######## fpu_store_buffer ########
Fig. 1: fpu_store_buffer, layout detail
The bar under the picture is 10 um long. Window x 167 to 207, y 42 to 82 um. Cells in grey, sequential cells in the stronger grey; small squares are vias.
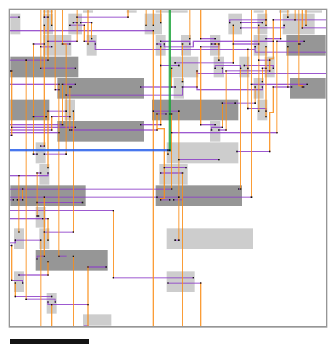

## config.mk

```make
export PLATFORM = sky130hd
export DESIGN_NAME = fpu_store_buffer
export DESIGN_NICKNAME = d
export VERILOG_FILES = /design/src/rtl/fpu_store_buffer.sv
export SDC_FILE = /design/constraint.sdc
export NUM_CORES = 1
export LEC_CHECK = 0
export ABC_AREA = 1
export CELL_PAD_IN_SITES_DETAIL_PLACEMENT = 2
export CELL_PAD_IN_SITES_GLOBAL_PLACEMENT = 2
export CORE_MARGIN = 2
export CORE_UTILIZATION = 31
export DETAILED_ROUTE_END_ITERATION = 12
export PLACE_DENSITY = 0.77
export SLEW_MARGIN = 10
export SYNTH_ARGS = -nofsm -noshare
export SYNTH_HDL_FRONTEND = slang
export SYNTH_SLANG_ARGS = --single-unit
```

## constraint.sdc

```tcl
create_clock -name clk -period 3.53 [get_ports clk]
set_input_delay 0.5295 -clock clk [delete_from_list [all_inputs] [get_ports clk]]
set_output_delay 0.5295 -clock clk [all_outputs]
set_load 0.1 [all_outputs]
```

## src/rtl/fpu_store_buffer.sv

```systemverilog
// fpu_store_buffer: in-order store buffer between the FPU and the data-memory
// write port. Stores are queued in a small circular buffer, drained one per
// cycle whenever the integer pipeline leaves the port free, and forwarded to
// younger loads of the same word.
module fpu_store_buffer #(
    parameter int DEPTH = 4,
    parameter int AW    = 32,
    parameter int DW    = 32
) (
    input  logic                       clk,
    input  logic                       rst,
    input  logic                       st_valid,
    input  logic [AW-1:0]              st_addr,
    input  logic [DW-1:0]              st_data,
    output logic                       st_ready,
    input  logic                       mem_busy,
    output logic                       mem_we,
    output logic [AW-1:0]              mem_addr,
    output logic [DW-1:0]              mem_wdata,
    input  logic [AW-1:0]              ld_addr,
    output logic                       ld_hit,
    output logic [DW-1:0]              ld_data,
    output logic [$clog2(DEPTH):0]     count,
    output logic                       empty
);

    localparam int PW = $clog2(DEPTH);
    localparam int CW = PW + 1;

    // Entry storage; contents are only meaningful inside the rp..wp window,
    // so the arrays carry no reset.
    logic [AW-1:0] addr_mem [DEPTH];
    logic [DW-1:0] data_mem [DEPTH];

    logic [PW-1:0] wp_reg;
    logic [PW-1:0] rp_reg;
    logic [CW-1:0] count_reg;
    logic [CW-1:0] count_next;
    logic          mem_we_reg;
    logic [AW-1:0] mem_addr_reg;
    logic [DW-1:0] mem_wdata_reg;

    logic          push;
    logic          pop;

    logic [DEPTH-1:0] entry_valid;
    logic [DEPTH-1:0] entry_match;
    logic [PW-1:0]    entry_age [DEPTH];

    logic          fwd_hit;
    logic [DW-1:0] fwd_data;
    logic [PW-1:0] fwd_idx;

    // Byte offset of the load address never takes part in matching.
    logic          ld_offset_unused;
    assign ld_offset_unused = ^ld_addr[1:0];

    // Full means refuse, even if a pop frees a slot this same cycle.
    assign st_ready = (count_reg < CW'(DEPTH));
    assign push     = st_valid && st_ready;
    assign pop      = (count_reg != '0) && !mem_busy;

    // Per-entry occupancy (distance from the head below count) and word match.
    generate
        for (genvar gi = 0; gi < DEPTH; gi++) begin : g_entry
            assign entry_age[gi]   = PW'(gi) - rp_reg;
            assign entry_valid[gi] = ({1'b0, entry_age[gi]} < count_reg);
            assign entry_match[gi] = entry_valid[gi] &&
                                     (addr_mem[gi][AW-1:2] == ld_addr[AW-1:2]);
        end
    endgenerate

    // Forwarding: in-flight register first, then walk entries oldest to
    // youngest so the youngest matching store overrides everything else.
    always_comb begin
        fwd_hit  = 1'b0;
        fwd_data = '0;
        fwd_idx  = '0;
        if (mem_we_reg && (mem_addr_reg[AW-1:2] == ld_addr[AW-1:2])) begin
            fwd_hit  = 1'b1;
            fwd_data = mem_wdata_reg;
        end
        for (int k = 0; k < DEPTH; k++) begin
            fwd_idx = rp_reg + PW'(k);
            if (entry_match[fwd_idx]) begin
                fwd_hit  = 1'b1;
                fwd_data = data_mem[fwd_idx];
            end
        end
    end

    // Occupancy update; simultaneous push and pop leaves it unchanged.
    always_comb begin
        count_next = count_reg;
        case ({push, pop})
            2'b10:   count_next = count_reg + CW'(1);
            2'b01:   count_next = count_reg - CW'(1);
            default: count_next = count_reg;
        endcase
    end

    // Entry write at the tail.
    always_ff @(posedge clk) begin
        if (push) begin
            addr_mem[wp_reg] <= st_addr;
            data_mem[wp_reg] <= st_data;
        end
    end

    // Pointers, occupancy and the registered memory write port.
    always_ff @(posedge clk or posedge rst) begin
        if (rst) begin
            wp_reg        <= '0;
            rp_reg        <= '0;
            count_reg     <= '0;
            mem_we_reg    <= 1'b0;
            mem_addr_reg  <= '0;
            mem_wdata_reg <= '0;
        end else begin
            count_reg <= count_next;
            if (push) begin
                wp_reg <= wp_reg + PW'(1);
            end
            if (pop) begin
                rp_reg        <= rp_reg + PW'(1);
                mem_we_reg    <= 1'b1;
                mem_addr_reg  <= addr_mem[rp_reg];
                mem_wdata_reg <= data_mem[rp_reg];
            end else begin
                mem_we_reg    <= 1'b0;
            end
        end
    end

    assign mem_we    = mem_we_reg;
    assign mem_addr  = mem_addr_reg;
    assign mem_wdata = mem_wdata_reg;
    assign count     = count_reg;
    assign empty     = (count_reg == '0) && !mem_we_reg;
    assign ld_hit    = fwd_hit;
    assign ld_data   = fwd_data;

endmodule
```

######## fetch_queue ########
File: src/rtl/fetch_queue.sv
// Instruction buffer between the I-cache read stage and decode: accepts up to two
// instructions per cycle and presents the two oldest queued entries in program order.
module fetch_queue #(
    parameter int DEPTH      = 8,
    parameter int ADDR_WIDTH = 32
) (
    input  logic                         clk,
    input  logic                         reset,
    input  logic                         i_flush,
    input  logic [1:0][31:0]             i_in_instr,
    input  logic [1:0][ADDR_WIDTH-1:0]   i_in_addr,
    input  logic [1:0]                   i_in_valid,
    output logic                         o_in_ready,
    output logic [1:0][31:0]             o_out_instr,
    output logic [1:0][ADDR_WIDTH-1:0]   o_out_addr,
    output logic [1:0]                   o_out_valid,
    input  logic [1:0]                   i_deq_count,
    output logic [$clog2(DEPTH):0]       o_count
);

    localparam int PW = $clog2(DEPTH);
    localparam int CW = PW + 1;
    localparam logic [31:0] EMPTY_INSTR = 32'h23;

    logic [31:0]           r_instrMem [DEPTH];
    logic [ADDR_WIDTH-1:0] r_addrMem  [DEPTH];
    logic [PW-1:0]         r_head;
    logic [PW-1:0]         r_tail;
    logic [CW-1:0]         r_count;

    logic                  w_inReady;
    logic                  w_doEnq;
    logic [CW-1:0]         w_nIn;
    logic [CW-1:0]         w_nOut;
    logic [CW-1:0]         w_deqReq;
    logic [PW-1:0]         w_slot1Idx;
    logic [PW-1:0]         w_headNext;

    // Ready depends only on registered occupancy, so a same-cycle dequeue never raises it.
    assign w_inReady  = (r_count <= CW'(DEPTH - 2));
    assign w_doEnq    = w_inReady && !i_flush;
    assign w_nIn      = w_inReady ? (CW'(i_in_valid[0]) + CW'(i_in_valid[1])) : '0;
    assign w_deqReq   = CW'(i_deq_count);
    assign w_nOut     = (w_deqReq < r_count) ? w_deqReq : r_count;
    // A lone valid slot 1 is compacted down into the tail entry.
    assign w_slot1Idx = i_in_valid[0] ? (r_tail + PW'(1)) : r_tail;
    assign w_headNext = r_head + PW'(1);

    always_ff @(posedge clk) begin
        if (w_doEnq) begin
            if (i_in_valid[0]) begin
                r_instrMem[r_tail] <= i_in_instr[0];
                r_addrMem[r_tail]  <= i_in_addr[0];
            end
            if (i_in_valid[1]) begin
                r_instrMem[w_slot1Idx] <= i_in_instr[1];
                r_addrMem[w_slot1Idx]  <= i_in_addr[1];
            end
        end
    end

    // Flush is treated exactly like reset and beats any enqueue or dequeue that cycle.
    always_ff @(posedge clk) begin
        if (reset || i_flush) begin
            r_head  <= '0;
            r_tail  <= '0;
            r_count <= '0;
        end else begin
            r_head  <= r_head + w_nOut[PW-1:0];
            r_tail  <= r_tail + w_nIn[PW-1:0];
            r_count <= r_count + w_nIn - w_nOut;
        end
    end

    assign o_in_ready     = w_inReady;
    assign o_count        = r_count;
    assign o_out_valid[0] = (r_count >= CW'(1));
    assign o_out_valid[1] = (r_count >= CW'(2));
    assign o_out_instr[0] = o_out_valid[0] ? r_instrMem[r_head]     : EMPTY_INSTR;
    assign o_out_addr[0]  = o_out_valid[0] ? r_addrMem[r_head]      : '0;
    assign o_out_instr[1] = o_out_valid[1] ? r_instrMem[w_headNext] : EMPTY_INSTR;
    assign o_out_addr[1]  = o_out_valid[1] ? r_addrMem[w_headNext]  : '0;

endmodule

File: config.mk
export PLATFORM = sky130hd
export DESIGN_NAME = fetch_queue
export DESIGN_NICKNAME = d
export VERILOG_FILES = /design/src/rtl/fetch_queue.sv
export SDC_FILE = /design/constraint.sdc
export NUM_CORES = 1
export LEC_CHECK = 0
export ABC_CLOCK_PERIOD_IN_PS = 20500
export CAP_MARGIN = 25
export CORE_MARGIN = 10
export CORE_UTILIZATION = 65
export CTS_BUF_LIST = sky130_fd_sc_hd__clkbuf_4 sky130_fd_sc_hd__clkbuf_8
export DETAILED_ROUTE_END_ITERATION = 10
export PLACE_DENSITY_LB_ADDON = 0.3
export SLEW_MARGIN = 15
export SYNTH_ARGS = -nofsm -noshare
export SYNTH_HDL_FRONTEND = slang
export SYNTH_SLANG_ARGS = --single-unit
export TNS_END_PERCENT = 20
File: constraint.sdc
create_clock -name clk -period 20.5 [get_ports clk]
set_clock_uncertainty 0.05 [all_clocks]
set_input_delay 4.1 -clock clk [delete_from_list [all_inputs] [get_ports clk]]
set_output_delay 4.1 -clock clk [all_outputs]
set_load 0.005 [all_outputs]
######## wb_regfile ########
**src/rtl/wb_regfile.sv**
```systemverilog
// Writeback stage: selects the writeback value, commits it to a 32-entry register
// file, and provides bypassed ID read ports, EX forwarding flags and a retired-write counter.
module wb_regfile #(
  parameter int unsigned DATA_W = 32,
  parameter int unsigned ADDR_W = 5,
  parameter int unsigned BYPASS = 1
) (
  input  logic              clk,
  input  logic              rst_n,
  input  logic              wb_in,
  input  logic              mem2reg_in,
  input  logic [DATA_W-1:0] mem_read_data_in,
  input  logic [DATA_W-1:0] ALU_result_in,
  input  logic [ADDR_W-1:0] dst_addr_in,
  input  logic [ADDR_W-1:0] rs_addr,
  input  logic [ADDR_W-1:0] rt_addr,
  output logic [DATA_W-1:0] rs_data,
  output logic [DATA_W-1:0] rt_data,
  input  logic [ADDR_W-1:0] ex_rs_addr,
  input  logic [ADDR_W-1:0] ex_rt_addr,
  output logic              fwd_rs,
  output logic              fwd_rt,
  output logic [DATA_W-1:0] wb_data_out,
  output logic [31:0]       wb_count
);

  localparam int unsigned DEPTH = 2 ** ADDR_W;

  logic [DATA_W-1:0] regs [DEPTH];
  logic [31:0]       count_q;
  logic              wr_valid;

  assign wb_data_out = mem2reg_in ? mem_read_data_in : ALU_result_in;
  assign wr_valid    = wb_in && rst_n && (dst_addr_in != '0);
  assign wb_count    = count_q;

  always_ff @(posedge clk) begin
    if (!rst_n) begin
      for (int unsigned i = 0; i < DEPTH; i++) regs[i] <= '0;
      count_q <= '0;
    end else if (wr_valid) begin
      regs[dst_addr_in] <= wb_data_out;
      count_q           <= count_q + 32'd1;
    end
  end

  // Address 0 reads as zero last, so it overrides a bypass hit as well.
  always_comb begin
    rs_data = regs[rs_addr];
    rt_data = regs[rt_addr];
    if (BYPASS != 0 && wr_valid && rs_addr == dst_addr_in) rs_data = wb_data_out;
    if (BYPASS != 0 && wr_valid && rt_addr == dst_addr_in) rt_data = wb_data_out;
    if (rs_addr == '0) rs_data = '0;
    if (rt_addr == '0) rt_data = '0;
  end

  // Forwarding flags deliberately ignore rst_n.
  assign fwd_rs = wb_in && (dst_addr_in != '0) && (dst_addr_in == ex_rs_addr);
  assign fwd_rt = wb_in && (dst_addr_in != '0) && (dst_addr_in == ex_rt_addr);

endmodule
```
**config.mk**
```make
export PLATFORM = sky130hd
export DESIGN_NAME = wb_regfile
export DESIGN_NICKNAME = d
export VERILOG_FILES = /design/src/rtl/wb_regfile.sv
export SDC_FILE = /design/constraint.sdc
export NUM_CORES = 2
export LEC_CHECK = 0
export CAP_MARGIN = 10
export CORE_MARGIN = 2
export CORE_UTILIZATION = 50
export CTS_CLUSTER_SIZE = 25
export DETAILED_ROUTE_END_ITERATION = 8
export PLACE_DENSITY = 0.68
export SYNTH_ARGS = -nofsm -noshare
export SYNTH_HDL_FRONTEND = slang
export SYNTH_SLANG_ARGS = --single-unit
```
**constraint.sdc**
```tcl
create_clock -name clk -period 3.54 [get_ports clk]
set_clock_uncertainty 0.15 [all_clocks]
set_input_delay 0.354 -clock clk [delete_from_list [all_inputs] [get_ports clk]]
set_output_delay 0.354 -clock clk [all_outputs]
set_load 0.05 [all_outputs]
```
######## mac16_acc_sched ########
==> src/rtl/mac16_acc_sched_pkg.sv <==
// Shared types and defaults for the MAC16 accumulation scheduler.
// Holds the scheduler FSM encoding and the requester count.
package mac16_sched_pkg;

  localparam int N_REQ       = 2;
  localparam int MAC_LAT_DEF = 1;
  localparam int CNT_W_DEF   = 16;

  typedef enum logic [2:0] {
    S_IDLE    = 3'd0,
    S_CLR     = 3'd1,
    S_STREAM  = 3'd2,
    S_DRAIN   = 3'd3,
    S_CAPTURE = 3'd4,
    S_RESULT  = 3'd5
  } state_e;

endpackage

==> src/rtl/mac16_acc_sched_rr_arb2.sv <==
// Two-way round-robin arbiter: the priority holder wins ties, and priority
// moves to the requester that was not served whenever a result is consumed.
module rr_arb2
  import mac16_sched_pkg::*;
(
  input  logic             clk,
  input  logic             rst,
  input  logic [N_REQ-1:0] req,
  input  logic             adv,
  input  logic             served,
  output logic             gnt_valid,
  output logic             gnt
);

  logic prio_q;
  logic prio_d;

  // Next priority: hand over to the other requester after a completed result.
  always_comb begin
    prio_d = prio_q;
    if (adv) begin
      prio_d = ~served;
    end else begin
      prio_d = prio_q;
    end
  end

  // Priority register, requester 0 favoured out of reset.
  always_ff @(posedge clk or posedge rst) begin
    if (rst) begin
      prio_q <= 1'b0;
    end else begin
      prio_q <= prio_d;
    end
  end

  // Grant selection.
  always_comb begin
    gnt_valid = |req;
    if (req[prio_q]) begin
      gnt = prio_q;
    end else begin
      gnt = ~prio_q;
    end
  end

endmodule

==> src/rtl/mac16_acc_sched.sv <==
// Schedules two requesters' operand vectors onto one MAC16 accumulator:
// clear, stream beats, drain the MAC pipeline, capture and hand back the sum.
module mac16_acc_sched
  import mac16_sched_pkg::*;
#(
  parameter int MAC_LAT = MAC_LAT_DEF,
  parameter int CNT_W   = CNT_W_DEF
) (
  input  logic             CLK,
  input  logic             RST,
  input  logic [N_REQ-1:0] REQ_VALID,
  output logic [N_REQ-1:0] REQ_READY,
  input  logic [31:0]      REQ_A,
  input  logic [31:0]      REQ_B,
  input  logic [N_REQ-1:0] REQ_SUB,
  input  logic [N_REQ-1:0] REQ_LAST,
  output logic [15:0]      MAC_A,
  output logic [15:0]      MAC_B,
  output logic             MAC_CE,
  output logic             MAC_ORST,
  output logic             MAC_ADDSUB,
  input  logic [31:0]      MAC_O,
  output logic             RES_VALID,
  input  logic             RES_READY,
  output logic [31:0]      RES_DATA,
  output logic             RES_ID,
  output logic [CNT_W-1:0] RES_CNT
);

  // DRAIN runs MAC_LAT-1 cycles; the counter is loaded with one less than that.
  localparam logic [1:0]       DRAIN_LOAD = (MAC_LAT > 1) ? 2'(MAC_LAT - 2) : 2'd0;
  localparam logic [CNT_W-1:0] CNT_MAX    = {CNT_W{1'b1}};
  localparam logic [CNT_W-1:0] CNT_ONE    = {{(CNT_W-1){1'b0}}, 1'b1};

  state_e           state_q, state_d;
  logic             gnt_q, gnt_d;
  logic [CNT_W-1:0] cnt_q, cnt_d;
  logic [1:0]       drain_q, drain_d;
  logic [31:0]      res_data_q, res_data_d;

  logic             arb_valid_s;
  logic             arb_gnt_s;
  logic             arb_adv_s;
  logic [15:0]      gnt_a_s;
  logic [15:0]      gnt_b_s;
  logic [N_REQ-1:0] ready_s;
  logic [15:0]      mac_a_s;
  logic [15:0]      mac_b_s;
  logic             mac_ce_s;
  logic             mac_addsub_s;

  rr_arb2 u_arb (
    .clk       (CLK),
    .rst       (RST),
    .req       (REQ_VALID),
    .adv       (arb_adv_s),
    .served    (gnt_q),
    .gnt_valid (arb_valid_s),
    .gnt       (arb_gnt_s)
  );

  assign gnt_a_s = gnt_q ? REQ_A[31:16] : REQ_A[15:0];
  assign gnt_b_s = gnt_q ? REQ_B[31:16] : REQ_B[15:0];

  // Next-state and MAC drive; MAC inputs are zero unless a beat or drain is live.
  always_comb begin
    state_d      = state_q;
    gnt_d        = gnt_q;
    cnt_d        = cnt_q;
    drain_d      = drain_q;
    res_data_d   = res_data_q;
    arb_adv_s    = 1'b0;
    ready_s      = {N_REQ{1'b0}};
    mac_a_s      = 16'd0;
    mac_b_s      = 16'd0;
    mac_ce_s     = 1'b0;
    mac_addsub_s = 1'b0;
    case (state_q)
      S_IDLE: begin
        if (arb_valid_s) begin
          gnt_d   = arb_gnt_s;
          cnt_d   = {CNT_W{1'b0}};
          state_d = S_CLR;
        end else begin
          state_d = S_IDLE;
        end
      end
      S_CLR: begin
        state_d = S_STREAM;
      end
      S_STREAM: begin
        ready_s[gnt_q] = 1'b1;
        if (REQ_VALID[gnt_q]) begin
          mac_a_s      = gnt_a_s;
          mac_b_s      = gnt_b_s;
          mac_ce_s     = 1'b1;
          mac_addsub_s = REQ_SUB[gnt_q];
          if (cnt_q != CNT_MAX) begin
            cnt_d = cnt_q + CNT_ONE;
          end else begin
            cnt_d = cnt_q;
          end
          if (REQ_LAST[gnt_q]) begin
            drain_d = DRAIN_LOAD;
            state_d = (MAC_LAT > 1) ? S_DRAIN : S_CAPTURE;
          end else begin
            state_d = S_STREAM;
          end
        end else begin
          state_d = S_STREAM;
        end
      end
      S_DRAIN: begin
        // Clock zero products through so the last real beat reaches the accumulator.
        mac_ce_s = 1'b1;
        if (drain_q == 2'd0) begin
          state_d = S_CAPTURE;
        end else begin
          drain_d = drain_q - 2'd1;
        end
      end
      S_CAPTURE: begin
        res_data_d = MAC_O;
        state_d    = S_RESULT;
      end
      S_RESULT: begin
        if (RES_READY) begin
          arb_adv_s = 1'b1;
          state_d   = S_IDLE;
        end else begin
          state_d = S_RESULT;
        end
      end
      default: begin
        state_d = S_IDLE;
      end
    endcase
  end

  // Scheduler state, grant, beat count and captured result.
  always_ff @(posedge CLK or posedge RST) begin
    if (RST) begin
      state_q    <= S_IDLE;
      gnt_q      <= 1'b0;
      cnt_q      <= {CNT_W{1'b0}};
      drain_q    <= 2'd0;
      res_data_q <= 32'd0;
    end else begin
      state_q    <= state_d;
      gnt_q      <= gnt_d;
      cnt_q      <= cnt_d;
      drain_q    <= drain_d;
      res_data_q <= res_data_d;
    end
  end

  assign REQ_READY  = ready_s;
  assign MAC_A      = mac_a_s;
  assign MAC_B      = mac_b_s;
  assign MAC_CE     = mac_ce_s;
  assign MAC_ADDSUB = mac_addsub_s;
  assign MAC_ORST   = RST | (state_q == S_CLR);
  assign RES_VALID  = (state_q == S_RESULT);
  assign RES_DATA   = res_data_q;
  assign RES_ID     = gnt_q;
  assign RES_CNT    = cnt_q;

endmodule

==> config.mk <==
export PLATFORM = sky130hd
export DESIGN_NAME = mac16_acc_sched
export DESIGN_NICKNAME = d
export VERILOG_FILES = /design/src/rtl/mac16_acc_sched_pkg.sv /design/src/rtl/mac16_acc_sched_rr_arb2.sv /design/src/rtl/mac16_acc_sched.sv
export SDC_FILE = /design/constraint.sdc
export NUM_CORES = 1
export LEC_CHECK = 0
export CAP_MARGIN = 10
export CORE_UTILIZATION = 42
export CTS_BUF_LIST = sky130_fd_sc_hd__clkbuf_2 sky130_fd_sc_hd__clkbuf_4 sky130_fd_sc_hd__clkbuf_8
export DETAILED_ROUTE_END_ITERATION = 10
export HOLD_SLACK_MARGIN = 0.1
export PLACE_DENSITY_LB_ADDON = 0.25
export SLEW_MARGIN = 30
export SYNTH_ARGS = -nofsm -noshare
export SYNTH_HDL_FRONTEND = slang
export SYNTH_HIERARCHICAL = 1
export SYNTH_SLANG_ARGS = --single-unit
==> constraint.sdc <==
create_clock -name CLK -period 2.7 [get_ports CLK]
set_input_delay 0.405 -clock CLK [delete_from_list [all_inputs] [get_ports CLK]]
set_output_delay 0.405 -clock CLK [all_outputs]
set_load 0.1 [all_outputs]
######## prog_seq_counter ########
===== config.mk =====
export PLATFORM = sky130hd
export DESIGN_NAME = prog_seq_counter
export DESIGN_NICKNAME = d
export VERILOG_FILES = /design/src/rtl/prog_seq_counter_pkg.sv /design/src/rtl/prog_seq_counter_seq_table.sv /design/src/rtl/prog_seq_counter.sv
export SDC_FILE = /design/constraint.sdc
export NUM_CORES = 1
export LEC_CHECK = 0
export ABC_AREA = 1
export CAP_MARGIN = 20
export CORE_AREA = 3 3 47 49
export CTS_BUF_LIST = sky130_fd_sc_hd__clkbuf_16
export DETAILED_ROUTE_END_ITERATION = 7
export DIE_AREA = 0 0 50 52
export PLACE_DENSITY_LB_ADDON = 0.25
export SYNTH_ARGS = -nofsm -noshare
export SYNTH_HDL_FRONTEND = slang
export SYNTH_SLANG_ARGS = --single-unit

===== constraint.sdc =====
create_clock -name clk -period 3 [get_ports clk]
set_input_delay 0.45 -clock clk [delete_from_list [all_inputs] [get_ports clk]]
set_output_delay 0.45 -clock clk [all_outputs]
set_load 0.1 [all_outputs]

===== src/rtl/prog_seq_counter_pkg.sv =====
// Shared encodings for the programmable sequence counter: step modes and ping-pong direction.
// Pure definitions; no latency or backpressure.
package seq_counter_pkg;

    localparam logic [1:0] MODE_FWD  = 2'b00;
    localparam logic [1:0] MODE_REV  = 2'b01;
    localparam logic [1:0] MODE_PING = 2'b10;
    localparam logic [1:0] MODE_HOLD = 2'b11;

    typedef enum logic {
        DIR_UP   = 1'b0,
        DIR_DOWN = 1'b1
    } dir_e;

endpackage


===== src/rtl/prog_seq_counter_seq_table.sv =====
// DEPTH x WIDTH code table with synchronous write and asynchronous read, reloaded from INIT_SEQ on reset.
// Latency: a write shows on rd_data the cycle after its edge; no backpressure, writes always accepted.
module seq_table #(
    parameter int                     WIDTH    = 3,
    parameter int                     DEPTH    = 4,
    parameter int                     IDX_W    = 2,
    parameter logic [DEPTH*WIDTH-1:0] INIT_SEQ = '0
) (
    input  logic             clk,
    input  logic             reset,
    input  logic             wr_en,
    input  logic [IDX_W-1:0] wr_addr,
    input  logic [WIDTH-1:0] wr_data,
    input  logic [IDX_W-1:0] rd_addr,
    output logic [WIDTH-1:0] rd_data
);

    logic [WIDTH-1:0] mem_q [DEPTH];
    logic [WIDTH-1:0] mem_d [DEPTH];
    logic [31:0]      wr_addr_ext;

    assign wr_addr_ext = 32'(wr_addr);

    // Addresses past DEPTH-1 exist when DEPTH is not a power of two; drop those writes.
    always_comb begin
        mem_d = mem_q;
        if (wr_en && (wr_addr_ext < 32'(DEPTH))) begin
            mem_d[wr_addr] = wr_data;
        end
    end

    always_ff @(posedge clk) begin
        if (reset) begin
            for (int i = 0; i < DEPTH; i++) begin
                mem_q[i] <= INIT_SEQ[i*WIDTH +: WIDTH];
            end
        end else begin
            mem_q <= mem_d;
        end
    end

    assign rd_data = mem_q[rd_addr];

endmodule


===== src/rtl/prog_seq_counter.sv =====
// Moore sequence counter stepping through a writable code table in forward, reverse, ping-pong or hold mode.
// Latency: count follows idx with zero delay; wrap/load_err are one-cycle registered pulses; no backpressure.
module prog_seq_counter
    import seq_counter_pkg::*;
#(
    parameter int                     WIDTH    = 3,
    parameter int                     DEPTH    = 4,
    parameter int                     IDX_W    = (DEPTH > 1) ? $clog2(DEPTH) : 1,
    parameter logic [DEPTH*WIDTH-1:0] INIT_SEQ = {3'd5, 3'd3, 3'd7, 3'd1}
) (
    input  logic             clk,
    input  logic             reset,
    input  logic             enable,
    input  logic [1:0]       mode,
    input  logic             load,
    input  logic [IDX_W-1:0] load_idx,
    input  logic             wr_en,
    input  logic [IDX_W-1:0] wr_addr,
    input  logic [WIDTH-1:0] wr_data,
    output logic [WIDTH-1:0] count,
    output logic [IDX_W-1:0] idx,
    output logic             wrap,
    output logic             load_err
);

    localparam logic [IDX_W-1:0] LAST = IDX_W'(DEPTH - 1);

    logic [IDX_W-1:0] idx_q, idx_d;
    dir_e             dir_q, dir_d;
    logic             wrap_q, wrap_d;
    logic             load_err_q, load_err_d;
    logic             load_ok;

    assign load_ok = (32'(load_idx) < 32'(DEPTH));

    always_comb begin
        idx_d      = idx_q;
        dir_d      = dir_q;
        wrap_d     = 1'b0;
        load_err_d = 1'b0;
        if (load) begin
            if (load_ok) begin
                idx_d = load_idx;
                dir_d = DIR_UP;
            end else begin
                load_err_d = 1'b1;
            end
        end else if (enable && (mode != MODE_HOLD)) begin
            if (DEPTH == 1) begin
                wrap_d = 1'b1;
            end else begin
                case (mode)
                    MODE_FWD: begin
                        idx_d  = (idx_q == LAST) ? '0 : idx_q + IDX_W'(1);
                        wrap_d = (idx_q == LAST);
                    end
                    MODE_REV: begin
                        idx_d  = (idx_q == '0) ? LAST : idx_q - IDX_W'(1);
                        wrap_d = (idx_q == '0);
                    end
                    MODE_PING: begin
                        // Turn at the endpoints so each end is visited once per pass.
                        if (dir_q == DIR_UP) begin
                            if (idx_q == LAST) begin
                                dir_d = DIR_DOWN;
                                idx_d = LAST - IDX_W'(1);
                            end else begin
                                idx_d = idx_q + IDX_W'(1);
                            end
                        end else begin
                            if (idx_q == '0) begin
                                dir_d = DIR_UP;
                                idx_d = IDX_W'(1);
                            end else begin
                                idx_d = idx_q - IDX_W'(1);
                            end
                        end
                        wrap_d = (idx_d == '0);
                    end
                    default: ;
                endcase
            end
        end
    end

    always_ff @(posedge clk) begin
        if (reset) begin
            idx_q      <= '0;
            dir_q      <= DIR_UP;
            wrap_q     <= 1'b0;
            load_err_q <= 1'b0;
        end else begin
            idx_q      <= idx_d;
            dir_q      <= dir_d;
            wrap_q     <= wrap_d;
            load_err_q <= load_err_d;
        end
    end

    seq_table #(
        .WIDTH   (WIDTH),
        .DEPTH   (DEPTH),
        .IDX_W   (IDX_W),
        .INIT_SEQ(INIT_SEQ)
    ) u_table (
        .clk    (clk),
        .reset  (reset),
        .wr_en  (wr_en),
        .wr_addr(wr_addr),
        .wr_data(wr_data),
        .rd_addr(idx_q),
        .rd_data(count)
    );

    assign idx      = idx_q;
    assign wrap     = wrap_q;
    assign load_err = load_err_q;

endmodule


Fig. 2: fetch_queue, the metal 3 layer
The bar under the picture is 50 um long.
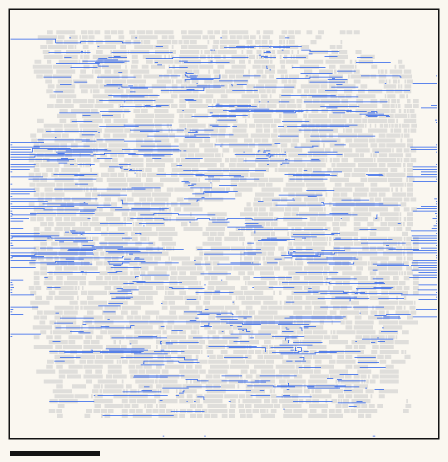
wire length on this layer: 8630 um
longest straight run: 142 um
share of all routed wire: 10%
nets with wire on the layer: 344
main direction: horizontal

==> results.py, fetch_queue <==
# Auto-generated metrics
metrics = {
    "setup_path": {
        "crit_family": "buffers and inverters",
    },
    "synth": {
        "synth_top_area_share_pct": 50.35,
        "avgSynthCellArea_um2": 16.29,
        "synth-async-reset-ratio_pct": 0,
    },
    "drt": {
        "drt_iter0_drc": 2129,
        "firstDrtPassIters": 7,
    },
    "finish": {
        "antennaDiodeCount": 5,
        "layout.cells.non_filler": 2797,
        "nonClkBufAreaFrac_pct": 8.693,
        "fin_util_pct": 76.02,
    },
    "outcome": {
        "status": "completed",
    },
    "die": {
        "dieArea_mm2": 0.05604,
    },
    "global_routing": {
        "busiest_layer": "met2",
    },
    "place": {
        "dpl-instance-area_mm2": 0.03355,
    },
    "cts": {
        "clock.latency.late_pin_ps": 660,
    },
}
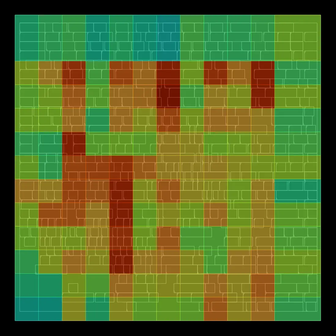
Fig. 3. Congestion heat map (mac16_acc_sched).
final core occ: 79.37%
M2 GR Usage: 46.01%
met3 Use GR: 6.464%
Total Routing Usage GR: 24.68%
most used routing layer: met2

==> results.py, mac16_acc_sched <==
# Auto-generated metrics
metrics = {
    "finish": {
        "buffers": 201,
        "flops": 55,
        "syn_to_final_growth_pct": 81.50,
    },
    "synth": {
        "synthCells": 304,
    },
    "cts": {
        "cts_resized": 0,
    },
    "place": {
        "port_buffers": 191,
        "dp.cells": 585,
    },
    "setup_path": {
        "cp_max_fo": 13,
    },
    "sta": {
        "min_period_ps": 2454,
        "worst_slack_ps": 245.9,
    },
    "outcome": {
        "status": "completed",
    },
    "drt": {
        "dr_total_vias": 3180,
        "drt_iter0_drc": 69,
    },
    "die": {
        "fp.coreArea_mm2": 0.007331,
    },
}
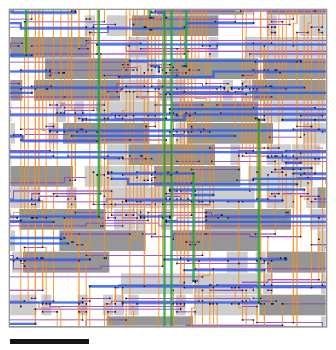
Fig. 4. Layout detail (wb_regfile).
The bar under the picture is 10 um long. Window x 233 to 273, y 64 to 104 um. Cells in grey, sequential cells in the stronger grey; small squares are vias.
legend:
  blue:
    layer: metal 3
  purple:
    layer: metal 1
  green:
    layer: metal 4
  orange:
    layer: metal 2
sequential cells in the window: 20
cells with their middle in the window: 68
most frequent: nor2_1 (24), edfxtp_1 (20), mux4_2 (7)
netlist names of flops here include: `regs` (20)

==> results.py, wb_regfile <==
# Auto-generated metrics
metrics = {
    "outcome": {
        "status": "completed",
    },
    "global_routing": {
        "grt_max_degree": 41,
    },
    "synth": {
        "ys_warn_count": 0,
        "edf_count": 1024,
        "yosysUniqueCellTypes": 76,
        "yosys.area_share.xor_xnor_pct": 0.7102,
        "synth-async-reset-ratio_pct": 0,
    },
    "finish": {
        "dominant-cell-class": "flip-flops and latches",
        "top_register": "regs",
    },
    "setup_path": {
        "r2r_slack_ps": 1120,
    },
    "worst_hold_path": {
        "min_from": "rst_n",
    },
    "sta": {
        "hold_violations": 0,
        "rsz0062_at_grt": "no",
    },
    "cts": {
        "post_cts_buffers": 0,
    },
}
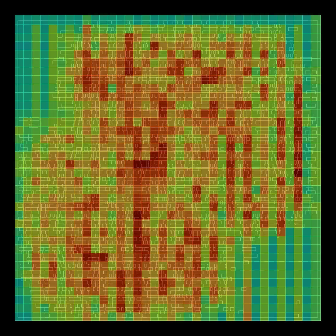
Fig. 5. Congestion heat map (fpu_store_buffer).
met1 Resource Use GR: 30.20%
final core occ: 41.99%
most used routing layer: met2

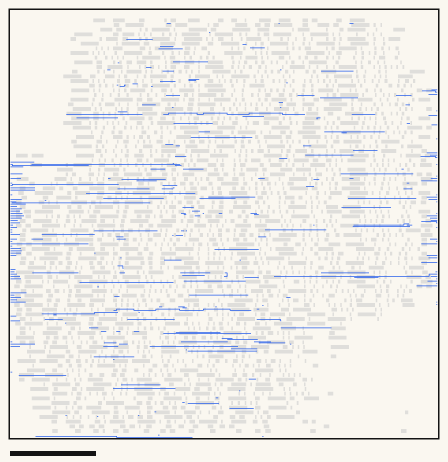
Fig. 6. The metal 3 layer (fpu_store_buffer).
The bar under the picture is 50 um long.
wire length on this layer: 2980 um
longest straight run: 90.2 um
share of all routed wire: 3.8%
main direction: horizontal
met3 Use GR: 4.141%
vias: 17450
Post-Route WL: 79510 um

Notes on Fig. 1 above:
legend:
  blue:
    layer: metal 3
  purple:
    layer: metal 1
  orange:
    layer: metal 2
  green:
    layer: metal 4
sequential cells in the window: 7
most frequent: nand2_1 (19), edfxtp_1 (6)
netlist names of flops here include: `data_mem` (5)
cells with their middle in the window: 40

==> results.py, fpu_store_buffer <==
# Auto-generated metrics
metrics = {
    "synth": {
        "post-synth-top-count-cell": "nand2_1",
        "yosys.area_share.simple_pct": 24.06,
    },
    "outcome": {
        "violations": "setup timing",
        "status": "complete, but fails checks",
    },
    "sta": {
        "worst_slack_ps": -703.2,
        "setup_violations": 33,
    },
    "drt": {
        "wl_per_cell_um": 23.61,
        "drt-vias-per-instance": 5.182,
        "firstDrtPassIters": 4,
    },
    "global_routing": {
        "grt_pass1_wl_um": 118200,
    },
    "cts": {
        "cts_root_buf": "clkbuf_16",
        "post_cts_buffers": 15,
    },
}
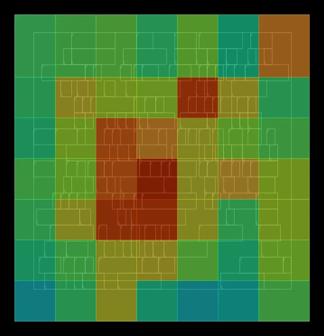
Fig. 7. Congestion heat map (prog_seq_counter).
WL/cell: 12.01 um
met1 Resource Use GR: 19.33%
M2 GR Usage: 36.96%

==> results.py, prog_seq_counter <==
# Auto-generated metrics
metrics = {
    "place": {
        "port_buffers": 19,
    },
    "drt": {
        "drtAntennaViolNets": 0,
    },
    "sta": {
        "finalCritPeriodShare_pct": 69.13,
    },
    "setup_path": {
        "path_cells": "inv_2, o21ai_0, o22ai_2, buf_4",
        "startpoint": "idx[0]",
        "r2r_slack_ps": 1390,
    },
    "synth": {
        "ys_area_um2": 958.4,
        "synth_top_area_share_pct": 33.42,
    },
    "cts": {
        "clock.latency.late_pin_ps": 240,
        "htreeDepth": 1,
    },
    "outcome": {
        "status": "completed",
    },
    "finish": {
        "antennaDiodeCount": 0,
        "flops": 16,
    },
    "worst_hold_path": {
        "worstHoldPathType": "flip-flop to flip-flop",
    },
    "die": {
        "num_rows": 16,
    },
}

==> layout pictures side by side <==
Gate families picked out.
picture 1
The bar under the picture is 20 um long.
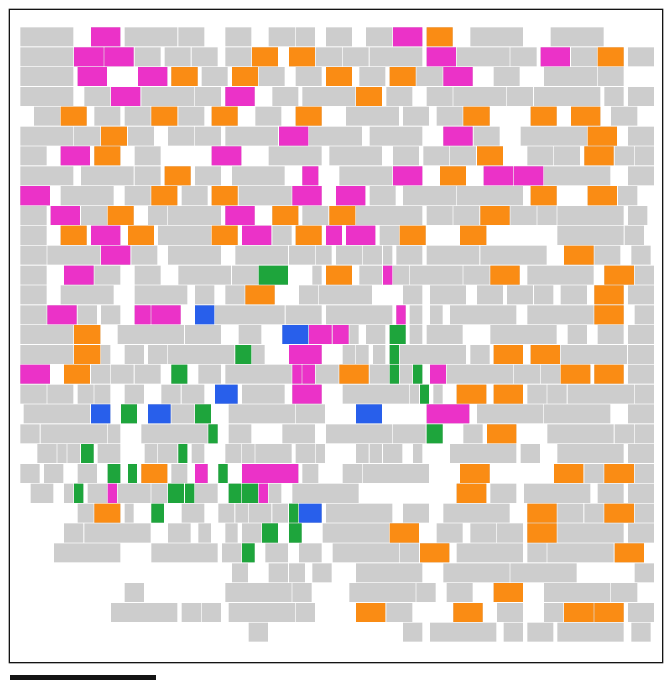
picture 2
The bar under the picture is 50 um long.
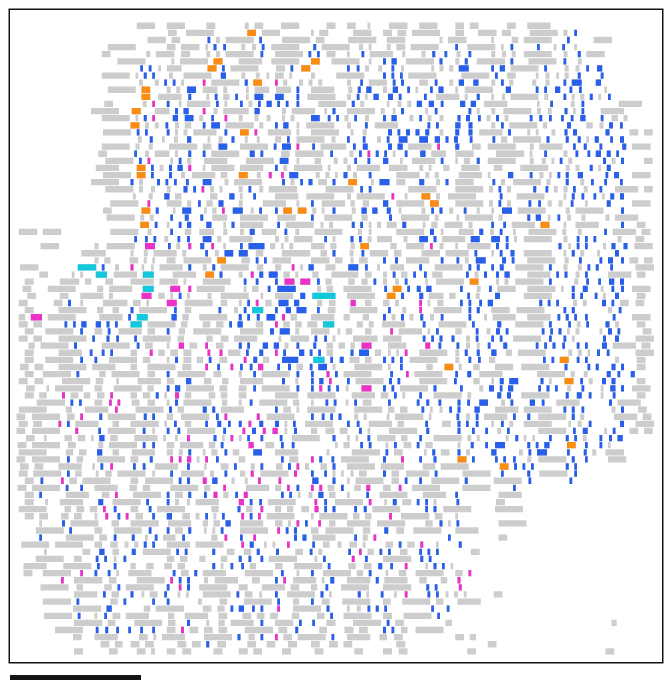
picture 3
The bar under the picture is 50 um long.
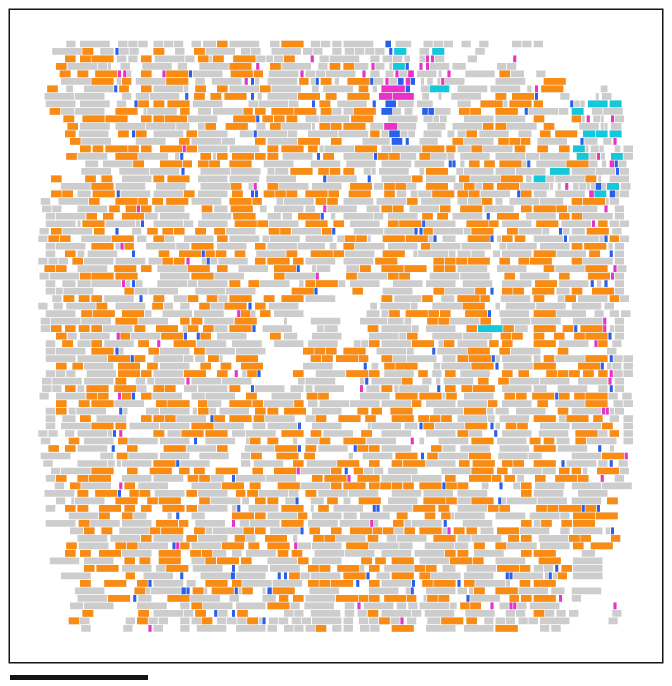
picture 4
The bar under the picture is 100 um long.
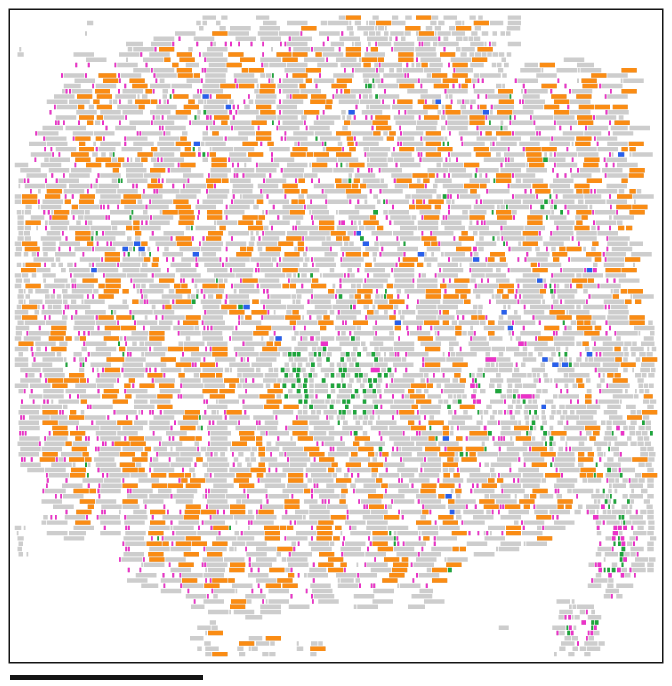
picture 5
The bar under the picture is 20 um long.
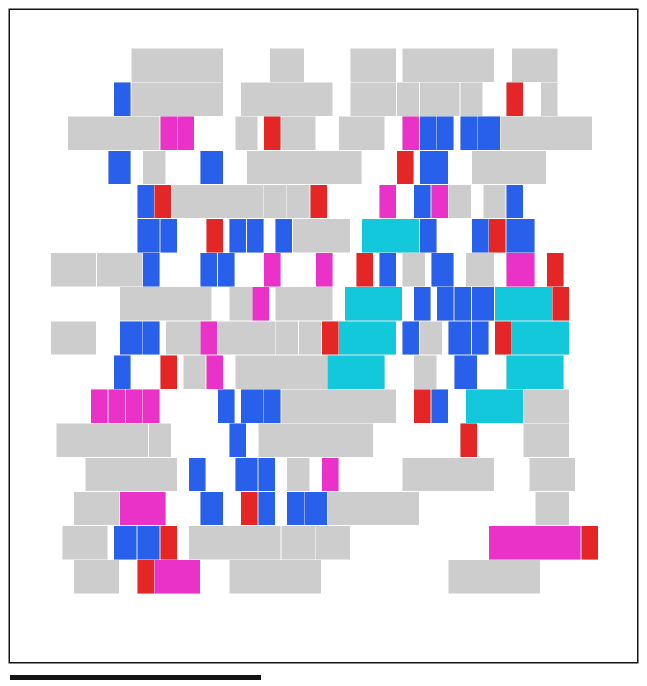
- prog_seq_counter = picture 5
- fpu_store_buffer = picture 2
- mac16_acc_sched = picture 1
- wb_regfile = picture 4
- fetch_queue = picture 3
- largest die: picture 4
- smallest die: picture 5

Key to picture 4:
legend:
  green:
    family: nand cells
    cells: 208
  orange:
    family: mux cells
    cells: 759
    where: widely spread
  blue:
    family: non-inverting ao/oa cells
    cells: 31
  magenta:
    family: nor cells
    cells: 1120
    where: widely spread


######## lan_spi_master ########
Fig. 8: lan_spi_master, layout detail
The bar under the picture is 10 um long. Window x 25 to 65, y 0 to 40 um. Cells in grey, sequential cells in the stronger grey; small squares are vias.
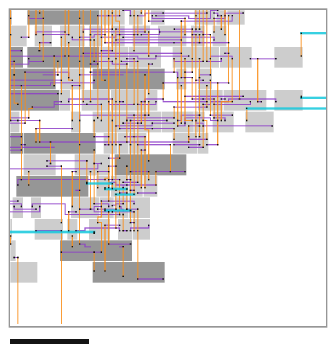

===== src/rtl/lan_spi_master.sv =====
// SPI mode-0 byte engine for the LAN controller: frames multi-byte transactions under one SS_n,
// returns each received byte on a one-cycle strobe and synchronises the NINT interrupt line.
module lan_spi_master #(
  parameter int CLK_DIV  = 4,
  parameter int CS_SETUP = 2,
  parameter int CS_HOLD  = 2,
  parameter int CS_GAP   = 4
) (
  input  logic       clk,
  input  logic       reset_n,
  input  logic [7:0] tx_data,
  input  logic       tx_last,
  input  logic       tx_valid,
  output logic       tx_ready,
  output logic [7:0] rx_data,
  output logic       rx_valid,
  output logic       busy,
  input  logic       MISO,
  output logic       MOSI,
  output logic       SCLK,
  output logic       SS_n,
  input  logic       nint,
  output logic       irq
);

  localparam int MAX_A   = (CLK_DIV > CS_SETUP) ? CLK_DIV : CS_SETUP;
  localparam int MAX_B   = (CS_HOLD > CS_GAP) ? CS_HOLD : CS_GAP;
  localparam int CNT_MAX = (MAX_A > MAX_B) ? MAX_A : MAX_B;
  localparam int CNT_W   = (CNT_MAX > 1) ? $clog2(CNT_MAX) : 1;

  typedef enum logic [2:0] {IDLE, SETUP, SHIFT, WAIT, LEAD, HOLD, GAP} state_t;

  state_t             state, state_nx;
  logic [CNT_W-1:0]   cnt, cnt_last;
  logic [3:0]         half;
  logic [7:0]         sh;
  logic               last_q;
  logic               rx_pend;
  logic               nint_meta, nint_sync;
  logic               accept, cnt_done, tick, last_half;

  assign accept    = tx_valid & tx_ready;
  assign cnt_done  = (cnt == cnt_last);
  assign tick      = (state == SHIFT) & cnt_done;
  assign last_half = (half == 4'd15);
  assign busy      = (state != IDLE);
  assign irq       = ~nint_sync;

  // Terminal count of the per-state cycle counter; LEAD is the one-half-period setup between bytes.
  always_comb begin
    cnt_last = '0;
    case (state)
      SETUP:       cnt_last = CNT_W'(CS_SETUP - 1);
      SHIFT, LEAD: cnt_last = CNT_W'(CLK_DIV - 1);
      HOLD:        cnt_last = CNT_W'(CS_HOLD - 1);
      GAP:         cnt_last = CNT_W'(CS_GAP - 1);
      default:     cnt_last = '0;
    endcase
  end

  // NOTE: every variable gets a default before the case so no path leaves it unassigned (no latch).
  always_comb begin
    state_nx = state;
    case (state)
      IDLE:    if (accept) state_nx = SETUP;
      SETUP:   if (cnt_done) state_nx = SHIFT;
      SHIFT:   if (cnt_done && last_half) state_nx = last_q ? HOLD : WAIT;
      WAIT:    if (accept) state_nx = LEAD;
      LEAD:    if (cnt_done) state_nx = SHIFT;
      HOLD:    if (cnt_done) state_nx = GAP;
      GAP:     if (cnt_done) state_nx = IDLE;
      default: state_nx = IDLE;
    endcase
  end

  always_ff @(posedge clk or negedge reset_n) begin
    if (!reset_n) state <= IDLE;
    else          state <= state_nx;
  end

  // tx_ready and SS_n are registered from the next state so they move on the same edge as the state.
  always_ff @(posedge clk or negedge reset_n) begin
    if (!reset_n) begin
      cnt      <= '0;
      half     <= '0;
      sh       <= '0;
      last_q   <= 1'b0;
      rx_pend  <= 1'b0;
      rx_valid <= 1'b0;
      rx_data  <= '0;
      MOSI     <= 1'b0;
      SCLK     <= 1'b0;
      SS_n     <= 1'b1;
      tx_ready <= 1'b0;
    end else begin
      cnt      <= (state_nx != state || cnt_done) ? '0 : cnt + 1'b1;
      tx_ready <= (state_nx == IDLE) || (state_nx == WAIT);
      SS_n     <= (state_nx == IDLE) || (state_nx == GAP);
      rx_pend  <= tick & last_half;
      rx_valid <= rx_pend;
      if (rx_pend) rx_data <= sh;

      if (state != SHIFT) half <= '0;
      else if (tick)      half <= half + 4'd1;

      if (tick) SCLK <= ~SCLK;

      // One register serves both directions: MISO enters at the LSB on rises, MOSI reads the MSB on falls.
      if (accept) begin
        sh     <= tx_data;
        last_q <= tx_last;
        MOSI   <= tx_data[7];
      end else if (tick) begin
        if (!half[0])        sh   <= {sh[6:0], MISO};
        else if (!last_half) MOSI <= sh[7];
      end
    end
  end

  always_ff @(posedge clk or negedge reset_n) begin
    if (!reset_n) begin
      nint_meta <= 1'b1;
      nint_sync <= 1'b1;
    end else begin
      nint_meta <= nint;
      nint_sync <= nint_meta;
    end
  end

endmodule


===== config.mk =====
export PLATFORM = sky130hd
export DESIGN_NAME = lan_spi_master
export DESIGN_NICKNAME = d
export VERILOG_FILES = /design/src/rtl/lan_spi_master.sv
export SDC_FILE = /design/constraint.sdc
export NUM_CORES = 1
export LEC_CHECK = 0
export CAP_MARGIN = 20
export CELL_PAD_IN_SITES_DETAIL_PLACEMENT = 0
export CELL_PAD_IN_SITES_GLOBAL_PLACEMENT = 1
export CORE_MARGIN = 3
export CORE_UTILIZATION = 46
export CTS_BUF_LIST = sky130_fd_sc_hd__clkbuf_2 sky130_fd_sc_hd__clkbuf_4 sky130_fd_sc_hd__clkbuf_8
export DETAILED_ROUTE_END_ITERATION = 16
export HOLD_SLACK_MARGIN = 0.03
export PLACE_DENSITY = 0.93
export SLEW_MARGIN = 20
export SYNTH_ARGS = -nofsm -noshare
export SYNTH_HDL_FRONTEND = slang
export SYNTH_SLANG_ARGS = --single-unit

===== constraint.sdc =====
create_clock -name clk -period 3.9 [get_ports clk]
set_input_delay 0.39 -clock clk [delete_from_list [all_inputs] [get_ports clk]]
set_output_delay 0.39 -clock clk [all_outputs]
set_load 0.01 [all_outputs]

######## mips_multi_cycle ########
**config.mk**
```make
export PLATFORM = sky130hd
export DESIGN_NAME = mips_multi_cycle
export DESIGN_NICKNAME = d
export VERILOG_FILES = /design/src/rtl/mips_multi_cycle.sv
export SDC_FILE = /design/constraint.sdc
export NUM_CORES = 2
export LEC_CHECK = 0
export ABC_AREA = 0
export CAP_MARGIN = 40
export CORE_MARGIN = 3
export CORE_UTILIZATION = 47
export CTS_CLUSTER_SIZE = 12
export DETAILED_ROUTE_END_ITERATION = 12
export DONT_BUFFER_PORTS = 1
export PLACE_DENSITY_LB_ADDON = 0.3
export SLEW_MARGIN = 15
export SYNTH_ARGS = -nofsm -noshare
export SYNTH_HDL_FRONTEND = slang
export SYNTH_SLANG_ARGS = --single-unit
```
**constraint.sdc**
```tcl
create_clock -name clk -period 4.9 [get_ports clk]
set_input_delay 1.47 -clock clk [delete_from_list [all_inputs] [get_ports clk]]
set_output_delay 1.47 -clock clk [all_outputs]
set_load 0.01 [all_outputs]
```
**src/rtl/mips_multi_cycle.sv**
```systemverilog
// mips_multi_cycle: multi-cycle MIPS-subset core with a unified memory port and debug visibility
module mips_multi_cycle #(
  parameter int ADDR_W = 8,
  parameter logic [31:0] PC_RESET = 32'h0000_0000
) (
  input  logic              clk,
  input  logic              rst,
  output logic [ADDR_W-1:0] mem_addr,
  output logic [31:0]       mem_wdata,
  output logic              mem_we,
  input  logic [31:0]       mem_rdata,
  input  logic [4:0]        dbg_ra,
  output logic [31:0]       dbg_rd,
  input  logic [2:0]        i_sel,
  output logic [31:0]       o_sel_data,
  output logic [3:0]        state,
  output logic              instr_done
);
  typedef enum logic [3:0] {
    IF_S, ID_S, EX_R, WB_R, EX_I, WB_I, EX_ADDR, MEM_RD, WB_MEM, MEM_WR, BR, JMP
  } st_t;
  st_t st, id_next;
  logic [31:0] pc, ir, a, b, alu_out, mdr;
  logic [31:0] rf [32];
  logic [5:0] op, funct;
  logic [4:0] rs, rt, rd, rf_wa;
  logic [31:0] simm, ra_v, rb_v, alu_r, rf_wd;
  logic r_ok, rf_we;
  assign op = ir[31:26];
  assign rs = ir[25:21];
  assign rt = ir[20:16];
  assign rd = ir[15:11];
  assign funct = ir[5:0];
  assign simm = {{16{ir[15]}}, ir[15:0]};
  assign ra_v = rs == 5'd0 ? 32'd0 : rf[rs];
  assign rb_v = rt == 5'd0 ? 32'd0 : rf[rt];
  assign r_ok = op == 6'h00 && (funct == 6'h20 || funct == 6'h22 || funct == 6'h24 ||
                                funct == 6'h25 || funct == 6'h2A);
  always_comb begin
    id_next = r_ok ? EX_R : op == 6'h08 ? EX_I : (op == 6'h23 || op == 6'h2B) ? EX_ADDR :
              (op == 6'h04 || op == 6'h05) ? BR : op == 6'h02 ? JMP : IF_S;
    alu_r = funct == 6'h22 ? a - b : funct == 6'h24 ? a & b : funct == 6'h25 ? a | b :
            funct == 6'h2A ? {31'd0, $signed(a) < $signed(b)} : a + b;
  end
  always_ff @(posedge clk) begin
    if (rst) begin
      pc <= PC_RESET;
      ir <= '0;
      a <= '0;
      b <= '0;
      alu_out <= '0;
      mdr <= '0;
      st <= IF_S;
    end else begin
      case (st)
        IF_S: begin
          ir <= mem_rdata;
          pc <= pc + 32'd4;
          st <= ID_S;
        end
        ID_S: begin
          a <= ra_v;
          b <= rb_v;
          alu_out <= pc + {simm[29:0], 2'b00};
          st <= id_next;
        end
        EX_R: begin
          alu_out <= alu_r;
          st <= WB_R;
        end
        EX_I: begin
          alu_out <= a + simm;
          st <= WB_I;
        end
        EX_ADDR: begin
          alu_out <= a + simm;
          st <= op == 6'h23 ? MEM_RD : MEM_WR;
        end
        MEM_RD: begin
          mdr <= mem_rdata;
          st <= WB_MEM;
        end
        BR: begin
          if ((a == b) == (op == 6'h04)) pc <= alu_out;
          st <= IF_S;
        end
        JMP: begin
          pc <= {pc[31:28], ir[25:0], 2'b00};
          st <= IF_S;
        end
        default: st <= IF_S;
      endcase
    end
  end
  assign rf_we = st == WB_R || st == WB_I || st == WB_MEM;
  assign rf_wa = st == WB_R ? rd : rt;
  assign rf_wd = st == WB_MEM ? mdr : alu_out;
  always_ff @(posedge clk) begin
    if (!rst && rf_we && rf_wa != 5'd0) rf[rf_wa] <= rf_wd;
  end
  assign mem_addr = st == IF_S ? pc[ADDR_W+1:2] : alu_out[ADDR_W+1:2];
  assign mem_wdata = b;
  assign mem_we = st == MEM_WR && !rst;
  assign instr_done = st == WB_R || st == WB_I || st == WB_MEM || st == MEM_WR || st == BR ||
                      st == JMP || (st == ID_S && id_next == IF_S);
  assign state = st;
  assign dbg_rd = dbg_ra == 5'd0 ? 32'd0 : rf[dbg_ra];
  always_comb
    o_sel_data = i_sel == 3'd0 ? pc : i_sel == 3'd1 ? ir : i_sel == 3'd2 ? a :
                 i_sel == 3'd3 ? b : i_sel == 3'd4 ? alu_out : i_sel == 3'd5 ? mdr :
                 i_sel == 3'd6 ? 32'(mem_addr) : {28'd0, st};
endmodule

```
######## mem_access_stage ########
==> src/rtl/mem_access_stage.sv <==
// ---------------------------------------------------------------------------
// mem_access_stage
// MEM pipeline stage. Issues data-memory loads/stores over a variable-latency
// req/ack bus and freezes the upstream pipeline until each access completes.
// Non-memory instructions pass straight through to MEM/WB with zero latency.
// A wait counter aborts an access whose ack never arrives.
//
// Ports
//   clk, rst        clock, asynchronous active-low reset
//   WB_EN           EXE/MEM writeback enable
//   MEM_R_EN        EXE/MEM load
//   MEM_W_EN        EXE/MEM store (wins over load when both are set)
//   ALURes          EXE/MEM effective address / ALU result
//   STVal           EXE/MEM store data
//   dest            EXE/MEM destination register
//   freeze          combinational stall to PC, IF/ID, ID/EXE, EXE/MEM
//   mem_req         bus request (registered)
//   mem_we          bus write strobe (registered)
//   mem_addr        bus address (registered)
//   mem_wdata       bus write data (registered)
//   mem_ack         bus completion pulse
//   mem_rdata       bus read data, valid with mem_ack
//   WB_EN_OUT       MEM/WB writeback enable, bubbled while frozen
//   MEM_R_EN_OUT    MEM/WB load select, bubbled while frozen
//   ALUResOut       MEM/WB ALU result passthrough
//   memReadVal      MEM/WB load data (registered)
//   destOut         MEM/WB destination passthrough
//   mem_err         sticky error: timeout or simultaneous read+write
// ---------------------------------------------------------------------------
module mem_access_stage #(
    parameter int unsigned WORD_LEN     = 16,
    parameter int unsigned REG_ADDR_LEN = 4,
    parameter int unsigned TIMEOUT      = 15
) (
    input  logic                    clk,
    input  logic                    rst,
    input  logic                    WB_EN,
    input  logic                    MEM_R_EN,
    input  logic                    MEM_W_EN,
    input  logic [WORD_LEN-1:0]     ALURes,
    input  logic [WORD_LEN-1:0]     STVal,
    input  logic [REG_ADDR_LEN-1:0] dest,
    output logic                    freeze,
    output logic                    mem_req,
    output logic                    mem_we,
    output logic [WORD_LEN-1:0]     mem_addr,
    output logic [WORD_LEN-1:0]     mem_wdata,
    input  logic                    mem_ack,
    input  logic [WORD_LEN-1:0]     mem_rdata,
    output logic                    WB_EN_OUT,
    output logic                    MEM_R_EN_OUT,
    output logic [WORD_LEN-1:0]     ALUResOut,
    output logic [WORD_LEN-1:0]     memReadVal,
    output logic [REG_ADDR_LEN-1:0] destOut,
    output logic                    mem_err
);

    // Counter wide enough for the largest supported TIMEOUT (255).
    localparam int unsigned CNT_W = 8;
    localparam logic [CNT_W-1:0] CNT_LAST = CNT_W'(TIMEOUT - 1);

    typedef enum logic [1:0] {
        S_IDLE = 2'd0,
        S_WAIT = 2'd1,
        S_DONE = 2'd2
    } state_e;

    state_e              state_q, state_d;
    logic                mem_req_q, mem_req_d;
    logic                mem_we_q, mem_we_d;
    logic [WORD_LEN-1:0] mem_addr_q, mem_addr_d;
    logic [WORD_LEN-1:0] mem_wdata_q, mem_wdata_d;
    logic [WORD_LEN-1:0] rd_val_q, rd_val_d;
    logic [CNT_W-1:0]    cnt_q, cnt_d;
    logic                err_q, err_d;

    logic access_c;

    assign access_c = MEM_R_EN | MEM_W_EN;

    // State and datapath registers.
    always_ff @(posedge clk or negedge rst) begin
        if (!rst) begin
            state_q     <= S_IDLE;
            mem_req_q   <= 1'b0;
            mem_we_q    <= 1'b0;
            mem_addr_q  <= '0;
            mem_wdata_q <= '0;
            rd_val_q    <= '0;
            cnt_q       <= '0;
            err_q       <= 1'b0;
        end else begin
            state_q     <= state_d;
            mem_req_q   <= mem_req_d;
            mem_we_q    <= mem_we_d;
            mem_addr_q  <= mem_addr_d;
            mem_wdata_q <= mem_wdata_d;
            rd_val_q    <= rd_val_d;
            cnt_q       <= cnt_d;
            err_q       <= err_d;
        end
    end

    // Next-state and register-update logic.
    always_comb begin
        state_d     = state_q;
        mem_req_d   = mem_req_q;
        mem_we_d    = mem_we_q;
        mem_addr_d  = mem_addr_q;
        mem_wdata_d = mem_wdata_q;
        rd_val_d    = rd_val_q;
        cnt_d       = cnt_q;
        err_d       = err_q;

        unique case (state_q)
            S_IDLE: begin
                if (access_c) begin
                    mem_req_d   = 1'b1;
                    mem_we_d    = MEM_W_EN;
                    mem_addr_d  = ALURes;
                    mem_wdata_d = STVal;
                    cnt_d       = '0;
                    if (MEM_R_EN && MEM_W_EN) begin
                        err_d = 1'b1;
                    end
                    state_d = S_WAIT;
                end
            end
            S_WAIT: begin
                // An ack on the final wait cycle takes priority over the abort.
                if (mem_ack) begin
                    mem_req_d = 1'b0;
                    if (!mem_we_q) begin
                        rd_val_d = mem_rdata;
                    end
                    state_d = S_DONE;
                end else if (cnt_q == CNT_LAST) begin
                    mem_req_d = 1'b0;
                    rd_val_d  = '0;
                    err_d     = 1'b1;
                    state_d   = S_DONE;
                end else begin
                    cnt_d = cnt_q + CNT_W'(1);
                end
            end
            S_DONE: begin
                // Inputs still describe the completed instruction; ignore them.
                state_d = S_IDLE;
            end
            default: begin
                state_d = S_IDLE;
            end
        endcase
    end

    // Stall while an access is being launched or is outstanding.
    assign freeze = ((state_q == S_IDLE) && access_c) || (state_q == S_WAIT);

    // Bubbles enter MEM/WB while stalled.
    assign WB_EN_OUT    = WB_EN & ~freeze;
    assign MEM_R_EN_OUT = MEM_R_EN & ~freeze;
    assign ALUResOut    = ALURes;
    assign destOut      = dest;

    assign mem_req    = mem_req_q;
    assign mem_we     = mem_we_q;
    assign mem_addr   = mem_addr_q;
    assign mem_wdata  = mem_wdata_q;
    assign memReadVal = rd_val_q;
    assign mem_err    = err_q;

endmodule

==> config.mk <==
export PLATFORM = sky130hd
export DESIGN_NAME = mem_access_stage
export DESIGN_NICKNAME = d
export VERILOG_FILES = /design/src/rtl/mem_access_stage.sv
export SDC_FILE = /design/constraint.sdc
export NUM_CORES = 1
export LEC_CHECK = 0
export CAP_MARGIN = 20
export CORE_MARGIN = 8
export CORE_UTILIZATION = 40
export CTS_CLUSTER_DIAMETER = 40
export CTS_CLUSTER_SIZE = 16
export DETAILED_ROUTE_END_ITERATION = 16
export GPL_TIMING_DRIVEN = 1
export PLACE_DENSITY = 0.9
export SETUP_SLACK_MARGIN = 0.4
export SLEW_MARGIN = 20
export SYNTH_ARGS = -nofsm -noshare
export SYNTH_HDL_FRONTEND = slang
export SYNTH_SLANG_ARGS = --single-unit
export TNS_END_PERCENT = 100
==> constraint.sdc <==
create_clock -name clk -period 2.2 [get_ports clk]
set_input_delay 0.22 -clock clk [delete_from_list [all_inputs] [get_ports clk]]
set_output_delay 0.22 -clock clk [all_outputs]
set_load 0.02 [all_outputs]
######## wide_add_seq ########
--- src/rtl/wide_add_seq.sv ---
// Multi-precision add/subtract: W = 16*NCHUNK operands pushed through one 16-bit prefix adder, LSB slice first.
// Latency NCHUNK cycles accept->out_valid; in_ready low while busy, result held until out_ready.

// 16-bit Kogge-Stone carry-prefix adder with carry-in.
// Purely combinational, zero latency; no flow control.
module adder (
    input  logic [15:0] a,
    input  logic [15:0] b,
    input  logic        cin,
    output logic [15:0] sum,
    output logic        cout
);
    always_comb begin
        logic [15:0] g;
        logic [15:0] p;
        logic [15:0] gn;
        logic [15:0] pn;
        p = a ^ b;
        g = a & b;
        // Fold the carry-in into bit 0 so g[i] ends up as the carry out of bit i.
        g[0] = g[0] | (p[0] & cin);
        for (int l = 0; l < 4; l++) begin
            gn = g | (p & (g << (1 << l)));
            pn = p & ((p << (1 << l)) | ((16'd1 << (1 << l)) - 16'd1));
            g  = gn;
            p  = pn;
        end
        sum  = (a ^ b) ^ {g[14:0], cin};
        cout = g[15];
    end
endmodule

// Sequencer: captures operands, chains the carry through a register across NCHUNK adder passes.
// Latency: out_valid first high NCHUNK edges after the accept edge; accepts spaced >= NCHUNK+2 cycles.
// Backpressure: in_ready only in IDLE; DONE holds sum/cout stable until out_ready.
module wide_add_seq #(
    parameter int NCHUNK = 4
) (
    input  logic                clk,
    input  logic                rst,
    input  logic                in_valid,
    output logic                in_ready,
    input  logic [16*NCHUNK-1:0] a,
    input  logic [16*NCHUNK-1:0] b,
    input  logic                cin,
    input  logic                op_sub,
    output logic                out_valid,
    input  logic                out_ready,
    output logic [16*NCHUNK-1:0] sum,
    output logic                cout
);
    localparam int W  = 16 * NCHUNK;
    localparam int IW = (NCHUNK > 1) ? $clog2(NCHUNK) : 1;
    localparam logic [IW-1:0] LAST = IW'(NCHUNK - 1);

    typedef enum logic [1:0] {IDLE, RUN, DONE} state_t;

    state_t          state;
    state_t          state_nxt;
    logic [W-1:0]    a_reg;
    logic [W-1:0]    b_reg;
    logic            carry;
    logic [IW-1:0]   idx;
    logic [15:0]     a_sl;
    logic [15:0]     b_sl;
    logic [15:0]     add_sum;
    logic            add_cout;

    always_ff @(posedge clk or posedge rst) begin
        if (rst) state <= IDLE;
        else     state <= state_nxt;
    end

    always_comb begin
        state_nxt = state;
        case (state)
            IDLE:    if (in_valid)     state_nxt = RUN;
            RUN:     if (idx == LAST)  state_nxt = DONE;
            DONE:    if (out_ready)    state_nxt = IDLE;
            default:                   state_nxt = IDLE;
        endcase
    end

    always_comb begin
        in_ready  = (state == IDLE);
        out_valid = (state == DONE);
    end

    always_comb begin
        a_sl = '0;
        b_sl = '0;
        for (int k = 0; k < NCHUNK; k++) begin
            if (idx == IW'(k)) begin
                a_sl = a_reg[16*k +: 16];
                b_sl = b_reg[16*k +: 16];
            end
        end
    end

    adder u_adder (
        .a    (a_sl),
        .b    (b_sl),
        .cin  (carry),
        .sum  (add_sum),
        .cout (add_cout)
    );

    always_ff @(posedge clk or posedge rst) begin
        if (rst) begin
            a_reg <= '0;
            b_reg <= '0;
            carry <= 1'b0;
            idx   <= '0;
            sum   <= '0;
            cout  <= 1'b0;
        end else begin
            case (state)
                IDLE: begin
                    if (in_valid) begin
                        a_reg <= a;
                        // Subtract is A + ~B + 1: invert B here and seed the carry with 1.
                        b_reg <= op_sub ? ~b : b;
                        carry <= op_sub ? 1'b1 : cin;
                        idx   <= '0;
                    end
                end
                RUN: begin
                    for (int k = 0; k < NCHUNK; k++) begin
                        if (idx == IW'(k)) sum[16*k +: 16] <= add_sum;
                    end
                    carry <= add_cout;
                    if (idx == LAST) begin
                        cout <= add_cout;
                        idx  <= '0;
                    end else begin
                        idx  <= idx + IW'(1);
                    end
                end
                default: ;
            endcase
        end
    end
endmodule

--- config.mk ---
export PLATFORM = sky130hd
export DESIGN_NAME = wide_add_seq
export DESIGN_NICKNAME = d
export VERILOG_FILES = /design/src/rtl/wide_add_seq.sv
export SDC_FILE = /design/constraint.sdc
export NUM_CORES = 1
export LEC_CHECK = 0
export ABC_CLOCK_PERIOD_IN_PS = 8000
export CAP_MARGIN = 20
export CORE_MARGIN = 4
export CORE_UTILIZATION = 52
export DETAILED_ROUTE_END_ITERATION = 16
export HOLD_SLACK_MARGIN = 0.05
export PLACE_DENSITY = 0.79
export SLEW_MARGIN = 30
export SYNTH_ARGS = -nofsm -noshare
export SYNTH_HDL_FRONTEND = slang
export SYNTH_HIERARCHICAL = 1
export SYNTH_SLANG_ARGS = --single-unit
--- constraint.sdc ---
create_clock -name clk -period 8 [get_ports clk]
set_clock_uncertainty 0.2 [all_clocks]
set_input_delay 1.6 -clock clk [delete_from_list [all_inputs] [get_ports clk]]
set_output_delay 1.6 -clock clk [all_outputs]
set_load 0.02 [all_outputs]
Fig. 9: wide_add_seq, metal 1
The bar under the picture is 50 um long. Supply wires on this layer in grey.
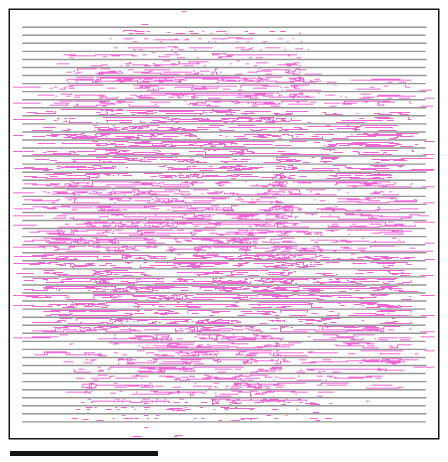
wire length on this layer: 10500 um
longest straight run: 48.3 um
main direction: horizontal
share of all routed wire: 45%
nets with wire on the layer: 1137

==> results.py, wide_add_seq <==
# Auto-generated metrics
metrics = {
    "run": {
        "openroad.warnings": 33,
    },
    "place": {
        "dpl.hpwl_um": 16980,
        "port_buffers": 200,
    },
    "cts": {
        "htreeDepth": 4,
        "clock.latency.late_pin_ps": 430,
    },
    "drt": {
        "drc": 0,
    },
    "synth": {
        "ys_warn_count": 6,
        "synth_top_area_share_pct": 51.12,
        "top_area_cell": "dfrtp_1",
    },
    "die": {
        "dieArea_mm2": 0.02089,
    },
    "finish": {
        "nNetsFinal": 1286,
        "logic_area_mm2": 0.004384,
    },
    "setup_path": {
        "cpPeakStageDelay_ps": 480,
    },
    "outcome": {
        "status": "completed",
    },
    "worst_hold_path": {
        "worstHoldPathType": "flip-flop to flip-flop",
    },
    "sta": {
        "slew_viol_final": 0,
    },
    "power_and_ir_drop": {
        "power_frac_clock_pct": 14.0,
    },
}
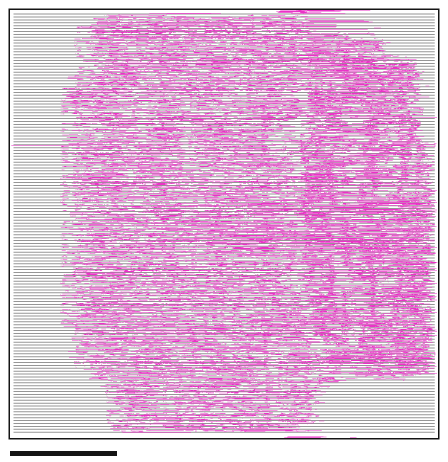
Fig. 10. Metal 1 (mips_multi_cycle).
The bar under the picture is 100 um long. Supply wires on this layer in grey.
nets with wire on the layer: 4896
share of all routed wire: 36%
wire length on this layer: 91.9 mm
longest straight run: 106 um
main direction: horizontal

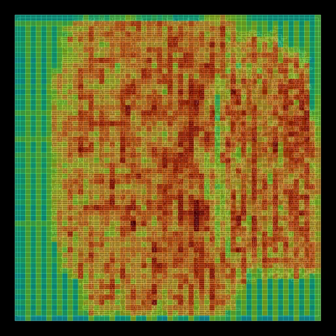
Fig. 11. Congestion heat map (mips_multi_cycle).
met1 Resource Use GR: 41.13%
Total Routing Usage GR: 31.12%
final core occ: 52.54%
WL/cell: 35.64 um
M2 GR Usage: 48.74%

==> results.py, mips_multi_cycle <==
# Auto-generated metrics
metrics = {
    "finish": {
        "logic_area_mm2": 0.03687,
        "drive_above_1_share_pct": 30.30,
        "layout.cells.non_filler": 7075,
        "dominant-cell-class": "combinational gates",
    },
    "die": {
        "die_h_um": 400.9,
        "num_rows": 144,
    },
    "power_and_ir_drop": {
        "max-vdd-ir-drop_mv": 0.4112,
    },
    "outcome": {
        "status": "complete, but fails checks",
        "violations": "setup timing",
    },
    "worst_hold_path": {
        "whs_path_depth": 2,
        "min_from": "mdr[12]",
    },
    "sta": {
        "hold_violations": 0,
        "worst_slack_ps": -116.9,
        "setup_violations": 4,
    },
    "cts": {
        "cts_hold_buf": 0,
        "cts_root_buf": "clkbuf_16",
    },
    "drt": {
        "wl_met1_um": 91860,
    },
    "synth": {
        "synthCells": 4977,
    },
}
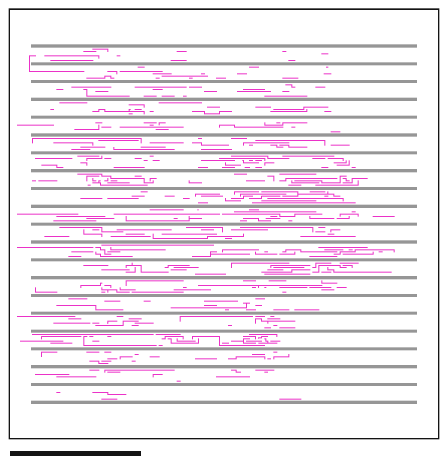
Fig. 12. Metal 1 (lan_spi_master).
The bar under the picture is 20 um long. Supply wires on this layer in grey.
nets with wire on the layer: 162
longest straight run: 18.9 um
met1 Resource Use GR: 19.75%
vias: 1173

Notes on Fig. 8 above:
legend:
  cyan:
    layer: metal 3
  orange:
    layer: metal 2
  purple:
    layer: metal 1
sequential cells in the window: 10
netlist names of flops here include: `half` (4), `cnt` (2)
most frequent: dfrtp_1 (10), nor2_1 (7)
cells with their middle in the window: 69

==> results.py, lan_spi_master <==
# Auto-generated metrics
metrics = {
    "outcome": {
        "status": "completed",
    },
    "synth": {
        "post-synth-top-count-cell": "dfrtp_1",
        "edf_count": 0,
        "synthCells": 142,
        "ys_area_mm2": 0.001619,
        "ys_sh_adder_pct": 0.7728,
    },
    "drt": {
        "wl_per_cell_um": 14.20,
        "firstDrtPassIters": 4,
    },
    "finish": {
        "lay_top_count": "dfrtp_1",
        "top_regs": "rx_data x8, sh x8, half x4",
        "comb_cells": 97,
        "nonClkBufAreaFrac_pct": 14.33,
        "n_all_inverters": 3,
    },
    "power_and_ir_drop": {
        "pwr-share-comb_pct": 31.9,
        "swShare_pct": 34.04,
        "seqPwrFrac_pct": 46.1,
    },
    "setup_path": {
        "end_kind": "output port",
        "cp_max_fo": 17,
    },
    "sta": {
        "slew_viol_final": 0,
    },
    "cts": {
        "cts_tree": "yes",
        "cts_resized": 0,
    },
    "place": {
        "port_buffers": 28,
    },
    "die": {
        "fp.coreArea_mm2": 0.003203,
    },
    "global_routing": {
        "overflow": 0,
    },
}
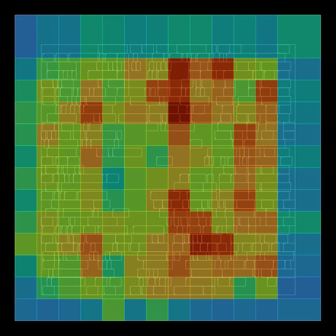
Fig. 13. Congestion heat map (mem_access_stage).
met3 Use GR: 9.969%
final core occ: 64.96%
WL/cell: 17.18 um
Total Routing Usage GR: 17.80%
most used routing layer: met2

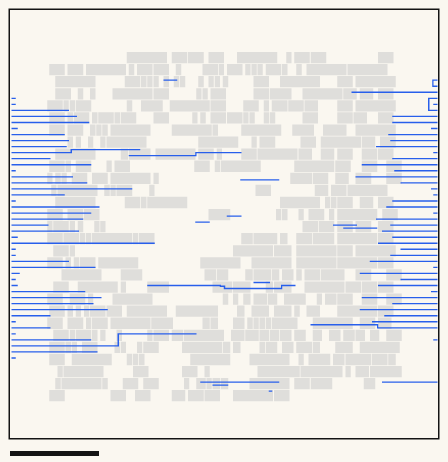
Fig. 14. The metal 3 layer (mem_access_stage).
The bar under the picture is 20 um long.
main direction: horizontal
longest straight run: 32.0 um
vias: 2271
Post-Route WL: 7901 um

==> results.py, mem_access_stage <==
# Auto-generated metrics
metrics = {
    "outcome": {
        "status": "completed",
    },
    "drt": {
        "drt-vias-per-instance": 4.937,
    },
    "synth": {
        "netlist_logic_family_top": "simple AND/OR/NAND/NOR gates",
        "topCellsByArea": "dfrtp_1 (59%), nand2_1 (15%), buf_4 (5.8%)",
        "yosys.area_share.simple_pct": 21.01,
        "ys_seq_share_pct": 59.05,
        "post-synth-top-count-cell": "nand2_1",
        "ys_warn_count": 0,
        "edf_count": 0,
    },
    "setup_path": {
        "reg2reg_from": "cnt_q[0]",
        "worst-path-buf-inv": 1,
        "r2r_end": "memReadVal[3]",
        "cp_max_fo": 8,
    },
    "run": {
        "drv_cap": 0,
        "openroad.warnings": 30,
    },
    "sta": {
        "hold_violations": 0,
        "max_freq_mhz": 514.5,
        "tns_ps": 0,
    },
    "worst_hold_path": {
        "worstHoldPathType": "primary input to flip-flop",
        "hold-path-endpoint": "mem_wdata[15]",
    },
    "finish": {
        "n_all_inverters": 2,
        "nonClkBufAreaFrac_pct": 33.04,
    },
    "power_and_ir_drop": {
        "power_switching_uw": 2234,
        "p_int_uw": 3488,
        "max-vdd-ir-drop_mv": 0.8428,
    },
    "cts": {
        "clock.latency.late_pin_ps": 330,
    },
    "die": {
        "initCoreUtil_pct": 40.94,
    },
    "global_routing": {
        "use_met2_pct": 29.06,
    },
    "place": {
        "port_buffers": 123,
        "dpl.hpwl_um": 5755,
    },
}

######## count_run_controller ########
Fig. 15: count_run_controller, the metal 3 layer
The bar under the picture is 20 um long.
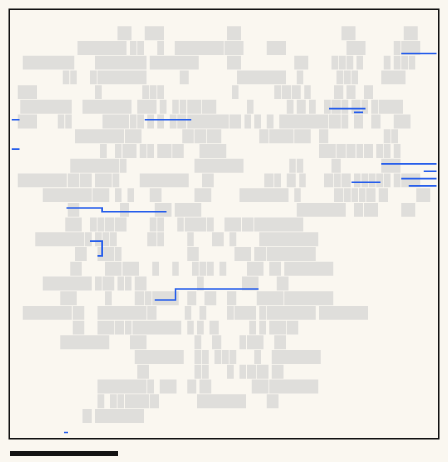

--- src/rtl/count_run_controller.sv ---
// Run/pause/clear sequencer for the 4-bit display counter: a prescaler on mainClock
// yields the advance tick, and a small FSM decides direction, wrap or stop-at-limit.
//
// state | meaning
// IDLE  | stopped after reset or clear, waiting for start
// RUN   | prescaler running, count advances on each internal tick
// PAUSE | count frozen by stop, start resumes with a fresh prescaler
// DONE  | one-shot reached its terminal value, start reloads and runs
module count_run_controller #(
    parameter int DIV_WIDTH = 24,
    parameter int CNT_WIDTH = 4
) (
    input  logic                 mainClock,
    input  logic                 reset,
    input  logic                 startBtn,
    input  logic                 stopBtn,
    input  logic                 clearBtn,
    input  logic                 upDown,
    input  logic                 oneShot,
    input  logic [CNT_WIDTH-1:0] limit,
    output logic [CNT_WIDTH-1:0] count,
    output logic                 tick,
    output logic                 running,
    output logic                 done
);

    typedef enum logic [1:0] {IDLE, RUN, PAUSE, DONE} state_t;

    state_t               state, state_nxt;
    logic [DIV_WIDTH-1:0] prescaler, prescaler_nxt;
    logic [CNT_WIDTH-1:0] count_nxt, start_val;
    logic                 start_prev, stop_prev, clear_prev;
    logic                 start_press, stop_press, clear_press;
    logic                 tick_int;

    assign start_press = startBtn & ~start_prev;
    assign stop_press  = stopBtn  & ~stop_prev;
    assign clear_press = clearBtn & ~clear_prev;

    assign start_val = upDown ? '0 : limit;
    // A stop or clear in the same cycle wins over the advance.
    assign tick_int  = (state == RUN) && (&prescaler) && !stop_press && !clear_press;

    always_comb begin
        state_nxt = state;
        count_nxt = count;
        if (clear_press) begin
            state_nxt = IDLE;
            count_nxt = start_val;
        end else begin
            case (state)
                IDLE: begin
                    if (start_press) state_nxt = RUN;
                end
                RUN: begin
                    if (stop_press) begin
                        state_nxt = PAUSE;
                    end else if (tick_int) begin
                        if (upDown) begin
                            if (count == limit) begin
                                if (oneShot) state_nxt = DONE;
                                else         count_nxt = '0;
                            end else begin
                                count_nxt = count + 1'b1;
                            end
                        end else begin
                            if (count == '0) begin
                                if (oneShot) state_nxt = DONE;
                                else         count_nxt = limit;
                            end else begin
                                count_nxt = count - 1'b1;
                            end
                        end
                    end
                end
                PAUSE: begin
                    if (start_press) state_nxt = RUN;
                end
                DONE: begin
                    if (start_press) begin
                        state_nxt = RUN;
                        count_nxt = start_val;
                    end
                end
                default: state_nxt = IDLE;
            endcase
        end
        prescaler_nxt = (state == RUN && state_nxt == RUN) ? prescaler + 1'b1 : '0;
    end

    always_ff @(posedge mainClock or negedge reset) begin
        if (!reset) state <= IDLE;
        else        state <= state_nxt;
    end

    // Button history resets high so a button held through reset release is not a press.
    always_ff @(posedge mainClock or negedge reset) begin
        if (!reset) begin
            count      <= '0;
            prescaler  <= '0;
            tick       <= 1'b0;
            running    <= 1'b0;
            done       <= 1'b0;
            start_prev <= 1'b1;
            stop_prev  <= 1'b1;
            clear_prev <= 1'b1;
        end else begin
            count      <= count_nxt;
            prescaler  <= prescaler_nxt;
            tick       <= tick_int;
            running    <= (state_nxt == RUN);
            done       <= (state_nxt == DONE) && (state != DONE);
            start_prev <= startBtn;
            stop_prev  <= stopBtn;
            clear_prev <= clearBtn;
        end
    end

endmodule
--- config.mk ---
export PLATFORM = sky130hd
export DESIGN_NAME = count_run_controller
export DESIGN_NICKNAME = d
export VERILOG_FILES = /design/src/rtl/count_run_controller.sv
export SDC_FILE = /design/constraint.sdc
export NUM_CORES = 1
export LEC_CHECK = 0
export ABC_AREA = 1
export CORE_UTILIZATION = 36
export CTS_BUF_LIST = sky130_fd_sc_hd__clkbuf_8 sky130_fd_sc_hd__clkbuf_16
export DETAILED_ROUTE_END_ITERATION = 6
export GPL_ROUTABILITY_DRIVEN = 0
export PLACE_DENSITY = 0.52
export SETUP_SLACK_MARGIN = 0.3
export SYNTH_ARGS = -nofsm -noshare
export SYNTH_HDL_FRONTEND = slang
export SYNTH_SLANG_ARGS = --single-unit
export TNS_END_PERCENT = 100
--- constraint.sdc ---
create_clock -name mainClock -period 2.9 [get_ports mainClock]
set_input_delay 0.725 -clock mainClock [delete_from_list [all_inputs] [get_ports mainClock]]
set_output_delay 0.725 -clock mainClock [all_outputs]
set_load 0.1 [all_outputs]
######## ps2_host_send ########
File: config.mk
export PLATFORM = sky130hd
export DESIGN_NAME = ps2_host_send
export DESIGN_NICKNAME = d
export VERILOG_FILES = /design/src/rtl/ps2_pkg.sv /design/src/rtl/ps2_line_sync.sv /design/src/rtl/ps2_host_send.sv
export SDC_FILE = /design/constraint.sdc
export NUM_CORES = 1
export LEC_CHECK = 0
export CAP_MARGIN = 0
export CORE_AREA = 2 2 102 84
export DETAILED_ROUTE_END_ITERATION = 6
export DIE_AREA = 0 0 104 86
export PLACE_DENSITY = 0.66
export SLEW_MARGIN = 40
export SYNTH_ARGS = -nofsm -noshare
export SYNTH_HDL_FRONTEND = slang
export SYNTH_SLANG_ARGS = --single-unit
export TNS_END_PERCENT = 30
File: constraint.sdc
create_clock -name clk -period 2.8 [get_ports clk]
set_clock_uncertainty 0.1 [all_clocks]
set_input_delay 0.28 -clock clk [delete_from_list [all_inputs] [get_ports clk]]
set_output_delay 0.28 -clock clk [all_outputs]
set_load 0.05 [all_outputs]
File: src/rtl/ps2_pkg.sv
// Shared PS2 definitions: command bytes, error codes, host-send FSM states and frame builder.
// Used by the host-to-device transmitter and the device-to-host scanner.
package ps2_pkg;

   localparam logic [7:0] PS2_CMD_SET_LED = 8'hED;
   localparam logic [7:0] PS2_CMD_RESET   = 8'hFF;
   localparam logic [7:0] PS2_CMD_ENABLE  = 8'hF4;
   localparam logic [7:0] PS2_ACK         = 8'hFA;
   localparam logic [7:0] PS2_RESEND      = 8'hFE;

   localparam logic [1:0] PS2_ERR_NONE    = 2'b00;
   localparam logic [1:0] PS2_ERR_TIMEOUT = 2'b01;
   localparam logic [1:0] PS2_ERR_NOACK   = 2'b10;

   typedef enum logic [2:0] {
      StIdle,
      StInhibit,
      StStart,
      StRun,
      StAck,
      StWaitRel,
      StErr
   } ps2_tx_state_e;

   // Shift-out order is LSB first: D0..D7, odd parity, stop.
   function automatic logic [9:0] ps2_frame(input logic [7:0] b);
      return {1'b1, ~^b, b};
   endfunction

endpackage

File: src/rtl/ps2_line_sync.sv
// Two-flop synchroniser for the PS2 clock and data pins plus a falling-edge pulse on the
// synchronised clock.
module ps2_line_sync (
   input  logic clk,
   input  logic rst,
   input  logic ps2_clk_in,
   input  logic ps2_data_in,
   output logic clk_sync,
   output logic data_sync,
   output logic fall
);

   logic [1:0] clk_ff;
   logic [1:0] data_ff;
   logic       clk_prev;

   // Reset to the idle (released, high) level so no spurious fall follows reset.
   always_ff @(posedge clk) begin
      if (!rst) begin
         clk_ff   <= 2'b11;
         data_ff  <= 2'b11;
         clk_prev <= 1'b1;
      end else begin
         clk_ff   <= {clk_ff[0], ps2_clk_in};
         data_ff  <= {data_ff[0], ps2_data_in};
         clk_prev <= clk_ff[1];
      end
   end

   assign clk_sync  = clk_ff[1];
   assign data_sync = data_ff[1];
   assign fall      = clk_prev & ~clk_ff[1];

endmodule

File: src/rtl/ps2_host_send.sv
// PS2 host-to-device transmitter: request-to-send, 11-clock frame out, device ACK check.
// Pads at chip top are open drain: ps2_clk = ps2_clk_oe ? 1'b0 : 1'bz (same for data).
module ps2_host_send
   import ps2_pkg::*;
#(
   parameter int unsigned INHIBIT_CYCLES = 10000,
   parameter int unsigned TIMEOUT_CYCLES = 1500000
) (
   input  logic       clk,
   input  logic       rst,
   input  logic       ps2_clk_in,
   input  logic       ps2_data_in,
   output logic       ps2_clk_oe,
   output logic       ps2_data_oe,
   input  logic       tx_valid,
   input  logic [7:0] tx_data,
   output logic       tx_ready,
   output logic       busy,
   output logic       done,
   output logic       err,
   output logic [1:0] err_code
);

   localparam int unsigned IhW = $clog2(INHIBIT_CYCLES + 1);
   localparam int unsigned WdW = $clog2(TIMEOUT_CYCLES + 1);

   ps2_tx_state_e  state_q, state_d;
   logic [9:0]     shift_q, shift_d;
   logic [3:0]     bit_cnt_q, bit_cnt_d;
   logic [IhW-1:0] inh_q, inh_d;
   logic [WdW-1:0] wdog_q, wdog_d;
   logic           data_q, data_d;
   logic [1:0]     err_code_q, err_code_d;

   logic clk_sync;
   logic data_sync;
   logic fall;
   logic wd_expire;

   ps2_line_sync u_line_sync (
      .clk         (clk),
      .rst         (rst),
      .ps2_clk_in  (ps2_clk_in),
      .ps2_data_in (ps2_data_in),
      .clk_sync    (clk_sync),
      .data_sync   (data_sync),
      .fall        (fall)
   );

   always_ff @(posedge clk) begin
      if (!rst) begin
         state_q    <= StIdle;
         shift_q    <= '0;
         bit_cnt_q  <= '0;
         inh_q      <= '0;
         wdog_q     <= '0;
         data_q     <= 1'b0;
         err_code_q <= PS2_ERR_NONE;
      end else begin
         state_q    <= state_d;
         shift_q    <= shift_d;
         bit_cnt_q  <= bit_cnt_d;
         inh_q      <= inh_d;
         wdog_q     <= wdog_d;
         data_q     <= data_d;
         err_code_q <= err_code_d;
      end
   end

   assign wd_expire = (wdog_q == WdW'(TIMEOUT_CYCLES - 1));

   always_comb begin
      state_d    = state_q;
      shift_d    = shift_q;
      bit_cnt_d  = bit_cnt_q;
      inh_d      = inh_q;
      wdog_d     = wdog_q;
      data_d     = data_q;
      err_code_d = err_code_q;
      done       = 1'b0;

      unique case (state_q)
         StIdle: begin
            if (tx_valid) begin
               shift_d = ps2_frame(tx_data);
               inh_d   = '0;
               state_d = StInhibit;
            end
         end
         StInhibit: begin
            if (inh_q == IhW'(INHIBIT_CYCLES - 1)) begin
               state_d = StStart;
            end else begin
               inh_d = inh_q + 1'b1;
            end
         end
         StStart: begin
            data_d    = 1'b1;
            bit_cnt_d = '0;
            wdog_d    = '0;
            state_d   = StRun;
         end
         StRun: begin
            if (fall) begin
               data_d    = ~shift_q[0];
               shift_d   = shift_q >> 1;
               bit_cnt_d = bit_cnt_q + 1'b1;
               wdog_d    = '0;
               // Tenth fall put the stop bit out; the next one is the ACK slot.
               if (bit_cnt_q == 4'd9) begin
                  state_d = StAck;
               end
            end else if (wd_expire) begin
               err_code_d = PS2_ERR_TIMEOUT;
               state_d    = StErr;
            end else begin
               wdog_d = wdog_q + 1'b1;
            end
         end
         StAck: begin
            if (fall) begin
               wdog_d = '0;
               if (!data_sync) begin
                  state_d = StWaitRel;
               end else begin
                  err_code_d = PS2_ERR_NOACK;
                  state_d    = StErr;
               end
            end else if (wd_expire) begin
               err_code_d = PS2_ERR_TIMEOUT;
               state_d    = StErr;
            end else begin
               wdog_d = wdog_q + 1'b1;
            end
         end
         StWaitRel: begin
            if (clk_sync && data_sync) begin
               done    = 1'b1;
               state_d = StIdle;
            end else if (wd_expire) begin
               err_code_d = PS2_ERR_TIMEOUT;
               state_d    = StErr;
            end else begin
               wdog_d = wdog_q + 1'b1;
            end
         end
         StErr: begin
            state_d = StIdle;
         end
         default: begin
            state_d = StIdle;
         end
      endcase
   end

   always_comb begin
      tx_ready    = (state_q == StIdle);
      busy        = (state_q != StIdle);
      err         = (state_q == StErr);
      ps2_clk_oe  = (state_q == StInhibit) || (state_q == StStart);
      ps2_data_oe = (state_q == StStart) || ((state_q == StRun) && data_q);
   end

   assign err_code = err_code_q;

endmodule

######## program_loader ########
### config.mk
export PLATFORM = sky130hd
export DESIGN_NAME = program_loader
export DESIGN_NICKNAME = d
export VERILOG_FILES = /design/src/rtl/program_loader.sv
export SDC_FILE = /design/constraint.sdc
export NUM_CORES = 1
export LEC_CHECK = 0
export CORE_MARGIN = 5
export CORE_UTILIZATION = 50
export CTS_BUF_LIST = sky130_fd_sc_hd__clkbuf_8
export DETAILED_ROUTE_END_ITERATION = 16
export GPL_ROUTABILITY_DRIVEN = 0
export GPL_TIMING_DRIVEN = 0
export PLACE_DENSITY = 0.78
export SLEW_MARGIN = 20
export SYNTH_ARGS = -nofsm -noshare
export SYNTH_HDL_FRONTEND = slang
export SYNTH_SLANG_ARGS = --single-unit
### constraint.sdc
create_clock -name clk -period 2.45 [get_ports clk]
set_input_delay 0.3675 -clock clk [delete_from_list [all_inputs] [get_ports clk]]
set_output_delay 0.3675 -clock clk [all_outputs]
set_load 0.01 [all_outputs]
### src/rtl/program_loader.sv
// ---------------------------------------------------------------------------
// program_loader
//
// Loads a DEPTH-word program image into the CPU's RAM through its write port
// while the CPU is held, then checks one trailing checksum byte. A good image
// releases the CPU (done=1, cpu_hold=0); a bad one keeps it held and raises
// chk_err. A start pulse in any state begins a fresh load.
//
// Ports
//   clk         system clock, all state changes on the rising edge
//   reset_n     asynchronous active-low reset
//   start       single-cycle request to begin or restart a load
//   in_valid    in_data holds a byte
//   in_data     image byte or checksum byte
//   in_ready    loader accepts a byte this cycle (decoded from state, start)
//   mem_we      one-cycle RAM write strobe
//   mem_addr    RAM write address
//   mem_wdata   RAM write data
//   cpu_hold    1 = CPU held
//   busy        load or checksum phase in progress
//   done        image loaded and checksum good (level)
//   chk_err     checksum mismatch (level)
//   word_count  image bytes written so far, 0..DEPTH
// ---------------------------------------------------------------------------
module program_loader #(
    parameter int DEPTH  = 16,
    parameter int ADDR_W = 4,
    parameter int DATA_W = 8
) (
    input  logic              clk,
    input  logic              reset_n,
    input  logic              start,
    input  logic              in_valid,
    input  logic [DATA_W-1:0] in_data,
    output logic              in_ready,
    output logic              mem_we,
    output logic [ADDR_W-1:0] mem_addr,
    output logic [DATA_W-1:0] mem_wdata,
    output logic              cpu_hold,
    output logic              busy,
    output logic              done,
    output logic              chk_err,
    output logic [ADDR_W:0]   word_count
);

    localparam logic [2:0] ST_IDLE  = 3'd0;
    localparam logic [2:0] ST_LOAD  = 3'd1;
    localparam logic [2:0] ST_CHECK = 3'd2;
    localparam logic [2:0] ST_DONE  = 3'd3;
    localparam logic [2:0] ST_ERROR = 3'd4;

    // Count value of the last image byte; accepting it moves us to CHECK.
    localparam logic [ADDR_W:0] LAST_CNT = (ADDR_W+1)'(DEPTH - 1);

    logic [2:0]        state_reg,      state_next;
    logic [DATA_W-1:0] sum_reg,        sum_next;
    logic [ADDR_W:0]   word_count_reg, word_count_next;
    logic              mem_we_reg,     mem_we_next;
    logic [ADDR_W-1:0] mem_addr_reg,   mem_addr_next;
    logic [DATA_W-1:0] mem_wdata_reg,  mem_wdata_next;
    logic              cpu_hold_reg,   cpu_hold_next;
    logic              busy_reg,       busy_next;
    logic              done_reg,       done_next;
    logic              chk_err_reg,    chk_err_next;

    logic              accept;
    logic [DATA_W-1:0] sum_plus;

    // start has priority over a byte: dropping ready in the start cycle
    // guarantees the byte presented alongside start is never consumed.
    assign in_ready = ((state_reg == ST_LOAD) || (state_reg == ST_CHECK)) && !start;
    assign accept   = in_valid && in_ready;

    // Running modulo-2^DATA_W sum including the byte on the bus this cycle.
    // In CHECK this is sum+checksum, which must wrap to zero for a good image.
    assign sum_plus = sum_reg + in_data;

    always_comb begin
        state_next      = state_reg;
        sum_next        = sum_reg;
        word_count_next = word_count_reg;
        mem_we_next     = 1'b0;
        mem_addr_next   = mem_addr_reg;
        mem_wdata_next  = mem_wdata_reg;

        if (start) begin
            state_next      = ST_LOAD;
            sum_next        = '0;
            word_count_next = '0;
        end else begin
            case (state_reg)
                ST_IDLE: begin
                    state_next = ST_IDLE;
                end
                ST_LOAD: begin
                    if (accept) begin
                        mem_we_next     = 1'b1;
                        mem_addr_next   = word_count_reg[ADDR_W-1:0];
                        mem_wdata_next  = in_data;
                        sum_next        = sum_plus;
                        word_count_next = word_count_reg + 1'b1;
                        if (word_count_reg == LAST_CNT) begin
                            state_next = ST_CHECK;
                        end
                    end
                end
                ST_CHECK: begin
                    // The checksum byte is consumed but never written to RAM.
                    if (accept) begin
                        state_next = (sum_plus == '0) ? ST_DONE : ST_ERROR;
                    end
                end
                ST_DONE: begin
                    state_next = ST_DONE;
                end
                ST_ERROR: begin
                    state_next = ST_ERROR;
                end
                default: begin
                    // Unused encodings fall back to a safe, held state.
                    state_next = ST_IDLE;
                end
            endcase
        end

        // Status outputs are registered from the next state so they line up
        // with the state register itself (e.g. done appears the cycle after
        // the checksum accept, busy the cycle after start).
        busy_next     = (state_next == ST_LOAD) || (state_next == ST_CHECK);
        done_next     = (state_next == ST_DONE);
        chk_err_next  = (state_next == ST_ERROR);
        cpu_hold_next = (state_next != ST_DONE);
    end

    // Reset drops any write strobe in flight and re-holds the CPU at once.
    always_ff @(posedge clk or negedge reset_n) begin
        if (!reset_n) begin
            state_reg      <= ST_IDLE;
            sum_reg        <= '0;
            word_count_reg <= '0;
            mem_we_reg     <= 1'b0;
            mem_addr_reg   <= '0;
            mem_wdata_reg  <= '0;
            cpu_hold_reg   <= 1'b1;
            busy_reg       <= 1'b0;
            done_reg       <= 1'b0;
            chk_err_reg    <= 1'b0;
        end else begin
            state_reg      <= state_next;
            sum_reg        <= sum_next;
            word_count_reg <= word_count_next;
            mem_we_reg     <= mem_we_next;
            mem_addr_reg   <= mem_addr_next;
            mem_wdata_reg  <= mem_wdata_next;
            cpu_hold_reg   <= cpu_hold_next;
            busy_reg       <= busy_next;
            done_reg       <= done_next;
            chk_err_reg    <= chk_err_next;
        end
    end

    assign mem_we     = mem_we_reg;
    assign mem_addr   = mem_addr_reg;
    assign mem_wdata  = mem_wdata_reg;
    assign cpu_hold   = cpu_hold_reg;
    assign busy       = busy_reg;
    assign done       = done_reg;
    assign chk_err    = chk_err_reg;
    assign word_count = word_count_reg;

endmodule

######## ifid_skid_stage ########
### src/rtl/ifid_skid_stage.sv
// ---------------------------------------------------------------------------
// ifid_skid_stage
//
// IF/ID pipeline boundary register with a valid/ready handshake and a
// two-entry skid buffer. It carries the fetched instruction and PC+2 from
// fetch to decode. Backpressure from decode never drops an accepted entry.
// The stage also supports flush-to-NOP, reports its occupancy, and keeps a
// saturating count of stall cycles.
//
// Ports
//   clk          rising-edge clock
//   reset        asynchronous, active-high reset
//   flush        synchronous flush; discards held and incoming entries
//   in_valid     fetch presents a valid instruction
//   in_ready     stage can accept an entry this cycle (registered)
//   inst         fetched instruction            [INST_W]
//   PC_Plus2     PC+2 of the fetched instruction [PC_W]
//   out_valid    instReg/PC_Plus2Reg hold a valid entry
//   out_ready    decode consumes the entry this cycle
//   instReg      instruction to decode (NOP_INST when not valid)
//   PC_Plus2Reg  PC+2 to decode (zero when not valid)
//   occupancy    number of held entries: 0, 1 or 2
//   stall_cnt    cycles with out_valid=1 and out_ready=0, saturating
// ---------------------------------------------------------------------------
module ifid_skid_stage #(
  parameter int                  INST_W   = 16,
  parameter int                  PC_W     = 16,
  parameter logic [INST_W-1:0]   NOP_INST = {INST_W{1'b0}},
  parameter int                  CNT_W    = 8
) (
  input  logic              clk,
  input  logic              reset,
  input  logic              flush,
  input  logic              in_valid,
  output logic              in_ready,
  input  logic [INST_W-1:0] inst,
  input  logic [PC_W-1:0]   PC_Plus2,
  output logic              out_valid,
  input  logic              out_ready,
  output logic [INST_W-1:0] instReg,
  output logic [PC_W-1:0]   PC_Plus2Reg,
  output logic [1:0]        occupancy,
  output logic [CNT_W-1:0]  stall_cnt
);

  // Occupancy state is encoded directly by the two valid bits
  // {main_valid, skid_valid}; 2'b01 cannot be reached.
  typedef enum logic [1:0] {
    ST_EMPTY = 2'b00,
    ST_BAD   = 2'b01,
    ST_ONE   = 2'b10,
    ST_FULL  = 2'b11
  } state_t;

  logic              r_main_valid;
  logic [INST_W-1:0] r_main_inst;
  logic [PC_W-1:0]   r_main_pc;
  logic              r_skid_valid;
  logic [INST_W-1:0] r_skid_inst;
  logic [PC_W-1:0]   r_skid_pc;
  logic [CNT_W-1:0]  r_stall_cnt;

  state_t            w_state;
  logic              w_accept;
  logic              w_pop;
  logic              w_cnt_max;

  assign w_state   = state_t'({r_main_valid, r_skid_valid});
  // in_ready depends only on the skid register, so there is no
  // combinational path from out_ready to in_ready.
  assign w_accept  = in_valid & ~r_skid_valid;
  assign w_pop     = r_main_valid & out_ready;
  assign w_cnt_max = (r_stall_cnt == {CNT_W{1'b1}});

  // Main/skid slot update: flush beats accept/pop; skid always drains
  // into main before any newer entry can reach main.
  always_ff @(posedge clk or posedge reset) begin
    if (reset) begin
      r_main_valid <= 1'b0;
      r_main_inst  <= {INST_W{1'b0}};
      r_main_pc    <= {PC_W{1'b0}};
      r_skid_valid <= 1'b0;
      r_skid_inst  <= {INST_W{1'b0}};
      r_skid_pc    <= {PC_W{1'b0}};
    end else if (flush) begin
      r_main_valid <= 1'b0;
      r_skid_valid <= 1'b0;
    end else begin
      case (w_state)
        ST_EMPTY: begin
          if (w_accept) begin
            r_main_valid <= 1'b1;
            r_main_inst  <= inst;
            r_main_pc    <= PC_Plus2;
          end
        end
        ST_ONE: begin
          if (w_accept && w_pop) begin
            r_main_inst <= inst;
            r_main_pc   <= PC_Plus2;
          end else if (w_accept) begin
            r_skid_valid <= 1'b1;
            r_skid_inst  <= inst;
            r_skid_pc    <= PC_Plus2;
          end else if (w_pop) begin
            r_main_valid <= 1'b0;
          end
        end
        ST_FULL: begin
          if (w_pop) begin
            r_main_inst  <= r_skid_inst;
            r_main_pc    <= r_skid_pc;
            r_skid_valid <= 1'b0;
          end
        end
        default: begin
          // Unreachable encoding: recover to empty.
          r_main_valid <= 1'b0;
          r_skid_valid <= 1'b0;
        end
      endcase
    end
  end

  // Saturating stall-cycle counter; only reset clears it, flush freezes it
  // for that cycle.
  always_ff @(posedge clk or posedge reset) begin
    if (reset) begin
      r_stall_cnt <= {CNT_W{1'b0}};
    end else if (r_main_valid && !out_ready && !flush && !w_cnt_max) begin
      r_stall_cnt <= r_stall_cnt + {{(CNT_W-1){1'b0}}, 1'b1};
    end else begin
      r_stall_cnt <= r_stall_cnt;
    end
  end

  // Output data masking: decode sees NOP and a zero PC when nothing is held.
  always_comb begin
    if (r_main_valid) begin
      instReg     = r_main_inst;
      PC_Plus2Reg = r_main_pc;
    end else begin
      instReg     = NOP_INST;
      PC_Plus2Reg = {PC_W{1'b0}};
    end
  end

  assign in_ready  = ~r_skid_valid;
  assign out_valid = r_main_valid;
  assign occupancy = {1'b0, r_main_valid} + {1'b0, r_skid_valid};
  assign stall_cnt = r_stall_cnt;

endmodule

### config.mk
export PLATFORM = sky130hd
export DESIGN_NAME = ifid_skid_stage
export DESIGN_NICKNAME = d
export VERILOG_FILES = /design/src/rtl/ifid_skid_stage.sv
export SDC_FILE = /design/constraint.sdc
export NUM_CORES = 1
export LEC_CHECK = 0
export CAP_MARGIN = 20
export CORE_UTILIZATION = 40
export CTS_BUF_LIST = sky130_fd_sc_hd__clkbuf_8
export CTS_CLUSTER_DIAMETER = 50
export DETAILED_ROUTE_END_ITERATION = 8
export PLACE_DENSITY = 0.68
export SLEW_MARGIN = 20
export SYNTH_ARGS = -nofsm -noshare
export SYNTH_HDL_FRONTEND = slang
export SYNTH_SLANG_ARGS = --single-unit
### constraint.sdc
create_clock -name clk -period 2.4 [get_ports clk]
set_clock_uncertainty 0.2 [all_clocks]
set_input_delay 0.36 -clock clk [delete_from_list [all_inputs] [get_ports clk]]
set_output_delay 0.36 -clock clk [all_outputs]
set_load 0.05 [all_outputs]
Fig. 16: ps2_host_send, metal 1
The bar under the picture is 20 um long. Supply wires on this layer in grey.
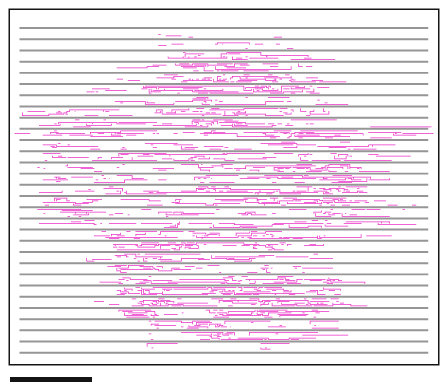
wire length on this layer: 3320 um
main direction: horizontal
longest straight run: 23.9 um

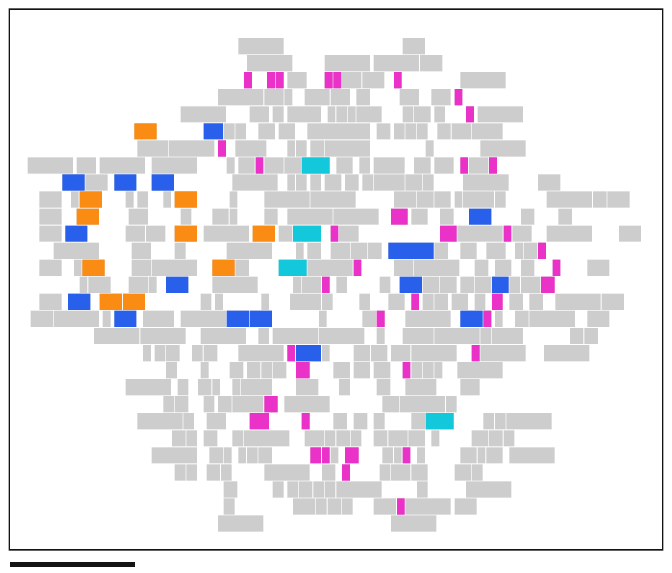
Fig. 17. Gate families picked out (ps2_host_send).
The bar under the picture is 20 um long.
legend:
  blue:
    family: non-inverting ao/oa cells
    cells: 16
  cyan:
    family: fa/ha/maj cells
    cells: 4
    where: centre
  magenta:
    family: nor cells
    cells: 38
  orange:
    family: mux cells
    cells: 10
    where: middle left

==> results.py, ps2_host_send <==
# Auto-generated metrics
metrics = {
    "finish": {
        "finalInstanceArea_mm2": 0.003581,
        "nNetsFinal": 396,
        "drive_above_1_share_pct": 9.399,
        "lay_top_cells": "dfxtp_1 (60), nand2_1 (31), nor2_1 (29)",
        "syn_to_final_growth_pct": 15.59,
        "n_all_inverters": 6,
        "buffers": 29,
    },
    "global_routing": {
        "grt.total_usage_pct": 15.19,
        "overflow": 0,
        "grt_pass1_wl_um": 10970,
    },
    "drt": {
        "drt-total-wl_um": 6473,
        "drt-vias-per-instance": 5.430,
    },
    "die": {
        "initCoreUtil_pct": 39.53,
        "die_w_um": 104,
        "die_h_um": 86,
        "io_pins": 21,
    },
    "setup_path": {
        "worst-path-buf-inv": 2,
        "startpoint_type": "flip-flop",
        "crit_family": "buffers and inverters",
        "end_kind": "output port",
    },
    "cts": {
        "cts_buffers": 9,
        "cts_resized": 0,
        "clock.latency.late_pin_ps": 340,
    },
    "sta": {
        "rsz0062_at_grt": "no",
    },
    "synth": {
        "ys_warn_count": 0,
        "avgSynthCellArea_um2": 8.605,
        "muxShareOfSynthArea_pct": 3.231,
    },
    "power_and_ir_drop": {
        "top_power_group": "sequential cells",
        "combinationalPower_uw": 265,
    },
    "outcome": {
        "status": "completed",
    },
}
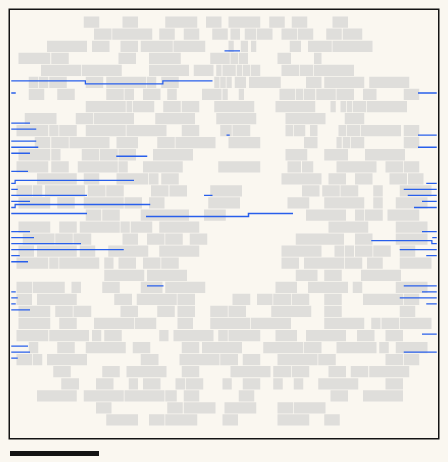
Fig. 18. The metal 3 layer (ifid_skid_stage).
The bar under the picture is 20 um long.
wire length on this layer: 385 um
longest straight run: 30.4 um
nets with wire on the layer: 48
share of all routed wire: 5.5%
main direction: horizontal

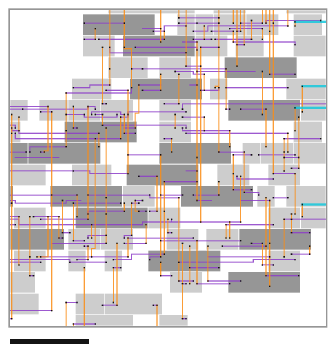
Fig. 19. Layout detail (ifid_skid_stage).
The bar under the picture is 10 um long. Window x 52 to 92, y 4 to 44 um. Cells in grey, sequential cells in the stronger grey; small squares are vias.
legend:
  purple:
    layer: metal 1
  cyan:
    layer: metal 3
  orange:
    layer: metal 2
sequential cells in the window: 16
most frequent: dfrtp_1 (16), mux2_2 (14), mux2_1 (10)
cells with their middle in the window: 66
netlist names of flops here include: `r_skid_pc` (6), `r_main_pc` (4), `r_main_inst` (3)

==> results.py, ifid_skid_stage <==
# Auto-generated metrics
metrics = {
    "synth": {
        "netlist_logic_family_top": "multiplexers",
        "topCellsByArea": "dfrtp_1 (52%), mux2_2 (20%), mux2_1 (11%)",
        "yosys.area_share.xor_xnor_pct": 0.9790,
        "ys_warn_count": 0,
        "post-synth-top-count-cell": "dfrtp_1",
        "ys_area_mm2": 0.003578,
        "top_area_cell": "dfrtp_1",
    },
    "die": {
        "die_h_um": 96.59,
    },
    "global_routing": {
        "overflow": 0,
        "use_met2_pct": 25.00,
        "grtUsageMet1_pct": 22.81,
    },
    "power_and_ir_drop": {
        "pwr-share-comb_pct": 42.4,
        "power_uw": 5542,
        "swShare_pct": 34.01,
    },
    "place": {
        "port_buffers": 80,
    },
    "finish": {
        "fin_util_pct": 59.36,
        "buffers": 89,
        "finalInstanceArea_mm2": 0.005151,
        "antennaDiodeCount": 0,
    },
    "drt": {
        "dr.max_layer_used": "met4",
    },
    "sta": {
        "hold_violations": 0,
        "max_freq_mhz": 433.4,
        "slew_headroom_pct": 67.18,
    },
    "cts": {
        "htreeDepth": 3,
    },
    "outcome": {
        "status": "completed",
    },
    "setup_path": {
        "r2r_end": "r_main_inst[2]",
    },
}
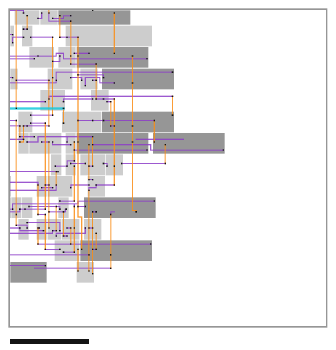
Fig. 20. Layout detail (count_run_controller).
The bar under the picture is 10 um long. Window x 39 to 79, y 0 to 40 um. Cells in grey, sequential cells in the stronger grey; small squares are vias.
legend:
  cyan:
    layer: metal 3
  orange:
    layer: metal 2
  purple:
    layer: metal 1
most frequent: dfrtp_1 (9), nor2_2 (8), nand2_1 (6)
sequential cells in the window: 9
cells with their middle in the window: 42
netlist names of flops here include: `prescaler` (9)

## Picture notes: Fig. 15
longest straight run: 15.2 um
main direction: horizontal
nets with wire on the layer: 14
wire length on this layer: 98.1 um
share of all routed wire: 2.4%

==> results.py, count_run_controller <==
# Auto-generated metrics
metrics = {
    "place": {
        "dp_slack_ps": 295.0,
        "port_buffers": 17,
    },
    "synth": {
        "synthesis.nets": 286,
        "ys_sh_aoi_pct": 3.275,
        "ys_warn_count": 0,
        "yosys.area_share.simple_pct": 35.79,
        "synth-async-reset-ratio_pct": 100.0,
        "ys_seq_share_pct": 42.28,
        "topCellsByArea": "dfrtp_1 (39%), nand2_1 (11%), nor2_2 (6.4%)",
        "ys.flops": 36,
    },
    "cts": {
        "clk_pin_slew_ps": 70,
    },
    "finish": {
        "logic_area_mm2": 0.001087,
        "n_all_inverters": 29,
        "nNetsFinal": 308,
        "comb-cell-share_pct": 44.11,
        "sh_seq_area_pct": 36.70,
        "nFillCells": 586,
        "seqCellArea_um2": 904.6,
    },
    "die": {
        "dieArea_mm2": 0.006255,
    },
    "global_routing": {
        "overflow": 0,
        "use_met2_pct": 24.57,
        "grtUsageMet1_pct": 20.01,
    },
    "sta": {
        "slew_viol_final": 0,
        "setup_violations": 0,
    },
    "setup_path": {
        "cpPeakStageDelay_ps": 480,
        "arrival_ps": 2520,
    },
    "power_and_ir_drop": {
        "p_int_uw": 935.9,
        "power_frac_clock_pct": 28.1,
        "power_sequential_uw": 587,
    },
    "outcome": {
        "status": "completed",
    },
}
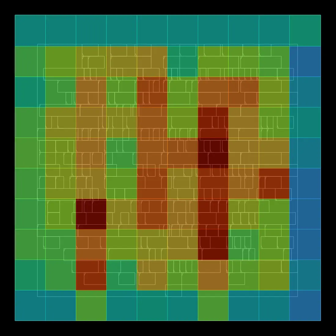
Fig. 21. Congestion heat map (program_loader).
met1 Resource Use GR: 22.39%
final core occ: 69.57%

==> results.py, program_loader <==
# Auto-generated metrics
metrics = {
    "setup_path": {
        "r2r_slack_ps": 20,
    },
    "cts": {
        "cts_root_buf": "clkbuf_8",
        "cts.sinks": 33,
        "cts_tree": "yes",
    },
    "synth": {
        "yosys.area_share.simple_pct": 24.80,
        "avgSynthCellArea_um2": 9.311,
        "ys_area_mm2": 0.001750,
        "ys_seq_share_pct": 47.25,
    },
    "power_and_ir_drop": {
        "pwr-share-comb_pct": 28.7,
        "power_frac_clock_pct": 30.1,
    },
    "outcome": {
        "status": "completed",
    },
    "sta": {
        "slew_viol_final": 0,
    },
    "finish": {
        "antennaDiodeCount": 0,
        "n_all_inverters": 6,
        "nFillCells": 282,
        "logic_area_um2": 900.9,
    },
    "drt": {
        "dr.max_layer_used": "met4",
        "drt-vias-per-instance": 5.423,
    },
}


==> layout pictures side by side <==
Layout detail.
shot_01.png
The bar under the picture is 10 um long. Window x 29 to 69, y 0 to 40 um. Cells in grey, sequential cells in the stronger grey; small squares are vias.
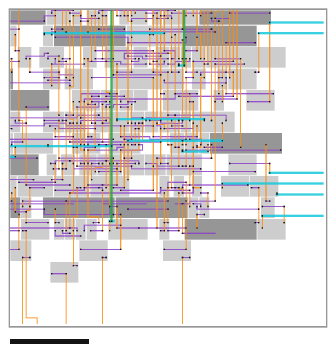
shot_02.png
The bar under the picture is 10 um long. Window x 52 to 92, y 4 to 44 um. Cells in grey, sequential cells in the stronger grey; small squares are vias.
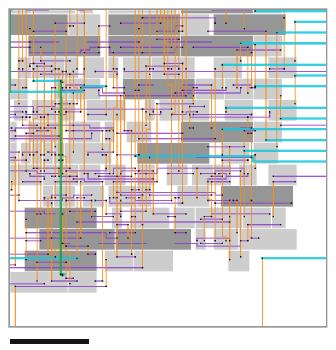
shot_03.png
The bar under the picture is 10 um long. Window x 58 to 98, y 2 to 42 um. Cells in grey, sequential cells in the stronger grey; small squares are vias.
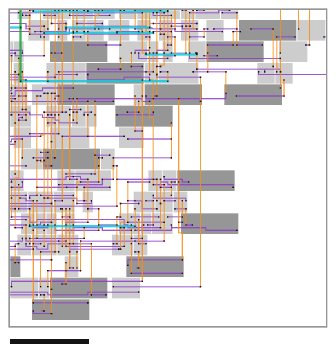
shot_04.png
The bar under the picture is 10 um long. Window x 158 to 198, y 39 to 79 um. Cells in grey, sequential cells in the stronger grey; small squares are vias.
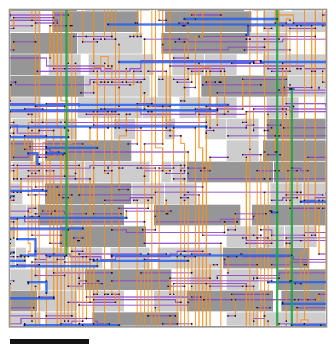
shot_05.png
The bar under the picture is 10 um long. Window x 47 to 87, y 2 to 42 um. Cells in grey, sequential cells in the stronger grey; small squares are vias.
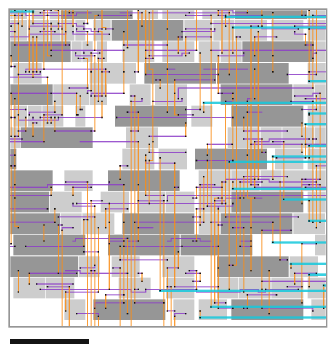
shot_06.png
The bar under the picture is 10 um long. Window x 88 to 128, y 16 to 56 um. Cells in grey, sequential cells in the stronger grey; small squares are vias.
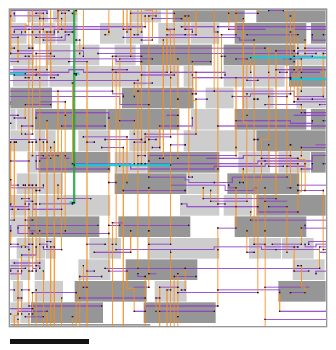
| from | picture |
|---|---|
| mem_access_stage | shot_02.png |
| fetch_queue | shot_04.png |
| program_loader | shot_01.png |
| mac16_acc_sched | shot_05.png |
| wide_add_seq | shot_06.png |
| ps2_host_send | shot_03.png |
Of these, largest die: shot_04.png
Of these, smallest die: shot_01.png


==> gallery <==
The metal 3 layer.
panel A
The bar under the picture is 20 um long.
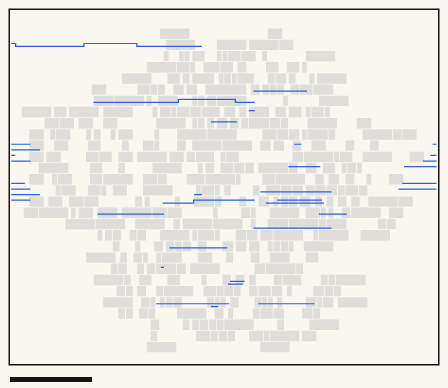
panel B
The bar under the picture is 20 um long.
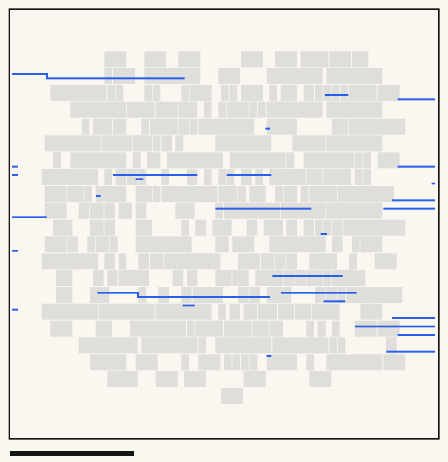
panel C
The bar under the picture is 20 um long.
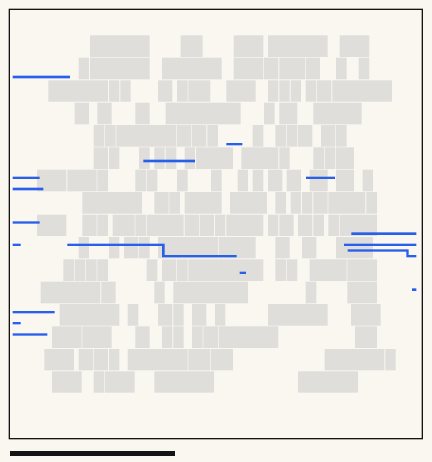
panel D
The bar under the picture is 100 um long.
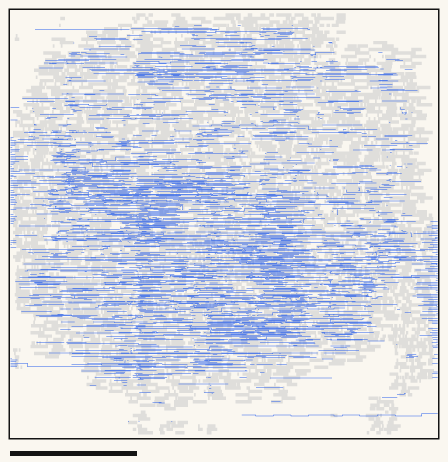
panel E
The bar under the picture is 20 um long.
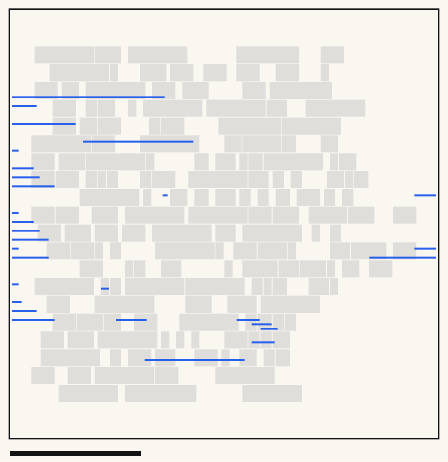
panel F
The bar under the picture is 50 um long.
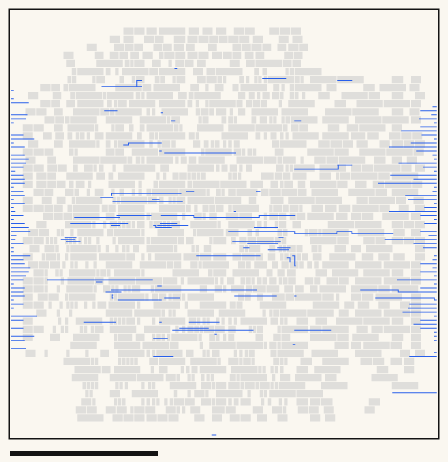
Panel A comes from ps2_host_send.
Panel C comes from prog_seq_counter.
Panel E comes from lan_spi_master.
Panel B comes from program_loader.
Panel D comes from wb_regfile.
Panel F comes from wide_add_seq.
Of these, smallest die: panel C
Of these, largest die: panel D

Power and IR drop assume default switching activity.
